# block 1

$ cat config.mk
export PLATFORM = sky130hd
export DESIGN_NAME = led_cmd_ctrl
export DESIGN_NICKNAME = d
export VERILOG_FILES = /design/src/rtl/led_cmd_ctrl_pkg.sv /design/src/rtl/timeout_counter.sv /design/src/rtl/led_cmd_ctrl.sv
export SDC_FILE = /design/constraint.sdc
export NUM_CORES = 1
export LEC_CHECK = 0
export ABC_AREA = 0
export CAP_MARGIN = 0
export CELL_PAD_IN_SITES_DETAIL_PLACEMENT = 0
export CELL_PAD_IN_SITES_GLOBAL_PLACEMENT = 1
export CORE_ASPECT_RATIO = 0.5
export CORE_MARGIN = 5
export CORE_UTILIZATION = 36
export CTS_BUF_LIST = sky130_fd_sc_hd__clkbuf_4 sky130_fd_sc_hd__clkbuf_8 sky130_fd_sc_hd__clkbuf_16
export CTS_CLUSTER_DIAMETER = 200
export DETAILED_ROUTE_END_ITERATION = 7
export HOLD_SLACK_MARGIN = 0.12
export PLACE_DENSITY = 0.85
export SLEW_MARGIN = 20
export SYNTH_ARGS = -nofsm -noshare
export SYNTH_HDL_FRONTEND = slang
export SYNTH_SLANG_ARGS = --single-unit
$ cat constraint.sdc
create_clock -name clk -period 2 [get_ports clk]
set_input_delay 0.6 -clock clk [delete_from_list [all_inputs] [get_ports clk]]
set_output_delay 0.6 -clock clk [all_outputs]
set_load 0.01 [all_outputs]
$ cat src/rtl/led_cmd_ctrl_pkg.sv
// Shared PS/2 keyboard command constants and the LED controller state encoding.
package led_cmd_ctrl_pkg;

    localparam logic [7:0] PS2_CMD_SET_LED = 8'hED;
    localparam logic [7:0] PS2_ACK         = 8'hFA;
    localparam logic [7:0] PS2_RESEND      = 8'hFE;

    localparam logic [2:0] ST_IDLE         = 3'd0;
    localparam logic [2:0] ST_SEND_CMD     = 3'd1;
    localparam logic [2:0] ST_WAIT_ACK_CMD = 3'd2;
    localparam logic [2:0] ST_SEND_LED     = 3'd3;
    localparam logic [2:0] ST_WAIT_ACK_LED = 3'd4;

    // Only caps-lock is driven; scroll-lock (bit 0) and num-lock (bit 1) stay off.
    function automatic logic [7:0] led_byte(input logic caps);
        return {5'b0, caps, 2'b00};
    endfunction

endpackage

$ cat src/rtl/timeout_counter.sv
// Saturating reply timer: counts while enabled, flags the last cycle of the window.
module timeout_counter #(
    parameter int TIMEOUT = 1_000_000
) (
    input  logic clk,
    input  logic i_sclr,
    input  logic i_en,
    input  logic i_clr,
    output logic o_expired
);

    localparam int W = (TIMEOUT > 1) ? $clog2(TIMEOUT) : 1;
    localparam logic [W-1:0] LAST = W'(TIMEOUT - 1);

    logic [W-1:0] count;

    always_ff @(posedge clk) begin
        if (i_sclr || i_clr) begin
            count <= '0;
        end else if (i_en && count != LAST) begin
            count <= count + W'(1);
        end
    end

    assign o_expired = i_en && (count == LAST);

endmodule

$ cat src/rtl/led_cmd_ctrl.sv
// Keyboard LED updater: sends 0xED + LED byte to the keyboard whenever caps-lock
// changes, with ack/resend/timeout handling and a bounded number of retries.
module led_cmd_ctrl
    import led_cmd_ctrl_pkg::*;
#(
    parameter int TIMEOUT   = 1_000_000,
    parameter int MAX_RETRY = 3
) (
    input  logic       clk,
    input  logic       i_sclr,
    input  logic       i_capslock,
    input  logic       i_byte_en,
    input  logic [7:0] i_byte,
    output logic       o_tx_req,
    output logic [7:0] o_tx_byte,
    input  logic       i_tx_done,
    output logic       o_rx_filter,
    output logic       o_busy,
    output logic       o_error
);

    localparam int RW = $clog2(MAX_RETRY + 1);

    logic [2:0]    state;
    logic          caps_lat;
    logic          caps_q;
    logic          pending;
    logic [RW-1:0] retry;
    logic          in_wait;
    logic          expired;
    logic          ack;
    logic          nack;
    logic          last_try;

    assign in_wait     = (state == ST_WAIT_ACK_CMD) || (state == ST_WAIT_ACK_LED);
    assign o_rx_filter = in_wait;
    assign o_busy      = (state != ST_IDLE);
    assign ack         = i_byte_en && (i_byte == PS2_ACK);
    assign nack        = (i_byte_en && (i_byte == PS2_RESEND)) || expired;
    assign last_try    = (int'(retry) + 1 >= MAX_RETRY);

    // Timer is held clear outside the reply windows, so every wait starts from zero.
    timeout_counter #(.TIMEOUT(TIMEOUT)) u_timer (
        .clk       (clk),
        .i_sclr    (i_sclr),
        .i_en      (in_wait),
        .i_clr     (!in_wait),
        .o_expired (expired)
    );

    always_ff @(posedge clk) begin
        caps_q <= i_capslock;
        if (i_sclr) begin
            state     <= ST_IDLE;
            caps_lat  <= 1'b0;
            pending   <= 1'b0;
            retry     <= '0;
            o_tx_req  <= 1'b0;
            o_tx_byte <= 8'h00;
            o_error   <= 1'b0;
        end else begin
            o_tx_req <= 1'b0;
            // Edges during a sequence collapse into a single relaunch from IDLE.
            if (state != ST_IDLE && i_capslock != caps_q) begin
                pending <= 1'b1;
            end
            case (state)
                ST_IDLE: begin
                    if (i_capslock != caps_lat || pending) begin
                        caps_lat  <= i_capslock;
                        pending   <= 1'b0;
                        state     <= ST_SEND_CMD;
                        o_tx_req  <= 1'b1;
                        o_tx_byte <= PS2_CMD_SET_LED;
                    end
                end
                ST_SEND_CMD: begin
                    if (i_tx_done) state <= ST_WAIT_ACK_CMD;
                end
                ST_SEND_LED: begin
                    if (i_tx_done) state <= ST_WAIT_ACK_LED;
                end
                ST_WAIT_ACK_CMD, ST_WAIT_ACK_LED: begin
                    if (ack) begin
                        retry <= '0;
                        if (state == ST_WAIT_ACK_CMD) begin
                            state     <= ST_SEND_LED;
                            o_tx_req  <= 1'b1;
                            o_tx_byte <= led_byte(caps_lat);
                        end else begin
                            state   <= ST_IDLE;
                            o_error <= 1'b0;
                        end
                    end else if (nack) begin
                        if (last_try) begin
                            // Give up; caps_lat is kept so IDLE does not relaunch on its own.
                            retry   <= '0;
                            o_error <= 1'b1;
                            pending <= 1'b0;
                            state   <= ST_IDLE;
                        end else begin
                            retry    <= retry + RW'(1);
                            o_tx_req <= 1'b1;
                            state    <= (state == ST_WAIT_ACK_CMD) ? ST_SEND_CMD : ST_SEND_LED;
                        end
                    end
                end
                default: state <= ST_IDLE;
            endcase
        end
    end

endmodule

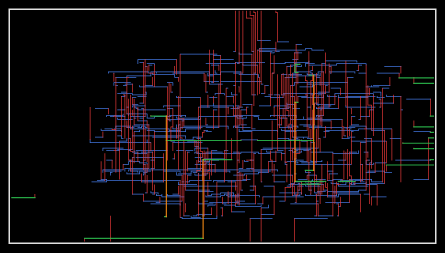
Fig. 1. Signal wires by layer (block 1).
Drawn at 4 px/um.
Orange is met4, wire length 88.4 um. Green is met3, wire length 150 um. Red is met2, wire length 1810 um. Blue is met1, wire length 1680 um.

through the flow:
| stage | setup slack, ps | cell area, sq um |
|---|---|---|
| final | 25.41 | 2193 |
| after global placement | -439.9 | 2017 |
| after global routing | -74.77 | 2193 |
| after floorplan | 8.916 | 1672 |
| after detailed placement | -398.7 | 2017 |
| after CTS | -37.15 | 2142 |
cell type report:
| class | instances | share of cell area (%) |
|---|---|---|
| multi-input combinational | 147 | 42.73 |
| sequential | 32 | 29.44 |
| clock buffer | 8 | 4.450 |
| tap | 57 | 3.252 |
| timing repair buffer | 46 | 18.94 |
| inverter | 7 | 1.198 |
==> results.txt <==
final non-filler cell total - 297
GRT overflow - 0
Synth Area per Inst - 8.423 sq um
Crit path required time - 2210 ps
period utilization - 98.73%
critical path type - reg2reg
Slowest Stage Delay on Critical Path - 550 ps
Tmin final - 1975 ps
Top cells excl fill/tap - 30 x dfxtp_1, 24 x nor2_1, 24 x buf_4, 20 x nand2_1, 16 x xnor2_1
R2R cell count - 5
initial antenna violation count - 0
RSZ-0062 raised after global routing - yes
status - finished clean
Flop pwr share - 37.7%
Psw - 0.0006134 W
Yosys cell types - 48
ys cells - 198
startpoint types - flip-flop
worst hold start - o_tx_byte[2]
clk pwr - 0.000543 W
hold path depth - 1
register share after synthesis - 38.41%
clock group share of total power - 27.1%
peak supply drop - 0.0002912 V
Setup crit start - u_timer.count[7]
met3 routed WL - 149 um
Clock Tree Root - clkbuf_8
routability congestion estimate - 0.8576
most numerous logic cell after layout - dfxtp_1
Buf/Inv on CP - 0
hold path endpoint - o_tx_byte[2]
Final nets - 253
tool warnings - 28
setup TNS - 0 ps
r2r startpoint - u_timer.count[7]
crit-path cells - or4b_4 > nor4_4 > a211oi_2 > or3_1 > a21oi_1
latest clock arrival within the worst-skew pair - 290 ps
top cells, area - dfxtp_1 38%, xnor2_1 8.4%, nor2_1 5.6%
Routed WL - 3719 um
post-layout power - 0.002003 W
antenna cells - 0
met3 usage - 3.893%
pwr dens - 913.2 nW/um^2
Top reg by flops - u_timer.count
YS warnings - 0
Routed Antenna Nets - 0
EDFF count, synth - 0
row count - 17
crit path to - state[1]
Die Y-Extent - 58.13 um
ys async rst share - 0%
area share of and/or/nand/nor cells after synthesis - 31.43%
max-slew violation count - 0
met2 wire length - 1805 um
via count - 1504
top sig layer - met4
logic area - 937.1 sq um
Critical Path Slowest Stage Cell - or4b_4
final setup vio count - 0
Syn-to-layout area delta - 31.51%
ys flops - 32
M1 GR Usage - 14.20%
Die W - 106.3 um
Gate power share - 35.2%
FF-to-FF End - state[1]
global route hottest layer - met2

# block 2

Fig. 2: block 2, routing congestion map
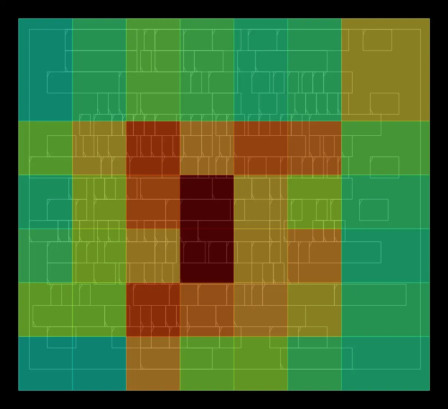
Fig. 3: block 2, close-up of the layout
Window x 30 to 50, y 2 to 22 um. Cells in gray, sequential cells in the stronger gray; small squares are vias.
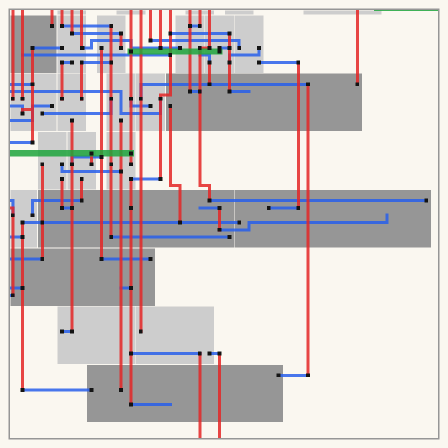
===== config.mk =====
export PLATFORM = sky130hd
export DESIGN_NAME = addsub_result_stage
export DESIGN_NICKNAME = d
export VERILOG_FILES = /design/src/rtl/addsub_pkg.sv /design/src/rtl/addsub_flag_gen.sv /design/src/rtl/addsub_result_stage.sv
export SDC_FILE = /design/constraint.sdc
export NUM_CORES = 1
export LEC_CHECK = 0
export ABC_AREA = 1
export ABC_CLOCK_PERIOD_IN_PS = 3200
export CORE_ASPECT_RATIO = 0.9
export CORE_UTILIZATION = 54
export CTS_CLUSTER_SIZE = 25
export DETAILED_ROUTE_END_ITERATION = 7
export PLACE_DENSITY = 0.94
export SKIP_CTS_REPAIR_TIMING = 1
export SYNTH_ARGS = -nofsm -noshare
export SYNTH_HDL_FRONTEND = slang
export SYNTH_HIERARCHICAL = 1
export SYNTH_SLANG_ARGS = --single-unit

===== constraint.sdc =====
create_clock -name clk -period 3.2 [get_ports clk]
set_input_delay 0.48 -clock clk [delete_from_list [all_inputs] [get_ports clk]]
set_output_delay 0.48 -clock clk [all_outputs]
set_load 0.01 [all_outputs]

===== src/rtl/addsub_pkg.sv =====
// Shared constants for the add/sub result stage: datapath width, flag layout
// and the signed-overflow rule used by the flag generator.
package addsub_pkg;

   localparam int ADDSUB_WIDTH = 5;
   localparam int FLAGS_W      = 4;

   localparam int FLAG_N = 3;
   localparam int FLAG_Z = 2;
   localparam int FLAG_C = 1;
   localparam int FLAG_V = 0;

   typedef logic [FLAGS_W-1:0] flags_t;

   // b_msb is the operand bit before the unit inverts it for subtraction.
   function automatic logic signed_overflow(input logic sub,
                                            input logic a_msb,
                                            input logic b_msb,
                                            input logic s_msb);
      logic same_sign;
      same_sign = sub ? (a_msb != b_msb) : (a_msb == b_msb);
      return same_sign && (s_msb != a_msb);
   endfunction

endpackage


===== src/rtl/addsub_flag_gen.sv =====
// Combinational N/Z/C/V flag generator for one add/sub result.
// Optional signed saturation of the stored value under ADDSUB_RESULT_SAT_EN.
module addsub_flag_gen
   import addsub_pkg::*;
#(
   parameter int WIDTH = ADDSUB_WIDTH
) (
   input  logic             in_sub,
   input  logic             a_msb,
   input  logic             b_msb,
   input  logic [WIDTH-1:0] in_s,
   input  logic             in_c,
   output logic [WIDTH-1:0] st_s,
   output flags_t           st_flags
);

   logic v_raw;

   always_comb begin
      v_raw = signed_overflow(in_sub, a_msb, b_msb, in_s[WIDTH-1]);
      st_s  = in_s;
`ifdef ADDSUB_RESULT_SAT_EN
      // V and C describe the raw operation; only N and Z see the clamped value.
      if (v_raw) begin
         st_s = a_msb ? {1'b1, {(WIDTH-1){1'b0}}} : {1'b0, {(WIDTH-1){1'b1}}};
      end
`endif
      st_flags         = '0;
      st_flags[FLAG_N] = st_s[WIDTH-1];
      st_flags[FLAG_Z] = (st_s == '0);
      st_flags[FLAG_C] = in_c;
      st_flags[FLAG_V] = v_raw;
   end

endmodule


===== src/rtl/addsub_result_stage.sv =====
// Registered 2-entry result FIFO with flag generation behind the add/sub unit.
// Build option: ADDSUB_RESULT_SAT_EN enables signed saturation of stored results.
module addsub_result_stage
   import addsub_pkg::*;
#(
   parameter int WIDTH = ADDSUB_WIDTH,
   parameter int DEPTH = 2
) (
   input  logic             clk,
   input  logic             reset_n,
   input  logic             in_valid,
   output logic             in_ready,
   input  logic             in_sub,
   input  logic             in_a_msb,
   input  logic             in_b_msb,
   input  logic [WIDTH-1:0] in_s,
   input  logic             in_c,
   output logic             out_valid,
   input  logic             out_ready,
   output logic [WIDTH-1:0] out_s,
   output flags_t           out_flags,
   output logic [1:0]       count
);

   // Handshakes: a beat transfers on a rising edge where valid && ready; the
   // sender holds its data stable until then. in_ready depends only on
   // occupancy, so a full stage refuses input even while it is being drained.
   localparam logic [1:0] FULL_CNT = 2'(DEPTH);

   logic [WIDTH-1:0] mem_s_q [DEPTH];
   logic [WIDTH-1:0] mem_s_d [DEPTH];
   flags_t           mem_f_q [DEPTH];
   flags_t           mem_f_d [DEPTH];
   logic             wr_ptr_q, wr_ptr_d;
   logic             rd_ptr_q, rd_ptr_d;
   logic [1:0]       count_q, count_d;

   logic [WIDTH-1:0] st_s;
   flags_t           st_flags;
   logic             push, pop;

   addsub_flag_gen #(.WIDTH(WIDTH)) u_flag_gen (
      .in_sub   (in_sub),
      .a_msb    (in_a_msb),
      .b_msb    (in_b_msb),
      .in_s     (in_s),
      .in_c     (in_c),
      .st_s     (st_s),
      .st_flags (st_flags)
   );

   assign in_ready  = (count_q != FULL_CNT);
   assign out_valid = (count_q != 2'd0);
   assign out_s     = mem_s_q[rd_ptr_q];
   assign out_flags = mem_f_q[rd_ptr_q];
   assign count     = count_q;

   assign push = in_valid && in_ready;
   assign pop  = out_valid && out_ready;

   always_comb begin
      mem_s_d  = mem_s_q;
      mem_f_d  = mem_f_q;
      wr_ptr_d = wr_ptr_q;
      rd_ptr_d = rd_ptr_q;
      count_d  = count_q;
      if (push) begin
         mem_s_d[wr_ptr_q] = st_s;
         mem_f_d[wr_ptr_q] = st_flags;
         wr_ptr_d          = ~wr_ptr_q;
      end
      if (pop) begin
         rd_ptr_d = ~rd_ptr_q;
      end
      unique case ({push, pop})
         2'b10:   count_d = count_q + 2'd1;
         2'b01:   count_d = count_q - 2'd1;
         default: count_d = count_q;
      endcase
   end

   always_ff @(posedge clk or negedge reset_n) begin
      if (!reset_n) begin
         for (int i = 0; i < DEPTH; i++) begin
            mem_s_q[i] <= '0;
            mem_f_q[i] <= '0;
         end
         wr_ptr_q <= 1'b0;
         rd_ptr_q <= 1'b0;
         count_q  <= 2'd0;
      end else begin
         mem_s_q  <= mem_s_d;
         mem_f_q  <= mem_f_d;
         wr_ptr_q <= wr_ptr_d;
         rd_ptr_q <= rd_ptr_d;
         count_q  <= count_d;
      end
   end

endmodule


==> results.txt <==
status - finished clean
FF-to-FF End - count[1]
first-pass GRT wire length - 4409 um
dpl ws - 1136 ps
share of cells above drive strength 1 - 6.857%
CP arrival - 1980 ps
AO/OA Area Share - 0%
Routed WL - 2719 um
final non-filler cell total - 202
EDFF count, synth - 0
Synth top area share - 44.09%
Multi-In Gates - 111
max-slew violation count - 0
ys async rst share - 100.0%
internal power - 0.0007783 W
latest clock arrival within the worst-skew pair - 310 ps
post-route cell area - 1453 sq um
clock group share of total power - 11.7%
sw frac - 42.81%
r2r startpoint - count[0]
first-pass detailed-route iteration total - 4
via count - 1137
initial antenna violation count - 0
Slowest Stage Delay on Critical Path - 580 ps
antenna cells - 0
Yosys cell types - 20
Clock-cell share - 2.498%
Die W - 52.69 um
XOR/XNOR share of the synthesized area - 0.7014%
crit-path cells - clkinv_1 > nand2_1 > nand2_1 > clkdlybuf4s50_1
Clock Tree Root - clkbuf_4
Layout non-clock buf frac - 17.74%
registers - 22
hold path depth - 2
CTS max path bufs - 2
worst hold start - mem_f_q[2]
top sig layer - met4
number of port buffers - 25
peak supply drop - 0.0005534 V
die area - 2509 sq um
CP endpoint kind - primary output
R2R cell count - 8
buffers outside the clock class - 26
hpwl dp - 1966 um
vias per cell - 5.629
ys flops - 22
Mapped Cells - 159
Die Y-Extent - 47.62 um
Routed Antenna Nets - 0
post-layout power - 0.001361 W
cell leakage power - 0.7789 nW
logic share of the area - 36.43%
Tapcells - 27
Buf/Inv on CP - 2
clock slew at reported path FFs - 120 ps
top_reg_cell synth - dfrtp_1
tool warnings - 26
mapped cell area - 1249 sq um
YS warnings - 6
Setup crit start - rd_ptr_q
dpl cell area - 1416 sq um
Reg area - 550.5 sq um
M1 GR Usage - 30.88%
About Fig. 2:
GRT Total Usage: 24.62%
wire per inst: 13.46 um
Util after Layout: 66.57%
met3 usage: 1.905%

About Fig. 3:
Green is met3. Red is met2. Blue is met1.
Netlist names of flops here include mem_s_q (3), mem_f_q (2). Most frequent: nand2_1 (12), dfrtp_1 (5), clkdlybuf4s50_1 (2). 20 logic cells have their middle in the window. Sequential cells in the window: 5.

[power groups by stage]
stage / Clock, W / Sequential [W] / Combinational [W]
after detailed placement: 0 / 0.000526 / 0.000677
final: 0.000159 / 0.000524 / 0.000678
after CTS: 0.000161 / 0.000520 / 0.000680
after global placement: 0 / 0.000516 / 0.000655
after global routing: 0.000168 / 0.000538 / 0.000755
after floorplan: 0 / 0.000478 / 0.000471
[registers in the layout, indices dropped and copies added (netlist names)]
name,count
wr_ptr_q,1
mem_s_q,10
mem_f_q,8
rd_ptr_q,1
count,2

# block 3

Fig. 4: block 3, routing congestion map
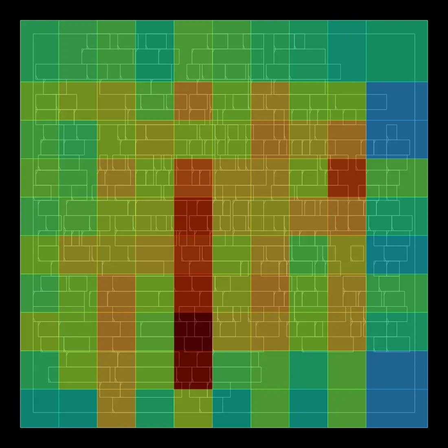
<file path="src/rtl/lcd_cmd_sched.sv">
// LCD command scheduler: 4-deep host command FIFO feeding an LCD controller, with image load and result capture.
// Optional watchdog on WAIT/FINISH is enabled by defining LCD_CMD_SCHED_WDOG_EN.
module lcd_cmd_sched (
  input  logic       clk,
  input  logic       reset,
  input  logic [2:0] host_cmd,
  input  logic       host_push,
  output logic       host_full,
  output logic       host_ovf,
  output logic       host_err,
  output logic [5:0] img_addr,
  input  logic [7:0] img_data,
  output logic [2:0] lcd_cmd,
  output logic       lcd_cmd_valid,
  output logic [7:0] lcd_datain,
  input  logic       lcd_busy,
  input  logic       lcd_output_valid,
  input  logic [7:0] lcd_dataout,
  output logic [7:0] pix_out,
  output logic       pix_valid,
  output logic       done
);

  localparam logic [2:0] S_IDLE   = 3'd0;
  localparam logic [2:0] S_ISSUE  = 3'd1;
  localparam logic [2:0] S_LOAD   = 3'd2;
  localparam logic [2:0] S_WAIT   = 3'd3;
  localparam logic [2:0] S_FINISH = 3'd4;

  logic [2:0] state_q, state_d;
  logic [2:0] fifo_q [4];
  logic [1:0] wr_ptr_q, rd_ptr_q;
  logic [2:0] count_q, count_d;
  logic       ovf_q;
  logic [5:0] addr_q, addr_d;
  logic [3:0] ovc_q, ovc_d;
  logic [7:0] pix_out_q;
  logic       pix_valid_q;
  logic [2:0] head;
  logic       head_bad;
  logic       push_ok;
  logic       pop;
  logic       wdog_to;

  assign head      = fifo_q[rd_ptr_q];
  assign head_bad  = head[2] & head[1];
  assign host_full = (count_q == 3'd4);
  // Invalid heads are discarded regardless of busy; valid ones wait for the controller.
  assign pop       = (state_q == S_ISSUE) && (head_bad || !lcd_busy);
  assign push_ok   = host_push && (!host_full || pop);

  always_comb begin
    count_d = count_q;
    case ({push_ok, pop})
      2'b10:   count_d = count_q + 3'd1;
      2'b01:   count_d = count_q - 3'd1;
      default: count_d = count_q;
    endcase
  end

  always_ff @(posedge clk or negedge reset) begin
    if (!reset) begin
      wr_ptr_q <= 2'd0;
      rd_ptr_q <= 2'd0;
      count_q  <= 3'd0;
      ovf_q    <= 1'b0;
    end else begin
      count_q <= count_d;
      if (push_ok) wr_ptr_q <= wr_ptr_q + 2'd1;
      if (pop)     rd_ptr_q <= rd_ptr_q + 2'd1;
      if (host_push && host_full && !pop) ovf_q <= 1'b1;
    end
  end

  always_ff @(posedge clk) begin
    if (push_ok) fifo_q[wr_ptr_q] <= host_cmd;
  end

`ifdef LCD_CMD_SCHED_WDOG_EN
  logic [7:0] wdog_q;
  logic       in_wait;

  assign in_wait = (state_q == S_WAIT) || (state_q == S_FINISH);
  // wdog_q == 254 marks the 255th consecutive cycle spent in WAIT/FINISH.
  assign wdog_to = in_wait && (wdog_q == 8'd254);

  always_ff @(posedge clk or negedge reset) begin
    if (!reset)                   wdog_q <= 8'd0;
    else if (in_wait && !wdog_to) wdog_q <= wdog_q + 8'd1;
    else                          wdog_q <= 8'd0;
  end
`else
  assign wdog_to = 1'b0;
`endif

  always_comb begin
    state_d = state_q;
    addr_d  = addr_q;
    ovc_d   = ovc_q;
    case (state_q)
      S_IDLE: if (count_q != 3'd0 && !lcd_busy) state_d = S_ISSUE;
      S_ISSUE: begin
        if (head_bad) begin
          state_d = S_IDLE;
        end else if (!lcd_busy) begin
          state_d = (head == 3'd1) ? S_LOAD : S_WAIT;
          addr_d  = 6'd0;
          ovc_d   = 4'd0;
        end
      end
      S_LOAD: begin
        if (addr_q == 6'd35) begin
          state_d = S_WAIT;
          ovc_d   = 4'd0;
        end else begin
          addr_d = addr_q + 6'd1;
        end
      end
      S_WAIT: begin
        if (lcd_output_valid) begin
          if (ovc_q == 4'd8) state_d = S_FINISH;
          else               ovc_d   = ovc_q + 4'd1;
        end
      end
      S_FINISH: if (!lcd_busy) state_d = S_IDLE;
      default:  state_d = S_IDLE;
    endcase
    if (wdog_to) state_d = S_IDLE;
  end

  always_ff @(posedge clk or negedge reset) begin
    if (!reset) begin
      state_q     <= S_IDLE;
      addr_q      <= 6'd0;
      ovc_q       <= 4'd0;
      pix_out_q   <= 8'd0;
      pix_valid_q <= 1'b0;
    end else begin
      state_q     <= state_d;
      addr_q      <= addr_d;
      ovc_q       <= ovc_d;
      pix_valid_q <= lcd_output_valid;
      if (lcd_output_valid) pix_out_q <= lcd_dataout;
    end
  end

  assign host_ovf      = ovf_q;
  assign host_err      = ((state_q == S_ISSUE) && head_bad) || wdog_to;
  assign lcd_cmd_valid = (state_q == S_ISSUE) && !head_bad && !lcd_busy;
  assign lcd_cmd       = lcd_cmd_valid ? head : 3'd0;
  assign img_addr      = (state_q == S_LOAD) ? addr_q : 6'd0;
  assign lcd_datain    = (state_q == S_LOAD) ? img_data : 8'd0;
  assign pix_out       = pix_out_q;
  assign pix_valid     = pix_valid_q;
  assign done          = (state_q == S_FINISH) && !lcd_busy && !wdog_to;

endmodule

</file>
<file path="config.mk">
export PLATFORM = sky130hd
export DESIGN_NAME = lcd_cmd_sched
export DESIGN_NICKNAME = d
export VERILOG_FILES = /design/src/rtl/lcd_cmd_sched.sv
export SDC_FILE = /design/constraint.sdc
export NUM_CORES = 1
export LEC_CHECK = 0
export CORE_MARGIN = 2
export CORE_UTILIZATION = 44
export CTS_BUF_LIST = sky130_fd_sc_hd__clkbuf_16
export CTS_CLUSTER_DIAMETER = 30
export DETAILED_ROUTE_END_ITERATION = 8
export PLACE_DENSITY = 0.81
export SLEW_MARGIN = 30
export SYNTH_ARGS = -nofsm -noshare
export SYNTH_HDL_FRONTEND = slang
export SYNTH_SLANG_ARGS = --single-unit
</file>
<file path="constraint.sdc">
create_clock -name clk -period 2.3 [get_ports clk]
set_clock_uncertainty 0.1 [all_clocks]
set_input_delay 0.69 -clock clk [delete_from_list [all_inputs] [get_ports clk]]
set_output_delay 0.69 -clock clk [all_outputs]
set_load 0.02 [all_outputs]
</file>
==> results.txt <==
final setup vio count - 14
Adder Share, Synth - 5.116%
clock group share of total power - 21.3%
via count - 1659
share of cells above drive strength 1 - 34.33%
FF-to-FF End - ovc_q[0]
post-route cell area - 3132 sq um
die area - 5349 sq um
top_reg_cell synth - dfrtp_1
drt initial violations - 74
hpwl dp - 3274 um
clock slew at reported path FFs - 60 ps
Synth Area per Inst - 11.75 sq um
number of port buffers - 54
most numerous logic cell after layout - buf_4
post-CTS setup buffers - 7
Seq group - 0.00113 W
slew margin rel. - 67.09%
status - finished, violations left
area share of and/or/nand/nor cells after synthesis - 18.86%
worst hold margin - 389.0 ps
global route hottest layer - met2
failing checks - negative setup slack
core area - 4661 sq um
CTS max path bufs - 2
routability congestion estimate - 0.8006
I/O pins - 55
Final WS setup - -293.0 ps
Max Cap Viol - 0
crit path to - lcd_cmd[1]
row count - 25
Top cells excl fill/tap - 33 x buf_4, 32 x clkdlybuf4s50_1, 30 x dfrtp_1, 14 x and2_1, 12 x edfxtp_1
met2 wire length - 2445 um
Worst R2R Setup Slack - -80 ps
Final nets - 299
ys cells - 179
About Fig. 4:
M2 GR Usage: 32.13%
wire per inst: 14.57 um
M1 GR Usage: 23.33%

layout make-up:
type / count / area (sq um) / area share [%]
Clock buffer: 5 / 125.1 / 3.995
Clock inverter: 3 / 41.29 / 1.318
Inverter: 10 / 37.54 / 1.199
Multi-Input combinational cell: 121 / 969.7 / 30.96
Sequential cell: 42 / 1111 / 35.48
Tap cell: 54 / 67.56 / 2.157
Timing Repair Buffer: 87 / 779.5 / 24.89
state kept, by name (all words and copies together) (netlist names):
register and cells:
state_q 3, count_q 3, pix_out 8, addr_q 6, rd_ptr_q 2, wr_ptr_q 2, ovc_q 4, host_ovf 1
fifo_q 12, pix_valid 1

# block 4

## src/rtl/conf_int_acc_stage.sv

```systemverilog
// Accumulates masked adder sums over ACC_LEN beats (or fewer on flush) and holds the total
// on a valid/ready output. Optional macro SATURATE_ACC_EN clamps the accumulator on carry-out.
module conf_int_acc_stage #(
  parameter int OP_BITWIDTH        = 16,
  parameter int DATA_PATH_BITWIDTH = 16,
  parameter int ACC_BITWIDTH       = 20,
  parameter int ACC_LEN            = 4,
  parameter int CNT_W              = $clog2(ACC_LEN + 1)
) (
  input  logic                          clk,
  input  logic                          rst,
  input  logic [DATA_PATH_BITWIDTH-1:0] in_sum,
  input  logic                          in_valid,
  output logic                          in_ready,
  input  logic                          flush,
  output logic [ACC_BITWIDTH-1:0]       out_acc,
  output logic [CNT_W-1:0]              out_count,
  output logic                          out_ovf,
  output logic                          out_valid,
  input  logic                          out_ready
);

  localparam int DROP_BITS = DATA_PATH_BITWIDTH - OP_BITWIDTH;
  localparam logic [DATA_PATH_BITWIDTH-1:0] KEEP_MASK = {DATA_PATH_BITWIDTH{1'b1}} << DROP_BITS;

  typedef enum logic {ACCUM, FULL} state_t;

  state_t                    state_reg, state_next;
  logic [ACC_BITWIDTH-1:0]   acc_reg, acc_next;
  logic [CNT_W-1:0]          cnt_reg, cnt_next;
  logic                      ovf_reg, ovf_next;
  logic [ACC_BITWIDTH-1:0]   out_acc_reg;
  logic [CNT_W-1:0]          out_count_reg;
  logic                      out_ovf_reg;
  logic [ACC_BITWIDTH-1:0]   masked;
  logic [ACC_BITWIDTH:0]     sum;
  logic                      accept;
  logic                      load_out;

  assign masked = ACC_BITWIDTH'(in_sum & KEEP_MASK);
  // Extra MSB of the add is the carry-out that drives overflow.
  assign sum    = {1'b0, acc_reg} + {1'b0, masked};
  assign accept = in_valid && (state_reg == ACCUM);

  always_comb begin
    state_next = state_reg;
    acc_next   = acc_reg;
    cnt_next   = cnt_reg;
    ovf_next   = ovf_reg;
    load_out   = 1'b0;
    case (state_reg)
      ACCUM: begin
        if (accept) begin
`ifdef SATURATE_ACC_EN
          acc_next = sum[ACC_BITWIDTH] ? {ACC_BITWIDTH{1'b1}} : sum[ACC_BITWIDTH-1:0];
`else
          acc_next = sum[ACC_BITWIDTH-1:0];
`endif
          cnt_next = cnt_reg + 1'b1;
          ovf_next = ovf_reg | sum[ACC_BITWIDTH];
        end
        // A flush with nothing accumulated and no beat this cycle is dropped.
        if ((accept && (cnt_next == CNT_W'(ACC_LEN) || flush)) || (flush && cnt_reg != '0)) begin
          state_next = FULL;
          load_out   = 1'b1;
        end
      end
      FULL: begin
        if (out_ready) begin
          state_next = ACCUM;
          acc_next   = '0;
          cnt_next   = '0;
          ovf_next   = 1'b0;
        end
      end
      default: state_next = ACCUM;
    endcase
  end

  always_ff @(posedge clk or negedge rst) begin
    if (!rst) begin
      state_reg     <= ACCUM;
      acc_reg       <= '0;
      cnt_reg       <= '0;
      ovf_reg       <= 1'b0;
      out_acc_reg   <= '0;
      out_count_reg <= '0;
      out_ovf_reg   <= 1'b0;
    end else begin
      state_reg <= state_next;
      acc_reg   <= acc_next;
      cnt_reg   <= cnt_next;
      ovf_reg   <= ovf_next;
      if (load_out) begin
        out_acc_reg   <= acc_next;
        out_count_reg <= cnt_next;
        out_ovf_reg   <= ovf_next;
      end
    end
  end

  assign in_ready  = (state_reg == ACCUM);
  assign out_valid = (state_reg == FULL);
  assign out_acc   = out_acc_reg;
  assign out_count = out_count_reg;
  assign out_ovf   = out_ovf_reg;

endmodule

```

## config.mk

```make
export PLATFORM = sky130hd
export DESIGN_NAME = conf_int_acc_stage
export DESIGN_NICKNAME = d
export VERILOG_FILES = /design/src/rtl/conf_int_acc_stage.sv
export SDC_FILE = /design/constraint.sdc
export NUM_CORES = 1
export LEC_CHECK = 0
export CAP_MARGIN = 30
export CORE_MARGIN = 5
export CORE_UTILIZATION = 45
export CTS_CLUSTER_DIAMETER = 50
export DETAILED_ROUTE_END_ITERATION = 10
export HOLD_SLACK_MARGIN = 0.1
export PLACE_DENSITY = 0.69
export REMOVE_ABC_BUFFERS = 1
export SLEW_MARGIN = 20
export SYNTH_ARGS = -nofsm -noshare
export SYNTH_HDL_FRONTEND = slang
export SYNTH_SLANG_ARGS = --single-unit
```

## constraint.sdc

```tcl
create_clock -name clk -period 2.7 [get_ports clk]
set_input_delay 0.405 -clock clk [delete_from_list [all_inputs] [get_ports clk]]
set_output_delay 0.405 -clock clk [all_outputs]
set_load 0.005 [all_outputs]
```

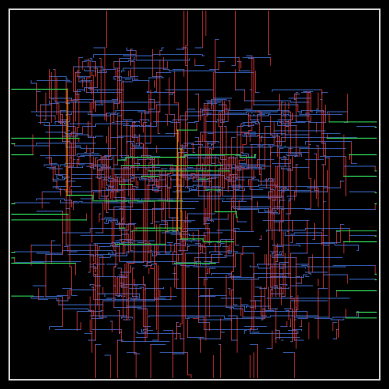
Fig. 5. Signal wires by layer (block 4).
Drawn at 4 px/um.
Blue is met1, wire length 3230 um. Green is met3, wire length 371 um. Orange is met4, wire length 74.1 um. Red is met2, wire length 3490 um.

==> results.txt <==
status - finished clean
H-tree depth - 2
comb area leader - AND-OR/OR-AND gates
M1 GR Usage - 23.35%
AO/OA Area Share - 20.67%
first-pass detailed-route iteration total - 4
Mapped Cells - 320
EDFF count, synth - 0
CTS tree - built
row count - 30
final setup vio count - 0
number of port buffers - 46
registers - 49
met3 usage - 4.266%
Mux cell area share - 6.864%
ys async rst share - 100.0%
routability congestion estimate - 0.8883
ys flops - 49
# fillers - 593
internal power - 0.002444 W
Synth top area share - 40.28%
wire per inst - 15.26 um
most frequent cell after synthesis - dfrtp_1
placed insts - 461
Max Cap Viol - 0
Routed WL - 7170 um
die area - 8510 sq um
Yosys cell types - 55
Routed Antenna Nets - 0
logic area - 1707 sq um
Buf/Inv on CP - 2
Util after Layout - 58.02%
largest area contributor in the netlist - dfrtp_1
vias in the first global route - 2682
antenna cells - 0
initial antenna violation count - 0
dpl cell area - 3759 sq um
via count - 2632
mapped cell area - 3044 sq um
GRT Total Usage - 18.17%
post-route cell area - 3876 sq um
post-layout power - 0.003987 W
Flop pwr share - 30.5%
Adder Share, Synth - 8.056%
final non-filler cell total - 470
top power group - combinational cells
pwr dens - 1028 nW/um^2
drt initial violations - 126
crit-path max FO - 3
met3 routed WL - 371 um
comb pwr - 0.00228 W
delay-heaviest family, CP - AND-OR/OR-AND gates
Met1 Wirelength - 3230 um
register share after synthesis - 40.28%
RSZ-0062 raised after global routing - no
[worst paths after layout]
kind / endpoint / slack, ps / depth (start not counted)
worst min-delay path: ovf_reg / 500 / 2
worst max register to register: acc_reg[12] / 390 / 9
worst min register to register: ovf_reg / 500 / 2
max in group asynchronous: acc_reg[9] / 1840 / 3
min in group asynchronous: out_acc[1] / 590 / 3
worst max-delay path: acc_reg[12] / 180 / 10

# block 5

[src/rtl/mux_rr_arbiter_pkg.sv]
// Shared helpers for the round-robin mux arbiter and its picker.
//   id_width(n)      : index width for n requesters, never below 1
//   next_idx(ptr, n) : ptr + 1 wrapped modulo n
package mux_rr_arbiter_pkg;

  function automatic int unsigned id_width(input int unsigned n);
    return (n > 1) ? 32'($clog2(n)) : 32'd1;
  endfunction

  function automatic int unsigned next_idx(input int unsigned ptr, input int unsigned n);
    return (ptr + 32'd1 >= n) ? 32'd0 : ptr + 32'd1;
  endfunction

endpackage

[src/rtl/rr_pick.sv]
// Combinational round-robin picker: finds the first set req bit at
// index ptr, ptr+1, ... wrapping modulo N.
//   req    [N-1:0]   request vector
//   ptr    [IDW-1:0] highest-priority index
//   winner [IDW-1:0] chosen index (0 when nothing is requested)
//   any              at least one request present
module rr_pick
  import mux_rr_arbiter_pkg::*;
#(
  parameter int unsigned N   = 4,
  parameter int unsigned IDW = 2
) (
  input  logic [N-1:0]   req,
  input  logic [IDW-1:0] ptr,
  output logic [IDW-1:0] winner,
  output logic           any
);

  // Walk offsets from farthest to nearest so the nearest hit wins.
  always_comb begin
    winner = '0;
    any    = |req;
    for (int unsigned i = N; i > 0; i--) begin
      if (req[IDW'((32'(ptr) + i - 32'd1) % N)]) begin
        winner = IDW'((32'(ptr) + i - 32'd1) % N);
      end
    end
  end

endmodule

[src/rtl/mux_rr_arbiter.sv]
// N:1 round-robin arbitrated mux with one output register stage.
// Optional packet lock enabled by macro MUX_RR_ARBITER_PACKET_LOCK_EN.
//   clk, rst             clock, synchronous active-high reset
//   in_valid  [N-1:0]    per-requester valid
//   in_data   [N*W-1:0]  requester k at [k*W +: W]
//   in_last   [N-1:0]    end-of-packet marker (lock build only)
//   in_ready  [N-1:0]    one-hot or zero grant
//   out_valid            output register holds a word
//   out_data  [W-1:0]    output word
//   out_ready            consumer accepts the word
//   out_id    [IDW-1:0]  requester that produced out_data
module mux_rr_arbiter
  import mux_rr_arbiter_pkg::*;
#(
  parameter int unsigned N = 4,
  parameter int unsigned W = 8
) (
  input  logic                       clk,
  input  logic                       rst,
  input  logic [N-1:0]               in_valid,
  input  logic [N*W-1:0]             in_data,
`ifdef MUX_RR_ARBITER_PACKET_LOCK_EN
  input  logic [N-1:0]               in_last,
`endif
  output logic [N-1:0]               in_ready,
  output logic                       out_valid,
  output logic [W-1:0]               out_data,
  input  logic                       out_ready,
  output logic [id_width(N)-1:0]     out_id
);

  localparam int unsigned IDW = id_width(N);
  localparam int unsigned SW  = id_width(N * W);

  logic [IDW-1:0] ptr;
  logic [IDW-1:0] win;
  logic           any_req;
  logic           can_load;
  logic           xfer;
  logic [N-1:0]   req;
  logic [SW-1:0]  sel_base;

`ifdef MUX_RR_ARBITER_PACKET_LOCK_EN
  logic           locked;
  logic [IDW-1:0] lock_idx;

  // While a packet is open only its owner may be considered.
  always_comb begin
    req = in_valid;
    if (locked) begin
      req = in_valid & (N'(1) << lock_idx);
    end
  end
`else
  always_comb begin
    req = in_valid;
  end
`endif

  rr_pick #(
    .N   (N),
    .IDW (IDW)
  ) u_pick (
    .req    (req),
    .ptr    (ptr),
    .winner (win),
    .any    (any_req)
  );

  // Stage can take a word when empty or draining this cycle.
  always_comb begin
    can_load = !out_valid || out_ready;
    xfer     = any_req && can_load;
    sel_base = SW'(32'(win) * W);
    in_ready = '0;
    if (xfer) begin
      in_ready[win] = 1'b1;
    end
  end

  always_ff @(posedge clk) begin
    if (rst) begin
      out_valid <= 1'b0;
      out_data  <= '0;
      out_id    <= '0;
      ptr       <= '0;
`ifdef MUX_RR_ARBITER_PACKET_LOCK_EN
      locked    <= 1'b0;
      lock_idx  <= '0;
`endif
    end else begin
      if (xfer) begin
        out_valid <= 1'b1;
        out_data  <= in_data[sel_base +: W];
        out_id    <= win;
`ifdef MUX_RR_ARBITER_PACKET_LOCK_EN
        // Pointer only moves once the packet closes.
        if (in_last[win]) begin
          locked <= 1'b0;
          ptr    <= IDW'(next_idx(32'(win), N));
        end else begin
          locked   <= 1'b1;
          lock_idx <= win;
        end
`else
        ptr       <= IDW'(next_idx(32'(win), N));
`endif
      end else if (out_ready) begin
        out_valid <= 1'b0;
      end
    end
  end

endmodule

[config.mk]
export PLATFORM = sky130hd
export DESIGN_NAME = mux_rr_arbiter
export DESIGN_NICKNAME = d
export VERILOG_FILES = /design/src/rtl/mux_rr_arbiter_pkg.sv /design/src/rtl/rr_pick.sv /design/src/rtl/mux_rr_arbiter.sv
export SDC_FILE = /design/constraint.sdc
export NUM_CORES = 1
export LEC_CHECK = 0
export CORE_UTILIZATION = 39
export CTS_CLUSTER_SIZE = 25
export DETAILED_ROUTE_END_ITERATION = 10
export GPL_TIMING_DRIVEN = 0
export PLACE_DENSITY_LB_ADDON = 0.3
export REMOVE_ABC_BUFFERS = 1
export SYNTH_ARGS = -nofsm -noshare
export SYNTH_HDL_FRONTEND = slang
export SYNTH_SLANG_ARGS = --single-unit
[constraint.sdc]
create_clock -name clk -period 2.2 [get_ports clk]
set_clock_uncertainty 0.1 [all_clocks]
set_input_delay 0.22 -clock clk [delete_from_list [all_inputs] [get_ports clk]]
set_output_delay 0.22 -clock clk [all_outputs]
set_load 0.02 [all_outputs]
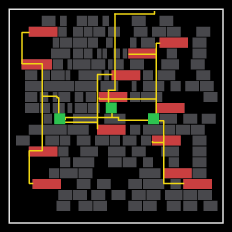
Fig. 6. Routed clock nets over the placement (block 5).
Drawn at 4 px/um.
Yellow is clock wires, length 214 um. Green is cells driving clock nets, count 3. Red is flip-flops, count 13.
There are 4 routed clock nets.
latest clock arrival within the worst-skew pair: 280 ps
clock group share of total power: 16.9%
clk pwr: 0.000154 W

==> results.txt <==
Seq/total area - 16.13%
cell leakage power - 0.6436 nW
post-route cell area - 1622 sq um
vias per cell - 5.311
buffers outside the clock class - 59
Mux cell area share - 8.867%
global route hottest layer - met2
core area - 2477 sq um
Met1 Wirelength - 1012 um
crit-path cells - clkdlybuf4s50_1 > or2_4 > nand3_4 > inv_2 > nor3_2 > dlygate4sd2_1
register share after synthesis - 25.62%
registers - 13
H-tree depth - 1
Critical Path Slowest Stage Cell - clkdlybuf4s50_1
Psw - 0.0003394 W
Clock Tree Root - clkbuf_4
Seq group - 0.000292 W
largest net degree at the start of global routing - 17
AO/OA Area Share - 34.36%
Fmax - 0.4818 GHz
status - finished clean
logic share of the area - 44.75%
pwr dens - 563.3 nW/um^2
Yosys cell types - 31
number of port buffers - 53
worst hold margin - 270.3 ps
Tmin final - 2075 ps
via count - 972
YS warnings - 0
hpwl dp - 1910 um
EDFF count, synth - 0
most frequent cell after synthesis - dfxtp_1
Max Cap Viol - 0
Final nets - 194
final setup vio count - 0
Reg area - 261.5 sq um
Setup crit start - in_valid[3]
wire per inst - 14.72 um
CTS tree - built
Layout non-clock buf frac - 34.72%
Die Y-Extent - 53.04 um
drt initial violations - 1
crit path to - in_ready[0]
top power group - combinational cells
row count - 18
routability congestion estimate - 0.7875
top cells, area - dfxtp_1 26%, a221oi_2 12%, a211oi_2 11%
internal power - 0.0005740 W
Slowest Stage Delay on Critical Path - 520 ps
hold path endpoint - out_valid
antenna cells - 0
met2 wire length - 1519 um
Worst R2R Setup Slack - 410 ps
synthesis area per yosys - 1016 sq um
GRT overflow - 0
Top Registers - out_data: 8 flops, out_id: 2 flops, ptr: 2 flops
Synth top area share - 25.62%
Adder Share, Synth - 1.232%
worst min path class - in2reg
dpl cell area - 1499 sq um
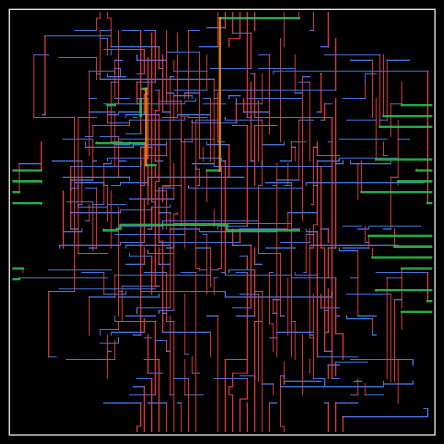
Fig. 7. Signal wires by layer (block 5).
Drawn at 8 px/um.
Green is met3, wire length 133 um. Red is met2, wire length 1520 um. Orange is met4, wire length 28.6 um. Blue is met1, wire length 1010 um.

==> repair_timing <==
action                                  in CTS  in global routing
pin swaps                                    3                  1
endpoints found under the setup margin      12                  3
gates resized                               17                  8
hold buffers                                 0                  0
setup buffers                                5                  1
==> layout by cell type (no fill, tap or decap), drive strengths merged, types with 5 or more instances in the layout <==
| master | count |
|---|---|
| a211oi | 9 |
| a21oi | 5 |
| a221oi | 8 |
| and2 | 10 |
| buf | 6 |
| clkbuf | 6 |
| clkdlybuf4s50 | 46 |
| dfxtp | 13 |
| mux2i | 9 |
| nand2 | 5 |
| o21bai | 8 |

# block 6

--- src/rtl/control_unit_fsm.sv ---
// Multi-cycle CPU control unit: registered Moore FSM that decodes opcodes and runs a BUSYWAIT memory handshake.
// Define STALL_CNT_EN to enable the saturating memory stall counter on STALL_COUNT.
module control_unit_fsm #(
    parameter int OP_WIDTH  = 8,
    parameter int MAX_WAIT  = 255,
    parameter int CNT_WIDTH = 16
) (
    input  logic                 CLK,
    input  logic                 RESET,
    input  logic                 INSTR_VALID,
    input  logic [OP_WIDTH-1:0]  OPCODE,
    input  logic                 BUSYWAIT,
    output logic                 READY,
    output logic                 DONE,
    output logic                 ILLEGAL_OP,
    output logic                 MEM_ERROR,
    output logic [2:0]           ALUOP,
    output logic                 MUX_2SCMPL,
    output logic                 MUX_IMMD,
    output logic                 WRITEENABLE,
    output logic                 BEQ_ENABLE,
    output logic                 JUMP_ENABLE,
    output logic                 BNE_ENABLE,
    output logic                 SHIFT_ENABLE,
    output logic [1:0]           SHIFTOP,
    output logic                 READ,
    output logic                 WRITE,
    output logic                 MUX_WRITEDATA,
    output logic [CNT_WIDTH-1:0] STALL_COUNT
);

    localparam int WAIT_W = (MAX_WAIT < 2) ? 1 : $clog2(MAX_WAIT + 1);

    localparam logic [OP_WIDTH-1:0] OP_LOADI = OP_WIDTH'(0);
    localparam logic [OP_WIDTH-1:0] OP_MOV   = OP_WIDTH'(1);
    localparam logic [OP_WIDTH-1:0] OP_ADD   = OP_WIDTH'(2);
    localparam logic [OP_WIDTH-1:0] OP_SUB   = OP_WIDTH'(3);
    localparam logic [OP_WIDTH-1:0] OP_AND   = OP_WIDTH'(4);
    localparam logic [OP_WIDTH-1:0] OP_OR    = OP_WIDTH'(5);
    localparam logic [OP_WIDTH-1:0] OP_J     = OP_WIDTH'(6);
    localparam logic [OP_WIDTH-1:0] OP_BEQ   = OP_WIDTH'(7);
    localparam logic [OP_WIDTH-1:0] OP_LWD   = OP_WIDTH'(8);
    localparam logic [OP_WIDTH-1:0] OP_LWI   = OP_WIDTH'(9);
    localparam logic [OP_WIDTH-1:0] OP_SWI   = OP_WIDTH'(11);
    localparam logic [OP_WIDTH-1:0] OP_MULT  = OP_WIDTH'(12);
    localparam logic [OP_WIDTH-1:0] OP_SLL   = OP_WIDTH'(13);
    localparam logic [OP_WIDTH-1:0] OP_SRL   = OP_WIDTH'(14);
    localparam logic [OP_WIDTH-1:0] OP_SRA   = OP_WIDTH'(15);
    localparam logic [OP_WIDTH-1:0] OP_ROR   = OP_WIDTH'(16);
    localparam logic [OP_WIDTH-1:0] OP_BNE   = OP_WIDTH'(17);

    typedef enum logic [2:0] {
        IDLE     = 3'd0,
        EXEC     = 3'd1,
        MEM_REQ  = 3'd2,
        MEM_WAIT = 3'd3,
        WB       = 3'd4,
        ERR      = 3'd5
    } state_t;

    typedef struct packed {
        logic       ready;
        logic       done;
        logic       illegal;
        logic       mem_err;
        logic [2:0] aluop;
        logic       cmpl;
        logic       immd;
        logic       we;
        logic       beq;
        logic       jump;
        logic       bne;
        logic       shift;
        logic [1:0] shiftop;
        logic       rd;
        logic       wr;
        logic       mux_wd;
    } ctrl_t;

    state_t                state_q, state_d;
    logic [OP_WIDTH-1:0]   op_q, op_d;
    logic [WAIT_W-1:0]     wait_q, wait_d;
    ctrl_t                 ctrl_q;
    logic                  timeout_s;
`ifdef STALL_CNT_EN
    logic [CNT_WIDTH-1:0]  stall_q, stall_d;
`endif

    function automatic logic is_mem(input logic [OP_WIDTH-1:0] op);
        return (op >= OP_LWD) && (op <= OP_SWI);
    endfunction

    function automatic ctrl_t decode(input state_t st, input logic [OP_WIDTH-1:0] op);
        ctrl_t c;
        logic  mem_immd;
        logic  load;
        c        = '0;
        mem_immd = (op == OP_LWI) || (op == OP_SWI);
        load     = (op == OP_LWD) || (op == OP_LWI);
        case (st)
            IDLE: c.ready = 1'b1;
            EXEC: begin
                c.ready = 1'b1;
                c.done  = 1'b1;
                case (op)
                    OP_LOADI: begin c.immd = 1'b1; c.we = 1'b1; end
                    OP_MOV:   c.we = 1'b1;
                    OP_ADD:   begin c.aluop = 3'b001; c.we = 1'b1; end
                    OP_SUB:   begin c.aluop = 3'b001; c.cmpl = 1'b1; c.we = 1'b1; end
                    OP_AND:   begin c.aluop = 3'b010; c.we = 1'b1; end
                    OP_OR:    begin c.aluop = 3'b011; c.we = 1'b1; end
                    OP_J:     begin c.aluop = 3'b111; c.jump = 1'b1; end
                    OP_BEQ:   begin c.aluop = 3'b001; c.cmpl = 1'b1; c.beq = 1'b1; end
                    OP_MULT:  begin c.aluop = 3'b100; c.we = 1'b1; end
                    OP_SLL:   begin c.aluop = 3'b101; c.immd = 1'b1; c.we = 1'b1; c.shift = 1'b1; c.shiftop = 2'b11; end
                    OP_SRL:   begin c.aluop = 3'b101; c.immd = 1'b1; c.we = 1'b1; c.shift = 1'b1; c.shiftop = 2'b00; end
                    OP_SRA:   begin c.aluop = 3'b110; c.immd = 1'b1; c.we = 1'b1; c.shift = 1'b1; c.shiftop = 2'b01; end
                    OP_ROR:   begin c.aluop = 3'b110; c.immd = 1'b1; c.we = 1'b1; c.shift = 1'b1; c.shiftop = 2'b10; end
                    OP_BNE:   begin c.aluop = 3'b001; c.cmpl = 1'b1; c.bne = 1'b1; end
                    default:  c.we = 1'b0;
                endcase
            end
            MEM_REQ, MEM_WAIT: begin
                c.immd = mem_immd;
                c.rd   = load;
                c.wr   = ~load;
            end
            WB: begin
                c.ready  = 1'b1;
                c.done   = 1'b1;
                c.immd   = mem_immd;
                c.we     = load;
                c.mux_wd = load;
            end
            // ERR is shared: the latched opcode tells an illegal op from a memory timeout
            ERR: begin
                c.illegal = ~is_mem(op);
                c.mem_err = is_mem(op);
            end
            default: c = '0;
        endcase
        return c;
    endfunction

    assign timeout_s = (MAX_WAIT != 0) && ((32'(wait_q) + 32'd1) == 32'(MAX_WAIT));

    // Next state, latched opcode, wait counter and stall counter
    always_comb begin
        state_d = state_q;
        op_d    = op_q;
        wait_d  = wait_q;
        if (ctrl_q.ready && INSTR_VALID) begin
            op_d = OPCODE;
            if (OPCODE > OP_BNE) begin
                state_d = ERR;
            end else if (is_mem(OPCODE)) begin
                state_d = MEM_REQ;
            end else begin
                state_d = EXEC;
            end
        end else begin
            case (state_q)
                MEM_REQ: begin
                    state_d = MEM_WAIT;
                    wait_d  = {WAIT_W{1'b0}};
                end
                MEM_WAIT: begin
                    if (!BUSYWAIT) begin
                        state_d = WB;
                    end else if (timeout_s) begin
                        state_d = ERR;
                    end else begin
                        wait_d = wait_q + WAIT_W'(1);
                    end
                end
                default: state_d = IDLE;
            endcase
        end
`ifdef STALL_CNT_EN
        stall_d = stall_q;
        if (((state_q == MEM_REQ) || (state_q == MEM_WAIT)) && (stall_q != {CNT_WIDTH{1'b1}})) begin
            stall_d = stall_q + CNT_WIDTH'(1);
        end else begin
            stall_d = stall_q;
        end
`endif
    end

    // State and output registers; outputs hold the decode of the state being entered
    always_ff @(posedge CLK or posedge RESET) begin
        if (RESET) begin
            state_q <= IDLE;
            op_q    <= {OP_WIDTH{1'b0}};
            wait_q  <= {WAIT_W{1'b0}};
            ctrl_q  <= '0;
`ifdef STALL_CNT_EN
            stall_q <= {CNT_WIDTH{1'b0}};
`endif
        end else begin
            state_q <= state_d;
            op_q    <= op_d;
            wait_q  <= wait_d;
            ctrl_q  <= decode(state_d, op_d);
`ifdef STALL_CNT_EN
            stall_q <= stall_d;
`endif
        end
    end

    assign READY         = ctrl_q.ready;
    assign DONE          = ctrl_q.done;
    assign ILLEGAL_OP    = ctrl_q.illegal;
    assign MEM_ERROR     = ctrl_q.mem_err;
    assign ALUOP         = ctrl_q.aluop;
    assign MUX_2SCMPL    = ctrl_q.cmpl;
    assign MUX_IMMD      = ctrl_q.immd;
    assign WRITEENABLE   = ctrl_q.we;
    assign BEQ_ENABLE    = ctrl_q.beq;
    assign JUMP_ENABLE   = ctrl_q.jump;
    assign BNE_ENABLE    = ctrl_q.bne;
    assign SHIFT_ENABLE  = ctrl_q.shift;
    assign SHIFTOP       = ctrl_q.shiftop;
    assign READ          = ctrl_q.rd;
    assign WRITE         = ctrl_q.wr;
    assign MUX_WRITEDATA = ctrl_q.mux_wd;
`ifdef STALL_CNT_EN
    assign STALL_COUNT   = stall_q;
`else
    assign STALL_COUNT   = {CNT_WIDTH{1'b0}};
`endif

endmodule

--- config.mk ---
export PLATFORM = sky130hd
export DESIGN_NAME = control_unit_fsm
export DESIGN_NICKNAME = d
export VERILOG_FILES = /design/src/rtl/control_unit_fsm.sv
export SDC_FILE = /design/constraint.sdc
export NUM_CORES = 1
export LEC_CHECK = 0
export ABC_AREA = 1
export CAP_MARGIN = 20
export CORE_MARGIN = 2
export CORE_UTILIZATION = 34
export DETAILED_ROUTE_END_ITERATION = 10
export GPL_TIMING_DRIVEN = 0
export HOLD_SLACK_MARGIN = 0.06
export PLACE_DENSITY = 0.65
export SETUP_SLACK_MARGIN = 0.4
export SLEW_MARGIN = 10
export SYNTH_ARGS = -nofsm -noshare
export SYNTH_HDL_FRONTEND = slang
export SYNTH_SLANG_ARGS = --single-unit
--- constraint.sdc ---
create_clock -name CLK -period 1.9 [get_ports CLK]
set_input_delay 0.19 -clock CLK [delete_from_list [all_inputs] [get_ports CLK]]
set_output_delay 0.19 -clock CLK [all_outputs]
set_load 0.03 [all_outputs]
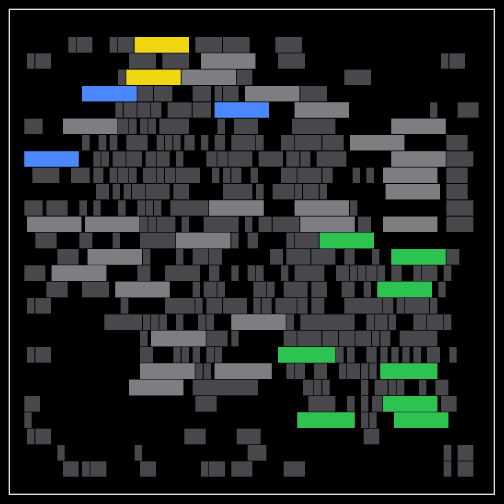
Fig. 8. Where the registers sit (block 6).
Drawn at 6 px/um. Other sequential cells in the stronger gray, the rest of the logic in the fainter gray.
Blue is ALUOP, placed flops 3. Green is wait_q, placed flops 8. Yellow is SHIFTOP, placed flops 2.
Another 25 sequential cells are not colored.
Seq group: 0.000863 W
Seq/total area: 32.39%
Reg area: 955.9 sq um

==> results.txt <==
Max Cap Viol - 0
FF-to-FF End - SHIFTOP[0]
die area - 6495 sq um
via count - 1768
CTS max path bufs - 2
# fillers - 528
core area - 5574 sq um
synth cell count leaders - 66 x nand2_1, 38 x dfrtp_1, 32 x inv_1, 32 x nor2_1, 20 x nand3_1
floorplan utilization - 35.78%
clock sink count - 38
AO/OA Area Share - 6.462%
clock slew at reported path FFs - 80 ps
dpl cell area - 2492 sq um
wire per inst - 11.42 um
Mux cell area share - 0%
Synth top area share - 47.68%
first-pass detailed-route iteration total - 4
post-CTS setup buffers - 10
top_reg_cell synth - dfrtp_1
critical path type - reg2reg
worst hold margin - 366.1 ps
largest net degree at the start of global routing - 39
share of cells above drive strength 1 - 32.71%
first-pass GRT wire length - 7569 um
tool warnings - 30
Tapcells - 72
crit-path max FO - 5
setup TNS - 0 ps
Clock Tree Root - clkbuf_8
mapped cell area - 1994 sq um
Yosys cell types - 29
placed insts - 370
internal power - 0.001404 W
GRT Total Usage - 15.09%
Worst R2R Setup Slack - 100 ps
Setup crit start - wait_q[0]
most frequent cell after synthesis - nand2_1
status - finished clean
number of port buffers - 30
area share of and/or/nand/nor cells after synthesis - 30.68%
met3 routed WL - 261 um
row count - 27
max-slew violation count - 0
CTS Hold Bufs - 0
Mapped Cells - 253
Hold Vio Cnt, Final - 0
worst min path class - in2async
Met1 Wirelength - 2016 um
dpl ws - -328.8 ps
register share after synthesis - 47.68%
measured slew at the worst slew-check pin - 776.1 ps
crit-path cells - ha_4 > nand2_1 > nand2_1 > nor2_1 > nand3_1 > nor2_2 > nand2_2 > nand2_4 > nand2_4 > nor2_8 > nand2_4 > buf_6 > a21oi_2
Crit path required time - 2120 ps
clk pwr - 0.000676 W
RSZ-0062 raised after global routing - yes
routability congestion estimate - 0.7885
most numerous logic cell after layout - nand2_1
clkbuf count - 5
antenna cells - 0
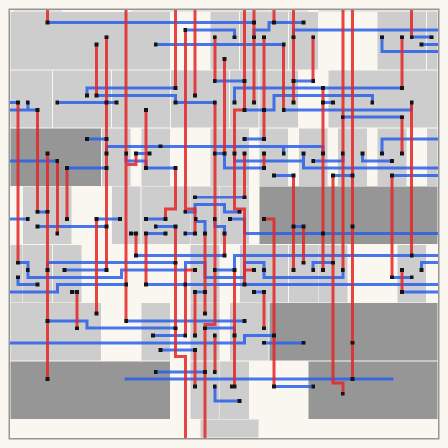
Fig. 9. Close-up of the layout (block 6).
Window x 50 to 70, y 10 to 30 um. Cells in gray, sequential cells in the stronger gray; small squares are vias.
Red is met2. Blue is met1.
Most frequent: nand2_1 (14), inv_1 (6), buf_4 (3). 40 logic cells have their middle in the window. Netlist names of flops here include wait_q (4). Sequential cells in the window: 4.

## sequential cells by signal, summed over array words and instances (netlist names)
name	flops
READ	1
READY	1
WRITEENABLE	1
WRITE	1
MUX_IMMD	1
MEM_ERROR	1
DONE	1
ILLEGAL_OP	1
SHIFT_ENABLE	1
state_q	3
MUX_WRITEDATA	1
SHIFTOP	2
op_q	8
ALUOP	3
MUX_2SCMPL	1
JUMP_ENABLE	1
BNE_ENABLE	1
wait_q	8
BEQ_ENABLE	1
## layer usage
layer  global-route usage (%)  vias up
li1                         -      890
met1                    18.70      827
met2                    25.67       49
met3                    4.607        2
met4                    3.559        0
met5                        0        -

# block 7

`config.mk`:
```
export PLATFORM = sky130hd
export DESIGN_NAME = cart_dl_arbiter_flat
export DESIGN_NICKNAME = d
export VERILOG_FILES = /design/src/rtl/cart_dl_arbiter_if.sv /design/src/rtl/cart_dl_arbiter.sv /design/src/flat_wrapper.sv
export SDC_FILE = /design/constraint.sdc
export NUM_CORES = 1
export LEC_CHECK = 0
export CAP_MARGIN = 30
export CELL_PAD_IN_SITES_DETAIL_PLACEMENT = 1
export CELL_PAD_IN_SITES_GLOBAL_PLACEMENT = 1
export CORE_MARGIN = 1
export CORE_UTILIZATION = 50
export DETAILED_ROUTE_END_ITERATION = 7
export PLACE_DENSITY_LB_ADDON = 0.05
export SKIP_LAST_GASP = 1
export SLEW_MARGIN = 0
export SYNTH_ARGS = -nofsm -noshare
export SYNTH_HDL_FRONTEND = slang
export SYNTH_SLANG_ARGS = --single-unit
```
`constraint.sdc`:
```
create_clock -name CLK50MHZ -period 8.01 [get_ports CLK50MHZ]
set_input_delay 1.602 -clock CLK50MHZ [delete_from_list [all_inputs] [get_ports CLK50MHZ]]
set_output_delay 1.602 -clock CLK50MHZ [all_outputs]
set_load 0.05 [all_outputs]
```
`src/rtl/cart_dl_arbiter_if.sv`:
```
// rtl/cart_dl_arbiter_if.sv - CPU cart-window and cart-memory handshake bundle
//
// Carries the two request/ack ports that the download arbiter sits between.
//   cpu_req/cpu_we/cpu_addr/cpu_din : CPU cart access, req held until cpu_ack
//   cpu_dout/cpu_ack                : read data and one-cycle completion pulse
//   mem_req/mem_we/mem_addr/mem_dout: memory request, held until mem_ack
//   mem_din/mem_ack                 : memory read data and one-cycle completion
// master: the arbiter's view (drives mem_*, cpu_dout, cpu_ack).
// slave : the surrounding system's view (CPU decode plus memory client).
interface cart_dl_arbiter_if #(
  parameter int ADDR_W = 15
);
  logic              cpu_req;
  logic              cpu_we;
  logic [ADDR_W-1:0] cpu_addr;
  logic [7:0]        cpu_din;
  logic [7:0]        cpu_dout;
  logic              cpu_ack;

  logic              mem_req;
  logic              mem_we;
  logic [ADDR_W-1:0] mem_addr;
  logic [7:0]        mem_dout;
  logic [7:0]        mem_din;
  logic              mem_ack;

  modport master (
    input  cpu_req, cpu_we, cpu_addr, cpu_din, mem_din, mem_ack,
    output cpu_dout, cpu_ack, mem_req, mem_we, mem_addr, mem_dout
  );

  modport slave (
    output cpu_req, cpu_we, cpu_addr, cpu_din, mem_din, mem_ack,
    input  cpu_dout, cpu_ack, mem_req, mem_we, mem_addr, mem_dout
  );
endinterface

```
`src/rtl/cart_dl_arbiter.sv`:
```
// rtl/cart_dl_arbiter.sv - cartridge download sequencer and cart memory arbiter
//
// Buffers cartridge bytes from the HPS ioctl stream in a small FIFO, writes
// them into the shared cart memory, and shares that memory port with CPU cart
// accesses. The CPU is held off while a download is active or still draining.
//
// Ports:
//   CLK50MHZ, COCO_RESET_N : clock, asynchronous active-low reset
//   ioctl_download/index/wr/addr/data : HPS download stream
//   bus (master)           : CPU request/ack and memory request/ack bundle
//   cpu_hold               : CPU must stay halted
//   cart_present           : a non-empty image has been fully written
//   dl_overflow, dl_trunc  : sticky byte-loss flags, cleared at download start
//   dl_sum                 : 16-bit sum of accepted bytes (DL_CHECKSUM_EN only)
//
// Optional feature macro: DL_CHECKSUM_EN adds the dl_sum output and its adder.
module cart_dl_arbiter #(
  parameter int         ADDR_W     = 15,
  parameter int         FIFO_DEPTH = 8,
  parameter logic [7:0] DL_INDEX   = 8'd1
) (
  input  logic         CLK50MHZ,
  input  logic         COCO_RESET_N,
  input  logic         ioctl_download,
  input  logic [7:0]   ioctl_index,
  input  logic         ioctl_wr,
  input  logic [24:0]  ioctl_addr,
  input  logic [7:0]   ioctl_data,
  cart_dl_arbiter_if.master bus,
  output logic         cpu_hold,
  output logic         cart_present,
  output logic         dl_overflow,
  output logic         dl_trunc
`ifdef DL_CHECKSUM_EN
  ,
  output logic [15:0]  dl_sum
`endif
);

  localparam int PTR_W = $clog2(FIFO_DEPTH);
  localparam int CNT_W = PTR_W + 1;
  localparam logic [CNT_W-1:0] CNT_FULL   = CNT_W'(FIFO_DEPTH);
  localparam logic [CNT_W-1:0] CNT_URGENT = CNT_W'(FIFO_DEPTH - 2);

  typedef enum logic [1:0] {S_IDLE, S_CPU, S_DL} state_t;

  state_t state, state_nxt;
  logic   grant_dl, grant_cpu;

  logic dl_active, dl_active_q, dl_start, dl_end;
  logic in_range, wr_hit, push, pop;
  logic fifo_empty, fifo_full;
  logic hold_int;
  logic pushed_any, armed;

  logic [ADDR_W+7:0] fifo_mem [FIFO_DEPTH];
  logic [PTR_W-1:0]  wr_ptr, rd_ptr;
  logic [CNT_W-1:0]  count;

  logic              req_we;
  logic [ADDR_W-1:0] req_addr;
  logic [7:0]        req_data;

  assign dl_active = ioctl_download && (ioctl_index == DL_INDEX);
  assign dl_start  = dl_active && !dl_active_q;
  assign dl_end    = !dl_active && dl_active_q;

  // Upper address bits only qualify the byte; they never reach the memory.
  assign in_range  = (ioctl_addr[24:ADDR_W] == '0);
  assign wr_hit    = ioctl_wr && dl_active;
  assign push      = wr_hit && in_range && !fifo_full;
  assign pop       = (state == S_DL) && bus.mem_ack;

  assign fifo_empty = (count == '0);
  assign fifo_full  = (count == CNT_FULL);

  assign hold_int = dl_active || !fifo_empty || (state == S_DL);
  // Forced low while reset is asserted so every output reads 0 in reset.
  assign cpu_hold = COCO_RESET_N && hold_int;

  assign bus.mem_req  = (state != S_IDLE);
  assign bus.mem_we   = req_we;
  assign bus.mem_addr = req_addr;
  assign bus.mem_dout = req_data;

  always_ff @(posedge CLK50MHZ or negedge COCO_RESET_N) begin
    if (!COCO_RESET_N) begin
      state <= S_IDLE;
    end else begin
      state <= state_nxt;
    end
  end

  // Only IDLE grants, so every transaction is followed by a mem_req-low cycle.
  // A CPU grant is also blocked while cpu_ack is out: the CPU still holds
  // cpu_req during that cycle and must not be served twice.
  always_comb begin
    state_nxt = state;
    grant_dl  = 1'b0;
    grant_cpu = 1'b0;
    case (state)
      S_IDLE: begin
        if (!fifo_empty && (hold_int || count >= CNT_URGENT)) begin
          grant_dl  = 1'b1;
          state_nxt = S_DL;
        end else if (bus.cpu_req && !hold_int && !bus.cpu_ack) begin
          grant_cpu = 1'b1;
          state_nxt = S_CPU;
        end
      end
      S_CPU:   if (bus.mem_ack) state_nxt = S_IDLE;
      S_DL:    if (bus.mem_ack) state_nxt = S_IDLE;
      default: state_nxt = S_IDLE;
    endcase
  end

  always_ff @(posedge CLK50MHZ) begin
    if (push) begin
      fifo_mem[wr_ptr] <= {ioctl_addr[ADDR_W-1:0], ioctl_data};
    end
  end

  always_ff @(posedge CLK50MHZ or negedge COCO_RESET_N) begin
    if (!COCO_RESET_N) begin
      wr_ptr <= '0;
      rd_ptr <= '0;
      count  <= '0;
    end else begin
      if (push) wr_ptr <= wr_ptr + 1'b1;
      if (pop)  rd_ptr <= rd_ptr + 1'b1;
      case ({push, pop})
        2'b10:   count <= count + 1'b1;
        2'b01:   count <= count - 1'b1;
        default: ;
      endcase
    end
  end

  // Request fields are captured at grant and stay put until the ack.
  always_ff @(posedge CLK50MHZ or negedge COCO_RESET_N) begin
    if (!COCO_RESET_N) begin
      req_we       <= 1'b0;
      req_addr     <= '0;
      req_data     <= '0;
      bus.cpu_dout <= '0;
      bus.cpu_ack  <= 1'b0;
    end else begin
      bus.cpu_ack <= 1'b0;
      if (grant_dl) begin
        req_we               <= 1'b1;
        {req_addr, req_data} <= fifo_mem[rd_ptr];
      end else if (grant_cpu) begin
        req_we   <= bus.cpu_we;
        req_addr <= bus.cpu_addr;
        req_data <= bus.cpu_din;
      end
      if ((state == S_CPU) && bus.mem_ack) begin
        bus.cpu_dout <= bus.mem_din;
        bus.cpu_ack  <= 1'b1;
      end
    end
  end

  // armed: the download has ended with bytes pushed; cart_present follows
  // once the FIFO is drained and the last DL write has been acked.
  always_ff @(posedge CLK50MHZ or negedge COCO_RESET_N) begin
    if (!COCO_RESET_N) begin
      dl_active_q  <= 1'b0;
      cart_present <= 1'b0;
      dl_overflow  <= 1'b0;
      dl_trunc     <= 1'b0;
      pushed_any   <= 1'b0;
      armed        <= 1'b0;
    end else begin
      dl_active_q <= dl_active;
      if (dl_start) begin
        cart_present <= 1'b0;
        dl_overflow  <= 1'b0;
        dl_trunc     <= 1'b0;
        pushed_any   <= 1'b0;
        armed        <= 1'b0;
      end
      if (wr_hit && !in_range)             dl_trunc    <= 1'b1;
      if (wr_hit && in_range && fifo_full) dl_overflow <= 1'b1;
      if (push)                            pushed_any  <= 1'b1;
      if (dl_end) begin
        armed <= pushed_any;
      end else if (armed && !hold_int) begin
        cart_present <= 1'b1;
        armed        <= 1'b0;
      end
    end
  end

`ifdef DL_CHECKSUM_EN
  always_ff @(posedge CLK50MHZ or negedge COCO_RESET_N) begin
    if (!COCO_RESET_N) begin
      dl_sum <= '0;
    end else if (dl_start) begin
      dl_sum <= push ? {8'h00, ioctl_data} : 16'h0000;
    end else if (push) begin
      dl_sum <= dl_sum + {8'h00, ioctl_data};
    end
  end
`endif

endmodule

```
`src/flat_wrapper.sv`:
```
// flat-port wrapper written by rule: the top's interface ports become plain ports
module cart_dl_arbiter_flat 
#(
  parameter int         ADDR_W     = 15,
  parameter int         FIFO_DEPTH = 8,
  parameter logic [7:0] DL_INDEX   = 8'd1
)
  (CLK50MHZ, COCO_RESET_N, ioctl_download, ioctl_index, ioctl_wr, ioctl_addr, ioctl_data, cpu_hold, cart_present, dl_overflow, dl_trunc, bus_cpu_req, bus_cpu_we, bus_cpu_addr, bus_cpu_din, bus_mem_din, bus_mem_ack, bus_cpu_dout, bus_cpu_ack, bus_mem_req, bus_mem_we, bus_mem_addr, bus_mem_dout);
  cart_dl_arbiter_if #(.ADDR_W(ADDR_W)) bus_i ();
  input  logic CLK50MHZ;
  input  logic COCO_RESET_N;
  input  logic ioctl_download;
  input  logic [7:0] ioctl_index;
  input  logic ioctl_wr;
  input  logic [24:0] ioctl_addr;
  input  logic [7:0] ioctl_data;
  output logic cpu_hold;
  output logic cart_present;
  output logic dl_overflow;
  output logic dl_trunc;
  input wire logic [$bits(bus_i.cpu_req)-1:0] bus_cpu_req;
  input wire logic [$bits(bus_i.cpu_we)-1:0] bus_cpu_we;
  input wire logic [$bits(bus_i.cpu_addr)-1:0] bus_cpu_addr;
  input wire logic [$bits(bus_i.cpu_din)-1:0] bus_cpu_din;
  input wire logic [$bits(bus_i.mem_din)-1:0] bus_mem_din;
  input wire logic [$bits(bus_i.mem_ack)-1:0] bus_mem_ack;
  output wire logic [$bits(bus_i.cpu_dout)-1:0] bus_cpu_dout;
  output wire logic [$bits(bus_i.cpu_ack)-1:0] bus_cpu_ack;
  output wire logic [$bits(bus_i.mem_req)-1:0] bus_mem_req;
  output wire logic [$bits(bus_i.mem_we)-1:0] bus_mem_we;
  output wire logic [$bits(bus_i.mem_addr)-1:0] bus_mem_addr;
  output wire logic [$bits(bus_i.mem_dout)-1:0] bus_mem_dout;
  assign bus_i.cpu_req = bus_cpu_req;
  assign bus_i.cpu_we = bus_cpu_we;
  assign bus_i.cpu_addr = bus_cpu_addr;
  assign bus_i.cpu_din = bus_cpu_din;
  assign bus_i.mem_din = bus_mem_din;
  assign bus_i.mem_ack = bus_mem_ack;
  assign bus_cpu_dout = bus_i.cpu_dout;
  assign bus_cpu_ack = bus_i.cpu_ack;
  assign bus_mem_req = bus_i.mem_req;
  assign bus_mem_we = bus_i.mem_we;
  assign bus_mem_addr = bus_i.mem_addr;
  assign bus_mem_dout = bus_i.mem_dout;
  cart_dl_arbiter #(.ADDR_W(ADDR_W), .FIFO_DEPTH(FIFO_DEPTH), .DL_INDEX(DL_INDEX)) u_core (.CLK50MHZ(CLK50MHZ), .COCO_RESET_N(COCO_RESET_N), .ioctl_download(ioctl_download), .ioctl_index(ioctl_index), .ioctl_wr(ioctl_wr), .ioctl_addr(ioctl_addr), .ioctl_data(ioctl_data), .bus(bus_i), .cpu_hold(cpu_hold), .cart_present(cart_present), .dl_overflow(dl_overflow), .dl_trunc(dl_trunc));
endmodule
```
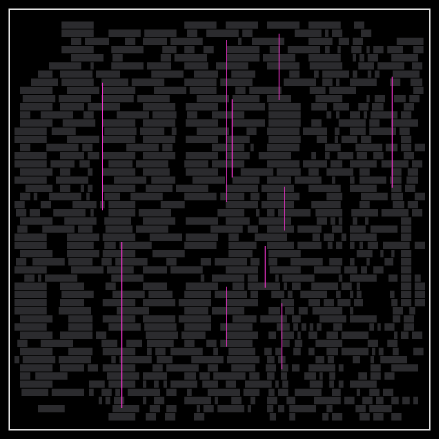
Fig. 10. The metal 4 layer (block 7).
Drawn at 3 px/um.
The layer holds 1.5% of the routed length. 4 nets have wire on it. The longest straight run is 55.1 um. The layer carries 305 um of wire.
Routed WL: 21050 um
via count: 5009

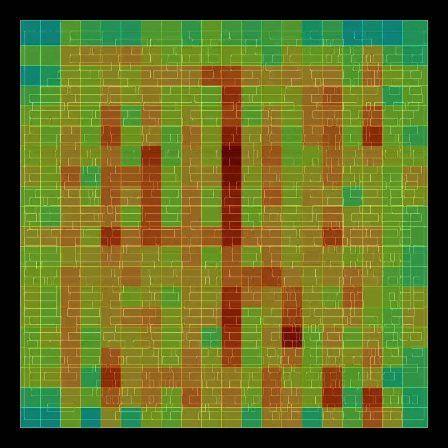
Fig. 11. Routing congestion map (block 7).
met3 usage: 4.783%
M2 GR Usage: 38.03%
M1 GR Usage: 29.93%
Util after Layout: 64.38%
global route hottest layer: met2

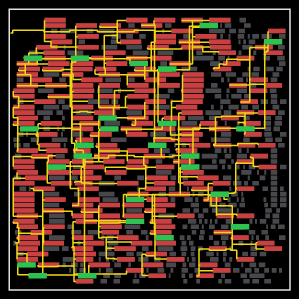
Fig. 12. Routed clock nets over the placement (block 7).
Drawn at 2 px/um.
Yellow is clock wires, length 2770 um. Red is flip-flops, count 235. Green is cells driving clock nets, count 25.
There are 26 routed clock nets. Position of the flops: widely spread.
clk pwr: 0.00112 W
clock group share of total power: 29.6%
Final Skew: 6.950 ps
latest clock arrival within the worst-skew pair: 520 ps

cell usage in the layout, fill, tap and decap left out, drive strengths merged, types with 3 or more instances in the layout:
cell           netlist  layout
a21oi                5       5
buf                 12      15
clkbuf               9      36
clkdlybuf4s50        0     115
clkinv               1       8
dfrtp               51      51
edfxtp             184     184
ha                   8       8
inv                  8       9
mux2                34      34
mux2i               24      24
mux4                46      46
nand2               29      29
nand2b               3       3
nand3                3       3
nor2                 9       9
o21ai               27      27
or4                  3       3
xnor2                5       5
xor2                 4       4
==> results.txt <==
AO/OA Area Share - 2.838%
Syn-to-layout area delta - 24.11%
Multi-In Gates - 229
cts repair resizes - 0
Slowest Stage Delay on Critical Path - 820 ps
Seq/total area - 57.87%
clock sink count - 235
floorplan utilization - 51.88%
Synth top area share - 58.30%
Flop pwr share - 39.3%
Yosys cell types - 47
pwr dens - 323.2 nW/um^2
Num CTS Buffers - 25
Fmax - 0.1895 GHz
buffers outside the clock class - 130
period utilization - 65.88%
first-pass GRT wire length - 32450 um
antenna cells - 0
status - finished clean
Mux cell area share - 18.26%
syn_nets - 581
hold path depth - 1
Gate power share - 31.1%
CTS max path bufs - 3
RSZ-0062 raised after global routing - no
slew margin rel. - 40.50%
Met1 Wirelength - 9090 um
delay-heaviest family, CP - buffers and inverters
Reg area - 6807 sq um
XOR/XNOR share of the synthesized area - 0.8317%
CTS Hold Bufs - 0
hold path endpoint - u_core.dl_overflow
worst min path class - reg2reg
area share of and/or/nand/nor cells after synthesis - 3.644%
crit-path cells - clkdlybuf4s50_1 > nor4_1 > nand3_1 > a21boi_0 > clkdlybuf4s50_1
measured slew at the worst slew-check pin - 892.6 ps
crit path to - cpu_hold
ys flops - 235
final setup vio count - 0
peak supply drop - 0.0002178 V
Setup crit start - ioctl_index[2]
Adder Share, Synth - 1.056%
tool warnings - 29
register share after synthesis - 71.76%
Max Cap Viol - 0
# fillers - 1555
I/O pins - 117
ys async rst share - 21.70%
comb pwr - 0.00118 W
GRT Total Usage - 22.38%
r2r startpoint - u_core.state[0]
post-layout power - 0.003802 W
Final nets - 717
setup TNS - 0 ps
Crit path required time - 6410 ps
H-tree depth - 1
CP endpoint kind - primary output
Clock Tree Root - clkbuf_16

# block 8

File: src/rtl/multicycle_control.sv
// multicycle_control: main control FSM for the multicycle MIPS-lite datapath.
// Sequences fetch/decode/execute/memory/writeback, produces the ALUOp pair,
// all datapath strobes and mux selects, and stalls on mem_ready.
// Optional feature macro: ILLEGAL_TRAP_EN (unknown opcode traps to state 13
// instead of being retired as a NOP).
module multicycle_control #(
  parameter logic [5:0] OP_NORI     = 6'b011000,
  parameter logic [5:0] FUNCT_BRV   = 6'b010100,
  parameter logic [5:0] FUNCT_JMXOR = 6'b100001
) (
  input  logic       clk,
  input  logic       rst_n,
  input  logic [5:0] op,
  input  logic [5:0] funct,
  input  logic       zero,
  input  logic       mem_ready,
  output logic       pcwrite,
  output logic       pcwritecond,
  output logic       iord,
  output logic       memread,
  output logic       memwrite,
  output logic       irwrite,
  output logic       memtoreg,
  output logic       regdst,
  output logic       regwrite,
  output logic       alusrca,
  output logic [1:0] alusrcb,
  output logic [1:0] pcsource,
  output logic       aluop1,
  output logic       aluop0,
  output logic       instr_done,
  output logic       illegal,
  output logic [3:0] state
);

  typedef enum logic [3:0] {
    S_FETCH  = 4'd0,
    S_DECODE = 4'd1,
    S_MEMADR = 4'd2,
    S_MEMRD  = 4'd3,
    S_MEMWB  = 4'd4,
    S_MEMWR  = 4'd5,
    S_RTEXEC = 4'd6,
    S_RTWB   = 4'd7,
    S_BEQ    = 4'd8,
    S_JUMP   = 4'd9,
    S_IEXEC  = 4'd10,
    S_IWB    = 4'd11,
    S_RTPC   = 4'd12,
    S_TRAP   = 4'd13
  } state_t;

  localparam logic [5:0] OP_RTYPE = 6'b000000;
  localparam logic [5:0] OP_LW    = 6'b100011;
  localparam logic [5:0] OP_SW    = 6'b101011;
  localparam logic [5:0] OP_BEQ   = 6'b000100;
  localparam logic [5:0] OP_J     = 6'b000010;

  state_t     r_state;
  state_t     w_next;
  logic       w_pcwrite, w_pcwritecond, w_iord, w_memread, w_memwrite;
  logic       w_irwrite, w_memtoreg, w_regdst, w_regwrite, w_alusrca;
  logic [1:0] w_alusrcb, w_pcsource, w_aluop;
  logic       w_instr_done, w_illegal;

  // State register; reset returns the sequencer to FETCH.
  always_ff @(posedge clk or negedge rst_n) begin
    if (!rst_n) begin
      r_state <= S_FETCH;
    end else begin
      r_state <= w_next;
    end
  end

  // Next-state and Moore output decode (memory strobes qualified by mem_ready).
  always_comb begin
    w_next        = S_FETCH;
    w_pcwrite     = 1'b0;
    w_pcwritecond = 1'b0;
    w_iord        = 1'b0;
    w_memread     = 1'b0;
    w_memwrite    = 1'b0;
    w_irwrite     = 1'b0;
    w_memtoreg    = 1'b0;
    w_regdst      = 1'b0;
    w_regwrite    = 1'b0;
    w_alusrca     = 1'b0;
    w_alusrcb     = 2'b00;
    w_pcsource    = 2'b00;
    w_aluop       = 2'b00;
    w_instr_done  = 1'b0;
    w_illegal     = 1'b0;
    case (r_state)
      S_FETCH: begin
        w_memread = 1'b1;
        w_alusrcb = 2'b01;
        w_irwrite = mem_ready;
        w_pcwrite = mem_ready;
        w_next    = mem_ready ? S_DECODE : S_FETCH;
      end
      S_DECODE: begin
        w_alusrcb = 2'b11;
        case (op)
          OP_LW, OP_SW: w_next = S_MEMADR;
          OP_RTYPE:     w_next = S_RTEXEC;
          OP_BEQ:       w_next = S_BEQ;
          OP_J:         w_next = S_JUMP;
          OP_NORI:      w_next = S_IEXEC;
          default: begin
`ifdef ILLEGAL_TRAP_EN
            w_next = S_TRAP;
`else
            // Unknown opcode retires as a NOP.
            w_next       = S_FETCH;
            w_instr_done = 1'b1;
`endif
          end
        endcase
      end
      S_MEMADR: begin
        w_alusrca = 1'b1;
        w_alusrcb = 2'b10;
        w_next    = (op == OP_LW) ? S_MEMRD : S_MEMWR;
      end
      S_MEMRD: begin
        w_memread = 1'b1;
        w_iord    = 1'b1;
        w_next    = mem_ready ? S_MEMWB : S_MEMRD;
      end
      S_MEMWB: begin
        w_regwrite   = 1'b1;
        w_memtoreg   = 1'b1;
        w_instr_done = 1'b1;
        w_next       = S_FETCH;
      end
      S_MEMWR: begin
        w_memwrite   = 1'b1;
        w_iord       = 1'b1;
        w_instr_done = mem_ready;
        w_next       = mem_ready ? S_FETCH : S_MEMWR;
      end
      S_RTEXEC: begin
        w_alusrca = 1'b1;
        w_aluop   = 2'b10;
        if ((funct == FUNCT_BRV) || (funct == FUNCT_JMXOR)) begin
          w_next = S_RTPC;
        end else begin
          w_next = S_RTWB;
        end
      end
      S_RTWB: begin
        w_regwrite   = 1'b1;
        w_regdst     = 1'b1;
        w_instr_done = 1'b1;
        w_next       = S_FETCH;
      end
      S_RTPC: begin
        w_pcwrite    = 1'b1;
        w_pcsource   = 2'b11;
        w_instr_done = 1'b1;
        w_next       = S_FETCH;
      end
      S_BEQ: begin
        w_alusrca     = 1'b1;
        w_aluop       = 2'b01;
        w_pcwritecond = 1'b1;
        w_pcsource    = 2'b01;
        w_instr_done  = 1'b1;
        w_next        = S_FETCH;
      end
      S_JUMP: begin
        w_pcwrite    = 1'b1;
        w_pcsource   = 2'b10;
        w_instr_done = 1'b1;
        w_next       = S_FETCH;
      end
      S_IEXEC: begin
        w_alusrca = 1'b1;
        w_alusrcb = 2'b10;
        w_aluop   = 2'b11;
        w_next    = S_IWB;
      end
      S_IWB: begin
        w_regwrite   = 1'b1;
        w_instr_done = 1'b1;
        w_next       = S_FETCH;
      end
`ifdef ILLEGAL_TRAP_EN
      S_TRAP: begin
        // Sticky trap: only reset leaves this state.
        w_illegal = 1'b1;
        w_next    = S_TRAP;
      end
`endif
      default: begin
        // Unused codes recover to FETCH with everything deasserted.
        w_next = S_FETCH;
      end
    endcase
  end

  // Strobes are suppressed while reset is held; selects follow the FETCH decode.
  assign pcwrite     = w_pcwrite     & rst_n;
  assign pcwritecond = w_pcwritecond & rst_n;
  assign memread     = w_memread     & rst_n;
  assign memwrite    = w_memwrite    & rst_n;
  assign irwrite     = w_irwrite     & rst_n;
  assign regwrite    = w_regwrite    & rst_n;
  assign instr_done  = w_instr_done  & rst_n;
  assign illegal     = w_illegal     & rst_n;
  assign iord        = w_iord;
  assign memtoreg    = w_memtoreg;
  assign regdst      = w_regdst;
  assign alusrca     = w_alusrca;
  assign alusrcb     = w_alusrcb;
  assign pcsource    = w_pcsource;
  assign aluop1      = w_aluop[1];
  assign aluop0      = w_aluop[0];
  assign state       = r_state;

  // zero is consumed by the datapath branch gating, not by the sequencer.
  logic w_unused;
  assign w_unused = zero;

endmodule

File: config.mk
export PLATFORM = sky130hd
export DESIGN_NAME = multicycle_control
export DESIGN_NICKNAME = d
export VERILOG_FILES = /design/src/rtl/multicycle_control.sv
export SDC_FILE = /design/constraint.sdc
export NUM_CORES = 1
export LEC_CHECK = 0
export ABC_AREA = 1
export CAP_MARGIN = 30
export CORE_UTILIZATION = 30
export DETAILED_ROUTE_END_ITERATION = 16
export MAX_ROUTING_LAYER = met4
export PLACE_DENSITY = 0.7
export SLEW_MARGIN = 20
export SYNTH_ARGS = -nofsm -noshare
export SYNTH_HDL_FRONTEND = slang
export SYNTH_SLANG_ARGS = --single-unit
File: constraint.sdc
create_clock -name clk -period 1.25 [get_ports clk]
set_clock_uncertainty 0.15 [all_clocks]
set_input_delay 0.25 -clock clk [delete_from_list [all_inputs] [get_ports clk]]
set_output_delay 0.25 -clock clk [all_outputs]
set_load 0.02 [all_outputs]
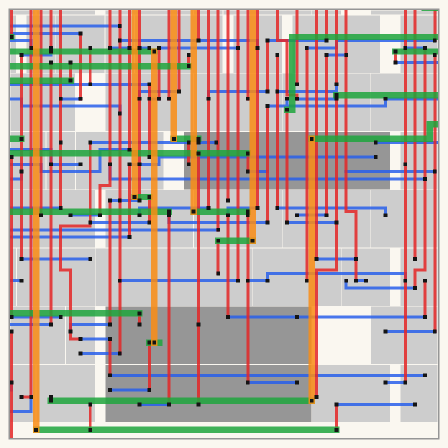
Fig. 13. Close-up of the layout (block 8).
Window x 25 to 45, y 2 to 22 um. Cells in gray, sequential cells in the stronger gray; small squares are vias.
Green is met3. Orange is met4. Red is met2. Blue is met1.
Most frequent: buf_6 (8), nor2_4 (5). Netlist names of flops here include state (3). Sequential cells in the window: 3. 36 logic cells have their middle in the window.

==> results.txt <==
Critical Path Slowest Stage Cell - dfrtp_2
clkbuf count - 3
Top cells excl fill/tap - 38 x buf_6, 25 x buf_4, 17 x nand2_1, 13 x nor2_4, 11 x nor2_2
logic area - 663.1 sq um
tool warnings - 30
Die Y-Extent - 47.12 um
synthesis area per yosys - 610.6 sq um
met3 usage - 5.385%
vias per cell - 5.516
Final WS setup - -731.6 ps
Yosys cell types - 21
Mapped Cells - 116
global route hottest layer - met2
crit path to - instr_done
max-slew violation count - 0
crit-path cells - nor2_4 > nand2_4 > clkinv_2 > nand2_1 > nor2_1 > nand2_1 > a21oi_4 > buf_6
r2r startpoint - state[1]
Hold Vio Cnt, Final - 0
failing checks - negative setup slack
# fillers - 69
largest area contributor in the netlist - nand2_1
ys async rst share - 100.0%
buffers outside the clock class - 78
top_reg_cell synth - dfrtp_1
status - finished, violations left
post-route cell area - 1694 sq um
Syn-to-layout area delta - 177.5%
ys cells - 116
XOR/XNOR share of the synthesized area - 0%
max reg flops - 4
GRT overflow - 0
FF-to-FF End - state[1]
cts repair resizes - 157
Clock Tree Root - clkbuf_4
EDFF count, synth - 0
final setup vio count - 25
core area - 1821 sq um
AO/OA Area Share - 10.86%
pwr dens - 623.1 nW/um^2
crit-path max FO - 4
ys flops - 4
Reg area - 105.1 sq um
Psw - 0.0004753 W
met2 wire length - 2170 um
vias in the first global route - 1129
Num CTS Buffers - 3
post-CTS setup buffers - 7
share of cells above drive strength 1 - 68.37%
Tapcells - 25
most frequent cell after synthesis - nand2_1
setup TNS - -12010 ps
row count - 15
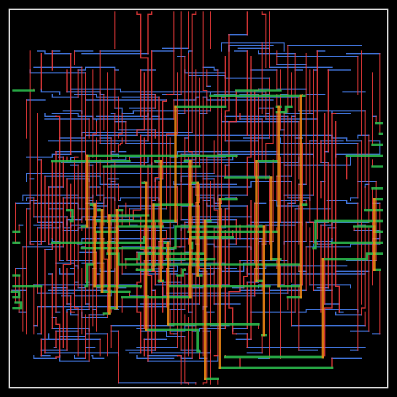
Fig. 14. Signal wires by layer (block 8).
Drawn at 8 px/um.
Blue is met1, wire length 1390 um. Orange is met4, wire length 297 um. Green is met3, wire length 359 um. Red is met2, wire length 2170 um.
wire per inst: 19.07 um
GRT Total Usage: 32.49%
Routed WL: 4215 um

critical path, delay by kind of cell (launching register included):
kind,cells,cell delay [ps]
DFF,1,460
and+or+nand+nor,5,540
AOI/OAI and AO/OA,1,130
buffers and inverters,2,180
worst min-delay path by stage:
stage | from | endpoint | cells after the start
after floorplan | rst_n | state[0] | 0
after CTS | rst_n | state[3] | 2
after global placement | rst_n | state[3] | 2
final | rst_n | state[2] | 2
after global routing | rst_n | state[2] | 2
after detailed placement | rst_n | state[3] | 2

# block 9

Fig. 15: block 9, signal wires by layer
Drawn at 3 px/um.
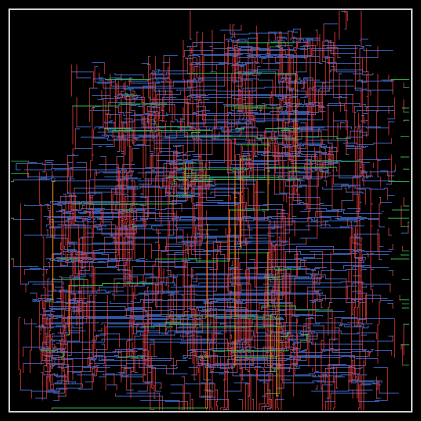
Fig. 16: block 9, routed clock nets over the placement
Drawn at 2 px/um.
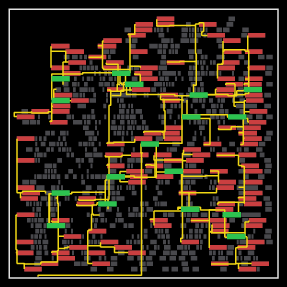
Fig. 17: block 9, the metal 4 layer
Drawn at 3 px/um.
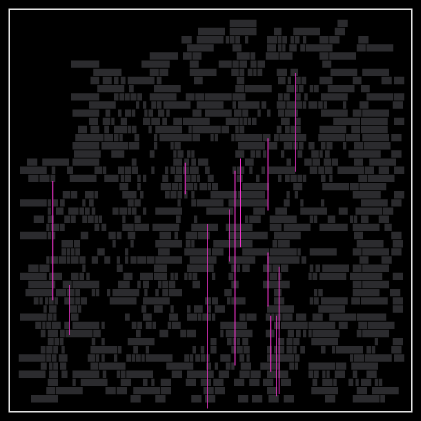
### src/rtl/vram_burst_control.sv
// Byte-commanded VRAM bus master with strided multi-word read/write bursts and a ready/valid response port.
// Optional: define VRAM_BURST_CHECKSUM_EN to append an XOR checksum byte to every burst.
module vram_burst_control #(
    parameter int ADDR_BITS           = 15,
    parameter int LANES               = 2,
    parameter int CYCLE_DURATION_BITS = 6
) (
    input  logic                     clock,
    input  logic                     reset,
    input  logic [7:0]               cmd_data_i,
    input  logic                     cmd_valid_i,
    output logic [7:0]               resp_data_o,
    output logic                     resp_valid_o,
    input  logic                     resp_ready_i,
    output logic                     vrd_n_o,
    output logic [LANES-1:0]         vwr_n_o,
    output logic [ADDR_BITS-1:0]     va_o,
    output logic                     vd_dir_o,
    input  logic [8*LANES-1:0]       vd_i,
    output logic [8*LANES-1:0]       vd_o,
    output logic                     busy_o,
    output logic                     error_bad_opcode_o,
    output logic                     error_overrun_o
);

    localparam logic       LVL_DIR_INPUT  = 1'b0;
    localparam logic       LVL_DIR_OUTPUT = 1'b1;
    localparam int         DW             = 8 * LANES;
    localparam logic [1:0] LAST_LANE      = 2'(LANES - 1);

    typedef enum logic [2:0] {IDLE, WAIT_ARG, EXECUTE, COLLECT, CYCLE, OUTPUT} state_t;
    typedef enum logic [1:0] {MODE_SINGLE, MODE_READ, MODE_WRITE} mode_t;

    function automatic logic [7:0] xor_lanes(input logic [DW-1:0] word);
        logic [7:0] acc;
        acc = 8'h00;
        for (int k = 0; k < LANES; k++) begin
            acc = acc ^ word[8*k +: 8];
        end
        return acc;
    endfunction

    state_t                         state_r, state_s;
    mode_t                          mode_r, mode_s;
    logic [7:0]                     opcode_r, opcode_s;
    logic [7:0]                     arg_r, arg_s;
    logic [ADDR_BITS-1:0]           addr_r, addr_s;
    logic [7:0]                     stride_r, stride_s;
    logic [CYCLE_DURATION_BITS-1:0] duration_r, duration_s;
    logic [CYCLE_DURATION_BITS-1:0] cnt_r, cnt_s;
    logic [7:0]                     words_r, words_s;
    logic [1:0]                     lane_r, lane_s;
    logic [DW-1:0]                  data_r, data_s;
    logic [7:0]                     csum_r, csum_s;
    logic [7:0]                     resp_data_r, resp_data_s;
    logic                           resp_valid_r, resp_valid_s;
    logic                           vrd_n_r, vrd_n_s;
    logic [LANES-1:0]               vwr_n_r, vwr_n_s;
    logic [ADDR_BITS-1:0]           va_r, va_s;
    logic                           vd_dir_r, vd_dir_s;
    logic [DW-1:0]                  vd_r, vd_s;
    logic                           busy_r, busy_s;
    logic                           err_bad_r, err_bad_s;
    logic                           err_ovr_r, err_ovr_s;
    logic [ADDR_BITS-1:0]           addr_inc_s;

    assign addr_inc_s = addr_r + ADDR_BITS'(stride_r);

    // State register.
    always_ff @(posedge clock or posedge reset) begin
        if (reset) begin
            state_r <= IDLE;
        end else begin
            state_r <= state_s;
        end
    end

    // Next-state, datapath and registered-output computation.
    always_comb begin
        state_s      = state_r;
        mode_s       = mode_r;
        opcode_s     = opcode_r;
        arg_s        = arg_r;
        addr_s       = addr_r;
        stride_s     = stride_r;
        duration_s   = duration_r;
        cnt_s        = cnt_r;
        words_s      = words_r;
        lane_s       = lane_r;
        data_s       = data_r;
        csum_s       = csum_r;
        resp_data_s  = resp_data_r;
        resp_valid_s = resp_valid_r;
        err_bad_s    = err_bad_r;
        err_ovr_s    = err_ovr_r;
        vrd_n_s      = 1'b1;
        vwr_n_s      = '1;
        va_s         = '0;
        vd_dir_s     = LVL_DIR_INPUT;
        vd_s         = '0;

        case (state_r)
            IDLE: begin
                if (cmd_valid_i) begin
                    opcode_s = cmd_data_i;
                    state_s  = WAIT_ARG;
                end else begin
                    state_s  = IDLE;
                end
            end
            WAIT_ARG: begin
                if (cmd_valid_i) begin
                    arg_s   = cmd_data_i;
                    state_s = EXECUTE;
                end else begin
                    state_s = WAIT_ARG;
                end
            end
            EXECUTE: begin
                state_s = IDLE;
                case (opcode_r)
                    8'h00: state_s = IDLE;
                    8'h01: begin
                        resp_data_s  = arg_r;
                        resp_valid_s = 1'b1;
                        mode_s       = MODE_SINGLE;
                        state_s      = OUTPUT;
                    end
                    8'h10: begin
                        addr_s     = '0;
                        stride_s   = 8'h01;
                        duration_s = '1;
                        err_bad_s  = 1'b0;
                        err_ovr_s  = 1'b0;
                    end
                    8'h20: addr_s[7:0] = arg_r;
                    8'h21: addr_s[ADDR_BITS-1:8] = arg_r[ADDR_BITS-9:0];
                    8'h22: stride_s = arg_r;
                    8'h60: duration_s = CYCLE_DURATION_BITS'(arg_r);
                    8'h80: begin
                        words_s = arg_r;
                        lane_s  = 2'd0;
                        csum_s  = 8'h00;
                        mode_s  = MODE_WRITE;
                        state_s = COLLECT;
                    end
                    8'h90: begin
                        words_s = arg_r;
                        csum_s  = 8'h00;
                        mode_s  = MODE_READ;
                        cnt_s   = duration_r;
                        vrd_n_s = 1'b0;
                        va_s    = addr_r;
                        state_s = CYCLE;
                    end
                    default: err_bad_s = 1'b1;
                endcase
            end
            COLLECT: begin
                if (cmd_valid_i) begin
                    data_s[{lane_r, 3'b000} +: 8] = cmd_data_i;
                    csum_s = csum_r ^ cmd_data_i;
                    if (lane_r == LAST_LANE) begin
                        cnt_s    = duration_r;
                        vwr_n_s  = '0;
                        va_s     = addr_r;
                        vd_s     = data_s;
                        vd_dir_s = LVL_DIR_OUTPUT;
                        state_s  = CYCLE;
                    end else begin
                        lane_s   = lane_r + 2'd1;
                    end
                end else begin
                    state_s = COLLECT;
                end
            end
            CYCLE: begin
                if (cmd_valid_i) begin
                    err_ovr_s = 1'b1;
                end else begin
                    err_ovr_s = err_ovr_r;
                end
                if (cnt_r != '0) begin
                    cnt_s    = cnt_r - CYCLE_DURATION_BITS'(1);
                    vrd_n_s  = vrd_n_r;
                    vwr_n_s  = vwr_n_r;
                    va_s     = va_r;
                    vd_s     = vd_r;
                    vd_dir_s = vd_dir_r;
                end else begin
                    addr_s = addr_inc_s;
                    lane_s = 2'd0;
                    if (mode_r == MODE_READ) begin
                        // Last strobe-low clock: capture the word and start presenting lane 0.
                        data_s       = vd_i;
                        csum_s       = csum_r ^ xor_lanes(vd_i);
                        resp_data_s  = vd_i[7:0];
                        resp_valid_s = 1'b1;
                        state_s      = OUTPUT;
                    end else if (words_r == 8'd0) begin
`ifdef VRAM_BURST_CHECKSUM_EN
                        resp_data_s  = csum_r;
                        resp_valid_s = 1'b1;
                        mode_s       = MODE_SINGLE;
                        state_s      = OUTPUT;
`else
                        state_s      = IDLE;
`endif
                    end else begin
                        words_s = words_r - 8'd1;
                        state_s = COLLECT;
                    end
                end
            end
            OUTPUT: begin
                if (cmd_valid_i) begin
                    err_ovr_s = 1'b1;
                end else begin
                    err_ovr_s = err_ovr_r;
                end
                if (resp_ready_i) begin
                    resp_valid_s = 1'b0;
                    if (mode_r == MODE_SINGLE) begin
                        state_s = IDLE;
                    end else if (lane_r != LAST_LANE) begin
                        lane_s       = lane_r + 2'd1;
                        resp_data_s  = data_r[{lane_r + 2'd1, 3'b000} +: 8];
                        resp_valid_s = 1'b1;
                    end else if (words_r == 8'd0) begin
`ifdef VRAM_BURST_CHECKSUM_EN
                        resp_data_s  = csum_r;
                        resp_valid_s = 1'b1;
                        mode_s       = MODE_SINGLE;
`else
                        state_s      = IDLE;
`endif
                    end else begin
                        words_s = words_r - 8'd1;
                        cnt_s   = duration_r;
                        vrd_n_s = 1'b0;
                        va_s    = addr_r;
                        state_s = CYCLE;
                    end
                end else begin
                    state_s = OUTPUT;
                end
            end
            default: state_s = IDLE;
        endcase

        busy_s = (state_s != IDLE);
    end

    // Datapath, configuration and registered bus/response outputs.
    always_ff @(posedge clock or posedge reset) begin
        if (reset) begin
            mode_r       <= MODE_SINGLE;
            opcode_r     <= 8'h00;
            arg_r        <= 8'h00;
            addr_r       <= '0;
            stride_r     <= 8'h01;
            duration_r   <= '1;
            cnt_r        <= '0;
            words_r      <= 8'h00;
            lane_r       <= 2'd0;
            data_r       <= '0;
            csum_r       <= 8'h00;
            resp_data_r  <= 8'h00;
            resp_valid_r <= 1'b0;
            vrd_n_r      <= 1'b1;
            vwr_n_r      <= '1;
            va_r         <= '0;
            vd_dir_r     <= LVL_DIR_INPUT;
            vd_r         <= '0;
            busy_r       <= 1'b0;
            err_bad_r    <= 1'b0;
            err_ovr_r    <= 1'b0;
        end else begin
            mode_r       <= mode_s;
            opcode_r     <= opcode_s;
            arg_r        <= arg_s;
            addr_r       <= addr_s;
            stride_r     <= stride_s;
            duration_r   <= duration_s;
            cnt_r        <= cnt_s;
            words_r      <= words_s;
            lane_r       <= lane_s;
            data_r       <= data_s;
            csum_r       <= csum_s;
            resp_data_r  <= resp_data_s;
            resp_valid_r <= resp_valid_s;
            vrd_n_r      <= vrd_n_s;
            vwr_n_r      <= vwr_n_s;
            va_r         <= va_s;
            vd_dir_r     <= vd_dir_s;
            vd_r         <= vd_s;
            busy_r       <= busy_s;
            err_bad_r    <= err_bad_s;
            err_ovr_r    <= err_ovr_s;
        end
    end

    assign resp_data_o        = resp_data_r;
    assign resp_valid_o       = resp_valid_r;
    assign vrd_n_o            = vrd_n_r;
    assign vwr_n_o            = vwr_n_r;
    assign va_o               = va_r;
    assign vd_dir_o           = vd_dir_r;
    assign vd_o               = vd_r;
    assign busy_o             = busy_r;
    assign error_bad_opcode_o = err_bad_r;
    assign error_overrun_o    = err_ovr_r;

endmodule

### config.mk
export PLATFORM = sky130hd
export DESIGN_NAME = vram_burst_control
export DESIGN_NICKNAME = d
export VERILOG_FILES = /design/src/rtl/vram_burst_control.sv
export SDC_FILE = /design/constraint.sdc
export NUM_CORES = 1
export LEC_CHECK = 0
export CAP_MARGIN = 20
export CORE_MARGIN = 2
export CORE_UTILIZATION = 40
export CTS_BUF_LIST = sky130_fd_sc_hd__clkbuf_4 sky130_fd_sc_hd__clkbuf_8 sky130_fd_sc_hd__clkbuf_16
export DETAILED_ROUTE_END_ITERATION = 7
export GPL_TIMING_DRIVEN = 0
export HOLD_SLACK_MARGIN = 0.15
export MAX_ROUTING_LAYER = met4
export RECOVER_POWER = 100
export SYNTH_ARGS = -nofsm -noshare
export SYNTH_HDL_FRONTEND = slang
export SYNTH_SLANG_ARGS = --single-unit
### constraint.sdc
create_clock -name clock -period 4.6 [get_ports clock]
set_input_delay 0.92 -clock clock [delete_from_list [all_inputs] [get_ports clock]]
set_output_delay 0.92 -clock clock [all_outputs]
set_load 0.01 [all_outputs]
==> results.txt <==
ys flops - 128
clock group share of total power - 30.0%
dpl cell area - 7774 sq um
drt initial violations - 440
status - finished, violations left
startpoint types - input port
ys async rst share - 100.0%
DRC - 0
Synth top area share - 44.28%
CP arrival - 3300 ps
comb pwr - 0.00156 W
Flop pwr share - 38.0%
Tapcells - 220
share of cells above drive strength 1 - 9.901%
max-slew violation count - 44
FF-to-FF End - va_o[5]
Max Cap Viol - 1
YS warnings - 0
Slowest Stage Delay on Critical Path - 1090 ps
failing checks - max-capacitance violations, max-slew violations
antenna cells - 0
Notes on Fig. 15 above:
Orange is met4, wire length 399 um. Blue is met1, wire length 9670 um. Green is met3, wire length 956 um. Red is met2, wire length 9130 um.

Notes on Fig. 16 above:
Red is flip-flops, count 128. Yellow is clock wires, length 1780 um. Green is cells driving clock nets, count 17.
There are 18 routed clock nets. Position of the flops: widely spread.
latest clock arrival within the worst-skew pair: 420 ps
clk pwr: 0.00147 W

Notes on Fig. 17 above:
The wires run mostly vertical. The longest straight run is 64.6 um. The layer carries 399 um of wire.

-- placed cells by master, fill, tap and decap left out, types with 6 or more instances in the layout --
master             n
dfstp_2            9
nor2b_1           13
nand2_1           68
inv_1             29
a22o_1            32
clkbuf_16         17
mux2_2            14
nor3_1            14
clkbuf_1          31
a31oi_1           16
nand3_1           11
dlygate4sd3_1     49
o31ai_1            7
o21ai_0           63
mux2i_1            9
nor2_1            55
o22a_1             8
clkinv_4           6
dfrtp_1          119
o22ai_1           10
ha_1              15
nand2b_1          13
clkdlybuf4s50_1   25
o221ai_1           6
a21oi_1           47
a22oi_1           20

# block 10

Fig. 18: block 10, close-up of the layout
Window x 46 to 66, y 9 to 29 um. Cells in gray, sequential cells in the stronger gray; small squares are vias.
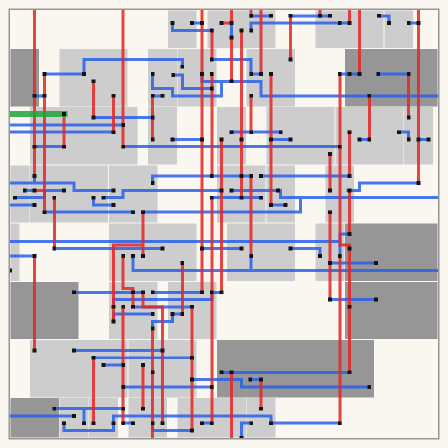
Fig. 19: block 10, routing congestion map
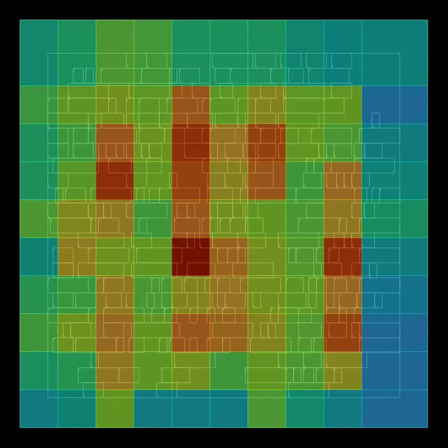
**src/rtl/seg7_pkg.sv**
```systemverilog
// seg7_pkg: scan states, hex glyph table and blank pattern for the 7-segment scan driver
package seg7_pkg;
  typedef enum logic [1:0] {SHOW_D0, GAP0, SHOW_D1, GAP1} state_e;
  localparam logic [6:0] GLYPH [16] = '{
    7'h3F, 7'h06, 7'h5B, 7'h4F, 7'h66, 7'h6D, 7'h7D, 7'h07,
    7'h7F, 7'h6F, 7'h77, 7'h7C, 7'h39, 7'h5E, 7'h79, 7'h71
  };
  localparam logic [6:0] SEG_BLANK = 7'h00;
endpackage

```
**src/rtl/hex_to_seg7.sv**
```systemverilog
// hex_to_seg7: 4-bit nibble to active-high 7-segment glyph (bit0=a .. bit6=g)
module hex_to_seg7
  import seg7_pkg::*;
(
  input  logic [3:0] i_nibble,
  output logic [6:0] o_seg
);
  assign o_seg = GLYPH[i_nibble];
endmodule

```
**src/rtl/seg7_scan_driver.sv**
```systemverilog
// seg7_scan_driver: two-digit multiplexed 7-seg driver with blanking gaps; option SEG7_LEADING_ZERO_BLANK_EN
module seg7_scan_driver
  import seg7_pkg::*;
#(
  parameter int SHOW_CYCLES    = 50000,
  parameter int GAP_CYCLES     = 500,
  parameter int SEG_ACTIVE_LOW = 0
) (
  input  logic       i_clk,
  input  logic       i_rst,
  input  logic [7:0] i_value,
  input  logic       i_load,
  input  logic       i_blank,
  output logic [6:0] o_digitalTube,
  output logic       o_sel,
  output logic       o_frame
);
  localparam int MAX_CYCLES = SHOW_CYCLES > GAP_CYCLES ? SHOW_CYCLES : GAP_CYCLES;
  localparam int CW = $clog2(MAX_CYCLES + 1);
  localparam logic [CW-1:0] SHOW_LAST = CW'(SHOW_CYCLES - 1);
  localparam logic [CW-1:0] GAP_LAST = CW'(GAP_CYCLES > 0 ? GAP_CYCLES - 1 : 0);
  localparam bit HAS_GAP = GAP_CYCLES > 0;
  localparam logic [6:0] SEG_FLIP = SEG_ACTIVE_LOW != 0 ? 7'h7F : 7'h00;
`ifdef SEG7_LEADING_ZERO_BLANK_EN
  localparam bit LZB = 1'b1;
`else
  localparam bit LZB = 1'b0;
`endif
  state_e state_q, state_d;
  logic [CW-1:0] cnt_q, cnt_d;
  logic [7:0] disp_q, disp_d, pend_q, pend_d;
  logic [6:0] seg_q, seg_d, glyph;
  logic [3:0] nibble;
  logic sel_q, sel_d, frame_q, frame_d, last, show;
  hex_to_seg7 u_hex (
    .i_nibble(nibble),
    .o_seg   (glyph)
  );
  always_comb begin
    show = state_q == SHOW_D0 || state_q == SHOW_D1;
    last = cnt_q == (show ? SHOW_LAST : GAP_LAST);
    cnt_d = last ? '0 : cnt_q + CW'(1);
    state_d = !last ? state_q
      : state_q == SHOW_D0 ? (HAS_GAP ? GAP0 : SHOW_D1)
      : state_q == GAP0 ? SHOW_D1
      : state_q == SHOW_D1 ? (HAS_GAP ? GAP1 : SHOW_D0)
      : SHOW_D0;
    frame_d = state_d == SHOW_D0 && state_q != SHOW_D0;
    pend_d = i_load ? i_value : pend_q;
    disp_d = frame_d ? pend_d : disp_q;
    nibble = state_d == SHOW_D1 ? disp_d[7:4] : disp_d[3:0];
    sel_d = state_d == SHOW_D0 ? 1'b0 : state_d == SHOW_D1 ? 1'b1 : sel_q;
  end
  always_comb begin
    seg_d = ((i_blank || state_d == GAP0 || state_d == GAP1 ||
              (LZB && state_d == SHOW_D1 && disp_d[7:4] == 4'h0)) ? SEG_BLANK : glyph) ^ SEG_FLIP;
  end
  always_ff @(posedge i_clk) begin
    if (i_rst) begin
      state_q <= SHOW_D0;
      cnt_q <= '0;
      disp_q <= '0;
      pend_q <= '0;
      seg_q <= GLYPH[0] ^ SEG_FLIP;
      sel_q <= 1'b0;
      frame_q <= 1'b0;
    end else begin
      state_q <= state_d;
      cnt_q <= cnt_d;
      disp_q <= disp_d;
      pend_q <= pend_d;
      seg_q <= seg_d;
      sel_q <= sel_d;
      frame_q <= frame_d;
    end
  end
  assign o_digitalTube = seg_q;
  assign o_sel = sel_q;
  assign o_frame = frame_q;
endmodule

```
**config.mk**
```make
export PLATFORM = sky130hd
export DESIGN_NAME = seg7_scan_driver
export DESIGN_NICKNAME = d
export VERILOG_FILES = /design/src/rtl/seg7_pkg.sv /design/src/rtl/hex_to_seg7.sv /design/src/rtl/seg7_scan_driver.sv
export SDC_FILE = /design/constraint.sdc
export NUM_CORES = 1
export LEC_CHECK = 0
export CORE_MARGIN = 5
export CORE_UTILIZATION = 55
export CTS_BUF_LIST = sky130_fd_sc_hd__clkbuf_4 sky130_fd_sc_hd__clkbuf_8
export DETAILED_ROUTE_END_ITERATION = 12
export PLACE_DENSITY_LB_ADDON = 0.15
export SLEW_MARGIN = 40
export SYNTH_ARGS = -nofsm -noshare
export SYNTH_HDL_FRONTEND = slang
export SYNTH_SLANG_ARGS = --single-unit
```
**constraint.sdc**
```tcl
create_clock -name i_clk -period 6.25 [get_ports i_clk]
set_input_delay 1.25 -clock i_clk [delete_from_list [all_inputs] [get_ports i_clk]]
set_output_delay 1.25 -clock i_clk [all_outputs]
set_load 0.005 [all_outputs]
```
==> results.txt <==
critical path type - in2reg
Adder Share, Synth - 4.992%
Die Y-Extent - 74.05 um
Clock-cell share - 3.465%
status - finished clean
ys cells - 244
Yosys cell types - 52
Top Registers - cnt_q: 16 flops, disp_q: 8 flops, pend_q: 8 flops
synth cell count leaders - 43 x dfxtp_1, 42 x nor2_1, 20 x nand2_1
Routed Antenna Nets - 0
GRT Total Usage - 16.47%
comb area leader - simple AND/OR/NAND/NOR gates
final non-filler cell total - 312
vias per cell - 5.420
I/O pins - 21
hpwl dp - 2901 um
startpoint types - input port
Mux cell area share - 12.26%
cts repair resizes - 0
global route hottest layer - met2
DRC - 0
cell leakage power - 1.013 nW
registers - 43
Biggest Area Class - combinational gates
FF-to-FF End - o_digitalTube[5]
worst hold start - o_sel
EDFF count, synth - 0
## Picture notes: Fig. 18
Green is met3. Red is met2. Blue is met1.
36 logic cells have their middle in the window. Sequential cells in the window: 4. Most frequent: nor2_1 (9), xor2_1 (4), dfxtp_1 (4). Netlist names of flops here include cnt_q (4).

## Picture notes: Fig. 19
wire per inst: 12.96 um
met3 usage: 4.595%
Util after Layout: 64.09%

[where the power goes]
group | total, W | internal (W) | leakage [nW] | switching (W)
sequential | 0.000284 | 0.000281 | 0.350 | 0.00000312
clock | 0.000177 | 0.0000871 | 0.0491 | 0.0000901
combinational | 0.0000346 | 0.0000194 | 0.614 | 0.0000153
total | 0.000495 | 0.000387 | 1.01 | 0.000108
[critical path: cells and delay by family]
family | cells | cell delay (ps)
buf+inv | 2 | 1040
mux | 3 | 900
simple gates | 2 | 310
compound gates | 2 | 300
fa+ha+maj | 1 | 250

# block 11

Fig. 20: block 11, routing congestion map
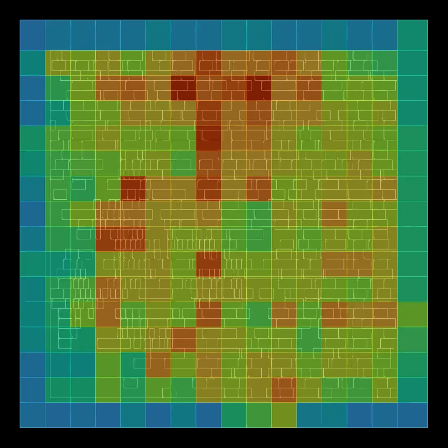
Fig. 21: block 11, signal wires by layer
Drawn at 3 px/um.
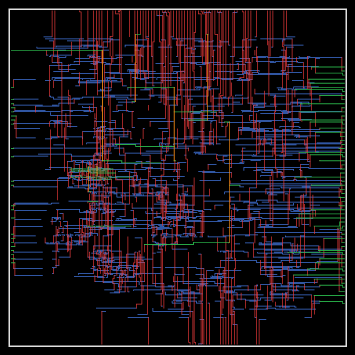
Fig. 22: block 11, routed clock nets over the placement
Drawn at 2 px/um.
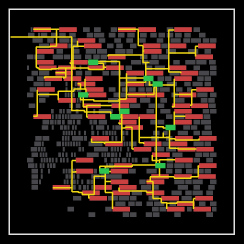
$ cat src/rtl/usb_pkg.sv
// Shared USB definitions.
//   PID_*            handshake / data PIDs (also used by rc_crc)
//   in_txn_state_t   state encoding of the IN transaction sequencer
package usb_pkg;

    localparam logic [7:0] PID_ACK   = 8'h4B;
    localparam logic [7:0] PID_NAK   = 8'h5A;
    localparam logic [7:0] PID_DATA0 = 8'hC3;

    typedef enum logic [2:0] {
        ST_IDLE      = 3'd0,
        ST_TOKEN     = 3'd1,
        ST_WAIT_RESP = 3'd2,
        ST_SEND_ACK  = 3'd3,
        ST_SEND_NAK  = 3'd4,
        ST_DONE      = 3'd5,
        ST_FAIL      = 3'd6
    } in_txn_state_t;

endpackage

$ cat src/rtl/counter.sv
// Generic up-counter with synchronous clear (priority) and count enable.
//   clk, rst_n  clock, asynchronous active-low reset
//   clr         synchronous clear to zero
//   en          increment by one (wraps at 2**WIDTH)
//   count       current value
module counter #(
    parameter int WIDTH = 8
) (
    input  logic             clk,
    input  logic             rst_n,
    input  logic             clr,
    input  logic             en,
    output logic [WIDTH-1:0] count
);

    always_ff @(posedge clk or negedge rst_n) begin
        if (!rst_n) begin
            count <= '0;
        end else if (clr) begin
            count <= '0;
        end else if (en) begin
            count <= count + WIDTH'(1);
        end
    end

endmodule

$ cat src/rtl/usb_in_txn_fsm.sv
// Next-state and output decode for one USB IN transaction.
//   Inputs : start_in, token_sent, pkt_status, crc_error, rc_hshake, hshake_done,
//            timeout (response timer at its last cycle), retry_last (one failure
//            left), retry_max (failures exhausted)
//   Outputs: registered send_token, send_hshake, hshake_pid, pkt_rec,
//            rc_crcerror, txn_ok, txn_fail, busy and state; combinational
//            counter / payload-latch controls for the top level.
// Handshakes: send_token and send_hshake are levels held until the matching
// done pulse; pkt_rec / rc_crcerror are one-cycle consume pulses answering
// the levels pkt_status / crc_error, which rc_crc holds until consumed.
module usb_in_txn_fsm
    import usb_pkg::*;
(
    input  logic          clk,
    input  logic          rst_n,
    input  logic          start_in,
    input  logic          token_sent,
    input  logic          pkt_status,
    input  logic          crc_error,
    input  logic [7:0]    rc_hshake,
    input  logic          hshake_done,
    input  logic          timeout,
    input  logic          retry_last,
    input  logic          retry_max,
    output in_txn_state_t state,
    output logic          send_token,
    output logic          send_hshake,
    output logic [7:0]    hshake_pid,
    output logic          pkt_rec,
    output logic          rc_crcerror,
    output logic          txn_ok,
    output logic          txn_fail,
    output logic          busy,
    output logic          cnt_clr,
    output logic          timer_clr,
    output logic          timer_en,
    output logic          retry_inc,
    output logic          data_load
);

    in_txn_state_t next_state;
    logic          consume_pkt;
    logic          consume_crc;

    always_comb begin
        next_state  = state;
        cnt_clr     = 1'b0;
        timer_clr   = 1'b0;
        timer_en    = 1'b0;
        retry_inc   = 1'b0;
        data_load   = 1'b0;
        consume_pkt = 1'b0;
        consume_crc = 1'b0;
        unique case (state)
            ST_IDLE: begin
                if (start_in) begin
                    cnt_clr    = 1'b1;
                    next_state = ST_TOKEN;
                end
            end
            ST_TOKEN: begin
                if (token_sent) begin
                    timer_clr  = 1'b1;
                    next_state = ST_WAIT_RESP;
                end
            end
            ST_WAIT_RESP: begin
                timer_en = 1'b1;
                // A CRC error outranks a simultaneous packet; a packet outranks the timeout.
                if (crc_error) begin
                    consume_crc = 1'b1;
                    retry_inc   = 1'b1;
                    next_state  = ST_SEND_NAK;
                end else if (pkt_status) begin
                    consume_pkt = 1'b1;
                    if (rc_hshake == PID_DATA0) begin
                        data_load  = 1'b1;
                        next_state = ST_SEND_ACK;
                    end else if (rc_hshake == PID_NAK) begin
                        retry_inc  = 1'b1;
                        next_state = retry_last ? ST_FAIL : ST_TOKEN;
                    end else begin
                        next_state = ST_FAIL;
                    end
                end else if (timeout) begin
                    retry_inc  = 1'b1;
                    next_state = retry_last ? ST_FAIL : ST_TOKEN;
                end
            end
            ST_SEND_ACK: begin
                if (hshake_done) next_state = ST_DONE;
            end
            ST_SEND_NAK: begin
                // The retry count was already bumped when the CRC error was consumed.
                if (hshake_done) next_state = retry_max ? ST_FAIL : ST_TOKEN;
            end
            ST_DONE:  next_state = ST_IDLE;
            ST_FAIL:  next_state = ST_IDLE;
            default:  next_state = ST_IDLE;
        endcase
    end

    always_ff @(posedge clk or negedge rst_n) begin
        if (!rst_n) begin
            state       <= ST_IDLE;
            send_token  <= 1'b0;
            send_hshake <= 1'b0;
            hshake_pid  <= 8'h00;
            pkt_rec     <= 1'b0;
            rc_crcerror <= 1'b0;
            txn_ok      <= 1'b0;
            txn_fail    <= 1'b0;
            busy        <= 1'b0;
        end else begin
            state       <= next_state;
            send_token  <= (next_state == ST_TOKEN);
            send_hshake <= (next_state == ST_SEND_ACK) || (next_state == ST_SEND_NAK);
            hshake_pid  <= (next_state == ST_SEND_ACK) ? PID_ACK :
                           (next_state == ST_SEND_NAK) ? PID_NAK : 8'h00;
            pkt_rec     <= consume_pkt;
            rc_crcerror <= consume_crc;
            txn_ok      <= (next_state == ST_DONE);
            txn_fail    <= (next_state == ST_FAIL);
            busy        <= (next_state != ST_IDLE);
        end
    end

endmodule

$ cat src/rtl/usb_in_txn_ctrl.sv
// USB IN transaction controller: requests the IN token, consumes the rc_crc
// result, answers ACK/NAK and retries on NAK, CRC error or response timeout.
//   clk, rst_n                      clock, asynchronous active-low reset
//   start_in                        begin a transaction (ignored while busy)
//   send_token / token_sent         token request level / completion pulse
//   pkt_status, CRC_error           rc_crc result levels
//   rc_hshake, rc_data              received PID and payload
//   pkt_rec, rc_CRCerror            one-cycle consume pulses back to rc_crc
//   send_hshake / hshake_done       handshake request level / completion pulse
//   hshake_pid                      ACK or NAK while send_hshake
//   data_out                        payload latched on DATA0 reception
//   txn_ok, txn_fail                one-cycle transaction result pulses
//   busy                            not idle
//   state                           current sequencer state (debug)
module usb_in_txn_ctrl
    import usb_pkg::*;
#(
    parameter int TIMEOUT_CYC = 255,
    parameter int MAX_RETRY   = 8
) (
    input  logic          clk,
    input  logic          rst_n,
    input  logic          start_in,
    output logic          send_token,
    input  logic          token_sent,
    input  logic          pkt_status,
    input  logic          CRC_error,
    input  logic [7:0]    rc_hshake,
    input  logic [63:0]   rc_data,
    output logic          pkt_rec,
    output logic          rc_CRCerror,
    output logic          send_hshake,
    output logic [7:0]    hshake_pid,
    input  logic          hshake_done,
    output logic [63:0]   data_out,
    output logic          txn_ok,
    output logic          txn_fail,
    output logic          busy,
    output in_txn_state_t state
);

    localparam int TIMER_W = $clog2(TIMEOUT_CYC);
    localparam int RETRY_W = $clog2(MAX_RETRY + 1);

    localparam logic [TIMER_W-1:0] TIMER_LAST = TIMER_W'(TIMEOUT_CYC - 1);
    localparam logic [RETRY_W-1:0] RETRY_MAX  = RETRY_W'(MAX_RETRY);
    localparam logic [RETRY_W-1:0] RETRY_LAST = RETRY_W'(MAX_RETRY - 1);

    logic [TIMER_W-1:0] timer;
    logic [RETRY_W-1:0] retry;
    logic               cnt_clr;
    logic               timer_clr;
    logic               timer_en;
    logic               retry_inc;
    logic               data_load;

    counter #(.WIDTH(TIMER_W)) u_timer (
        .clk   (clk),
        .rst_n (rst_n),
        .clr   (cnt_clr | timer_clr),
        .en    (timer_en),
        .count (timer)
    );

    // Saturating: the count never moves past MAX_RETRY.
    counter #(.WIDTH(RETRY_W)) u_retry (
        .clk   (clk),
        .rst_n (rst_n),
        .clr   (cnt_clr),
        .en    (retry_inc && (retry != RETRY_MAX)),
        .count (retry)
    );

    always_ff @(posedge clk or negedge rst_n) begin
        if (!rst_n) begin
            data_out <= '0;
        end else if (data_load) begin
            data_out <= rc_data;
        end
    end

    usb_in_txn_fsm u_fsm (
        .clk         (clk),
        .rst_n       (rst_n),
        .start_in    (start_in),
        .token_sent  (token_sent),
        .pkt_status  (pkt_status),
        .crc_error   (CRC_error),
        .rc_hshake   (rc_hshake),
        .hshake_done (hshake_done),
        .timeout     (timer == TIMER_LAST),
        .retry_last  (retry == RETRY_LAST),
        .retry_max   (retry == RETRY_MAX),
        .state       (state),
        .send_token  (send_token),
        .send_hshake (send_hshake),
        .hshake_pid  (hshake_pid),
        .pkt_rec     (pkt_rec),
        .rc_crcerror (rc_CRCerror),
        .txn_ok      (txn_ok),
        .txn_fail    (txn_fail),
        .busy        (busy),
        .cnt_clr     (cnt_clr),
        .timer_clr   (timer_clr),
        .timer_en    (timer_en),
        .retry_inc   (retry_inc),
        .data_load   (data_load)
    );

endmodule
$ cat config.mk
export PLATFORM = sky130hd
export DESIGN_NAME = usb_in_txn_ctrl
export DESIGN_NICKNAME = d
export VERILOG_FILES = /design/src/rtl/usb_pkg.sv /design/src/rtl/counter.sv /design/src/rtl/usb_in_txn_fsm.sv /design/src/rtl/usb_in_txn_ctrl.sv
export SDC_FILE = /design/constraint.sdc
export NUM_CORES = 1
export LEC_CHECK = 0
export ABC_AREA = 1
export CAP_MARGIN = 20
export CORE_MARGIN = 8
export CORE_UTILIZATION = 44
export CTS_CLUSTER_DIAMETER = 60
export DETAILED_ROUTE_END_ITERATION = 8
export MAX_ROUTING_LAYER = met4
export PLACE_DENSITY_LB_ADDON = 0.12
export SYNTH_ARGS = -nofsm -noshare
export SYNTH_HDL_FRONTEND = slang
export SYNTH_SLANG_ARGS = --single-unit
$ cat constraint.sdc
create_clock -name clk -period 2.1 [get_ports clk]
set_input_delay 0.21 -clock clk [delete_from_list [all_inputs] [get_ports clk]]
set_output_delay 0.21 -clock clk [all_outputs]
set_load 0.01 [all_outputs]
==> results.txt <==
period utilization - 86.93%
post-route cell area - 5937 sq um
cts repair resizes - 0
Worst R2R Setup Slack - 270 ps
startpoint types - flip-flop
synth cell count leaders - 88 x dfrtp_1, 60 x mux2_4, 50 x nand2_1
dpl ws - 226.8 ps
clock slew at reported path FFs - 90 ps
I/O pins - 161
Flop pwr share - 46.8%
Fmax - 0.5478 GHz
final non-filler cell total - 609
top_reg_cell synth - dfrtp_1
clock sink count - 88
Final nets - 576
clock group share of total power - 29.7%
largest net degree at the start of global routing - 51
via count - 2973
internal power - 0.002871 W
comb pwr - 0.000948 W
XOR/XNOR share of the synthesized area - 0%
status - finished clean
met3 routed WL - 662 um
slew margin rel. - 57.70%
Die Y-Extent - 111.8 um
worst min path class - in2async
critical path type - reg2reg
drt initial violations - 153
share of cells above drive strength 1 - 18.47%
cell leakage power - 2.994 nW
mapped cell area - 4039 sq um
synthesis area per yosys - 4039 sq um
ys flops - 88
worst hold margin - 411.2 ps
ys cells - 328
top power group - registers
Syn-to-layout area delta - 46.99%
Mapped Cells - 328
final setup vio count - 0
post-CTS setup buffers - 0
row count - 35
R2R cell count - 7
measured slew at the worst slew-check pin - 634.6 ps
Psw - 0.001173 W
GRT Total Usage - 17.05%
tool warnings - 28
Crit path required time - 2340 ps
Max Cap Viol - 0
Util after Layout - 65.49%
Routed WL - 10180 um
first-pass GRT wire length - 16420 um
Hold Vio Cnt, Final - 0
Num CTS Buffers - 9
Met1 Wirelength - 4660 um
ys async rst share - 100.0%
latest clock arrival within the worst-skew pair - 360 ps
crit-path max FO - 7
floorplan utilization - 44.55%
Yosys cell types - 26
## Picture notes: Fig. 20
M2 GR Usage: 25.69%
global route hottest layer: met2
wire per inst: 16.72 um
met3 usage: 5.411%
M1 GR Usage: 21.33%

## Picture notes: Fig. 21
Orange is met4, wire length 163 um. Red is met2, wire length 4700 um. Green is met3, wire length 663 um. Blue is met1, wire length 4660 um.

## Picture notes: Fig. 22
Red is flip-flops, count 88. Green is cells driving clock nets, count 9. Yellow is clock wires, length 1050 um.
Position of the flops: widely spread.

==> area by class of cell <==
cell class | count | area (sq um)
Clock buffer | 11 | 141.4
Clock inverter | 5 | 65.06
Inverter | 33 | 125.1
Tap cell | 111 | 138.9
Multi-Input combinational cell | 196 | 1595
Timing Repair Buffer | 165 | 1669
Sequential cell | 88 | 2202
Fill cell | 705 | 3128
==> critical path, stage by stage, from the launching register on <==
cell and delay (ps):
dfrtp_1 510, inv_1 130, nand4_1 280, nand2_1 120, nor3_1 360, nand2_1 150, nand2_1 100, nand2_1 50


==> screenshots <==
Routed clock nets over the placement.
(a)
Drawn at 4 px/um.
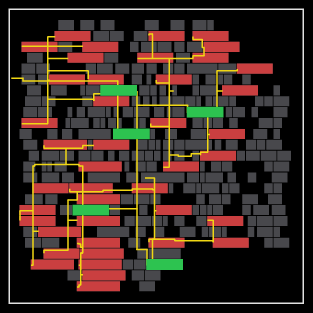
(b)
Drawn at 4 px/um.
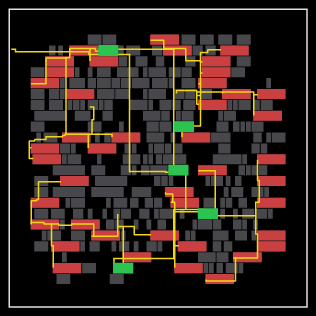
(c)
Drawn at 6 px/um.
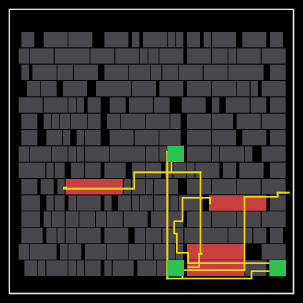
(d)
Drawn at 3 px/um.
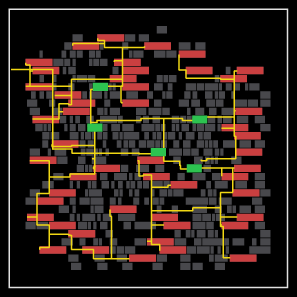
(e)
Drawn at 3 px/um.
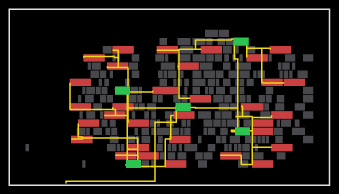
(f)
Drawn at 4 px/um.
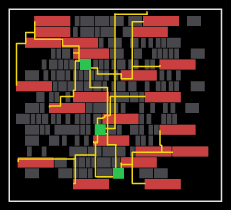
block 4: (d)
block 8: (c)
block 2: (f)
block 1: (e)
block 10: (b)
block 3: (a)


==> layout pictures side by side <==
Routing congestion map.
Plate I
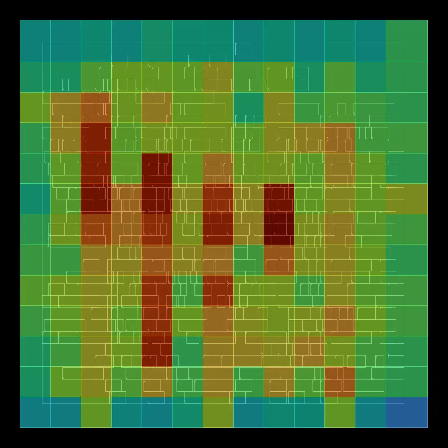
Plate II
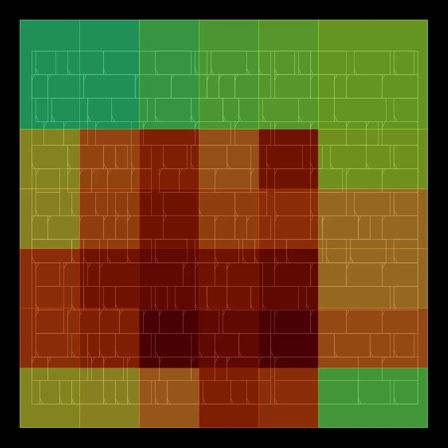
Plate III
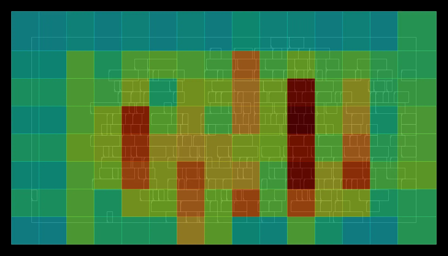
Plate IV
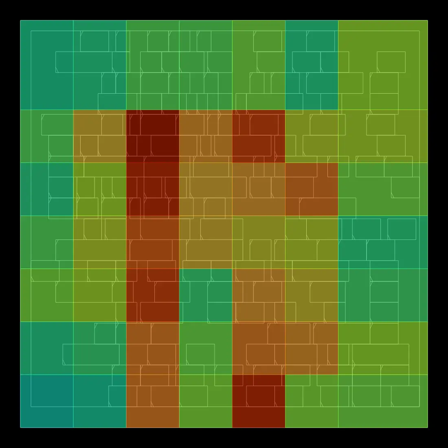
Plate V
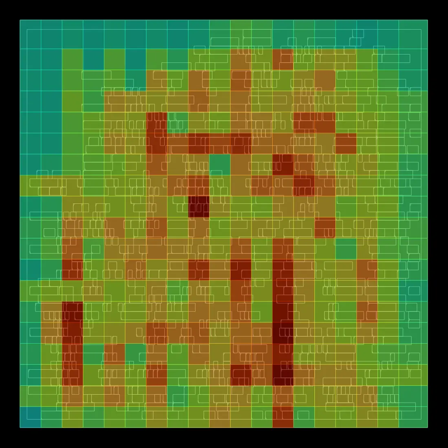
Plate VI
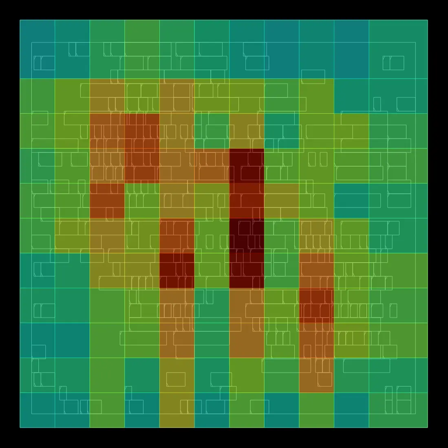
For block 9, see Plate V.
For block 6, see Plate VI.
For block 5, see Plate IV.
For block 1, see Plate III.
For block 4, see Plate I.
For block 8, see Plate II.
The one with the lowest track usage is Plate III.
The one with the highest track usage is Plate II.

No activity file was given, so power comes from the tool's default toggle rates.
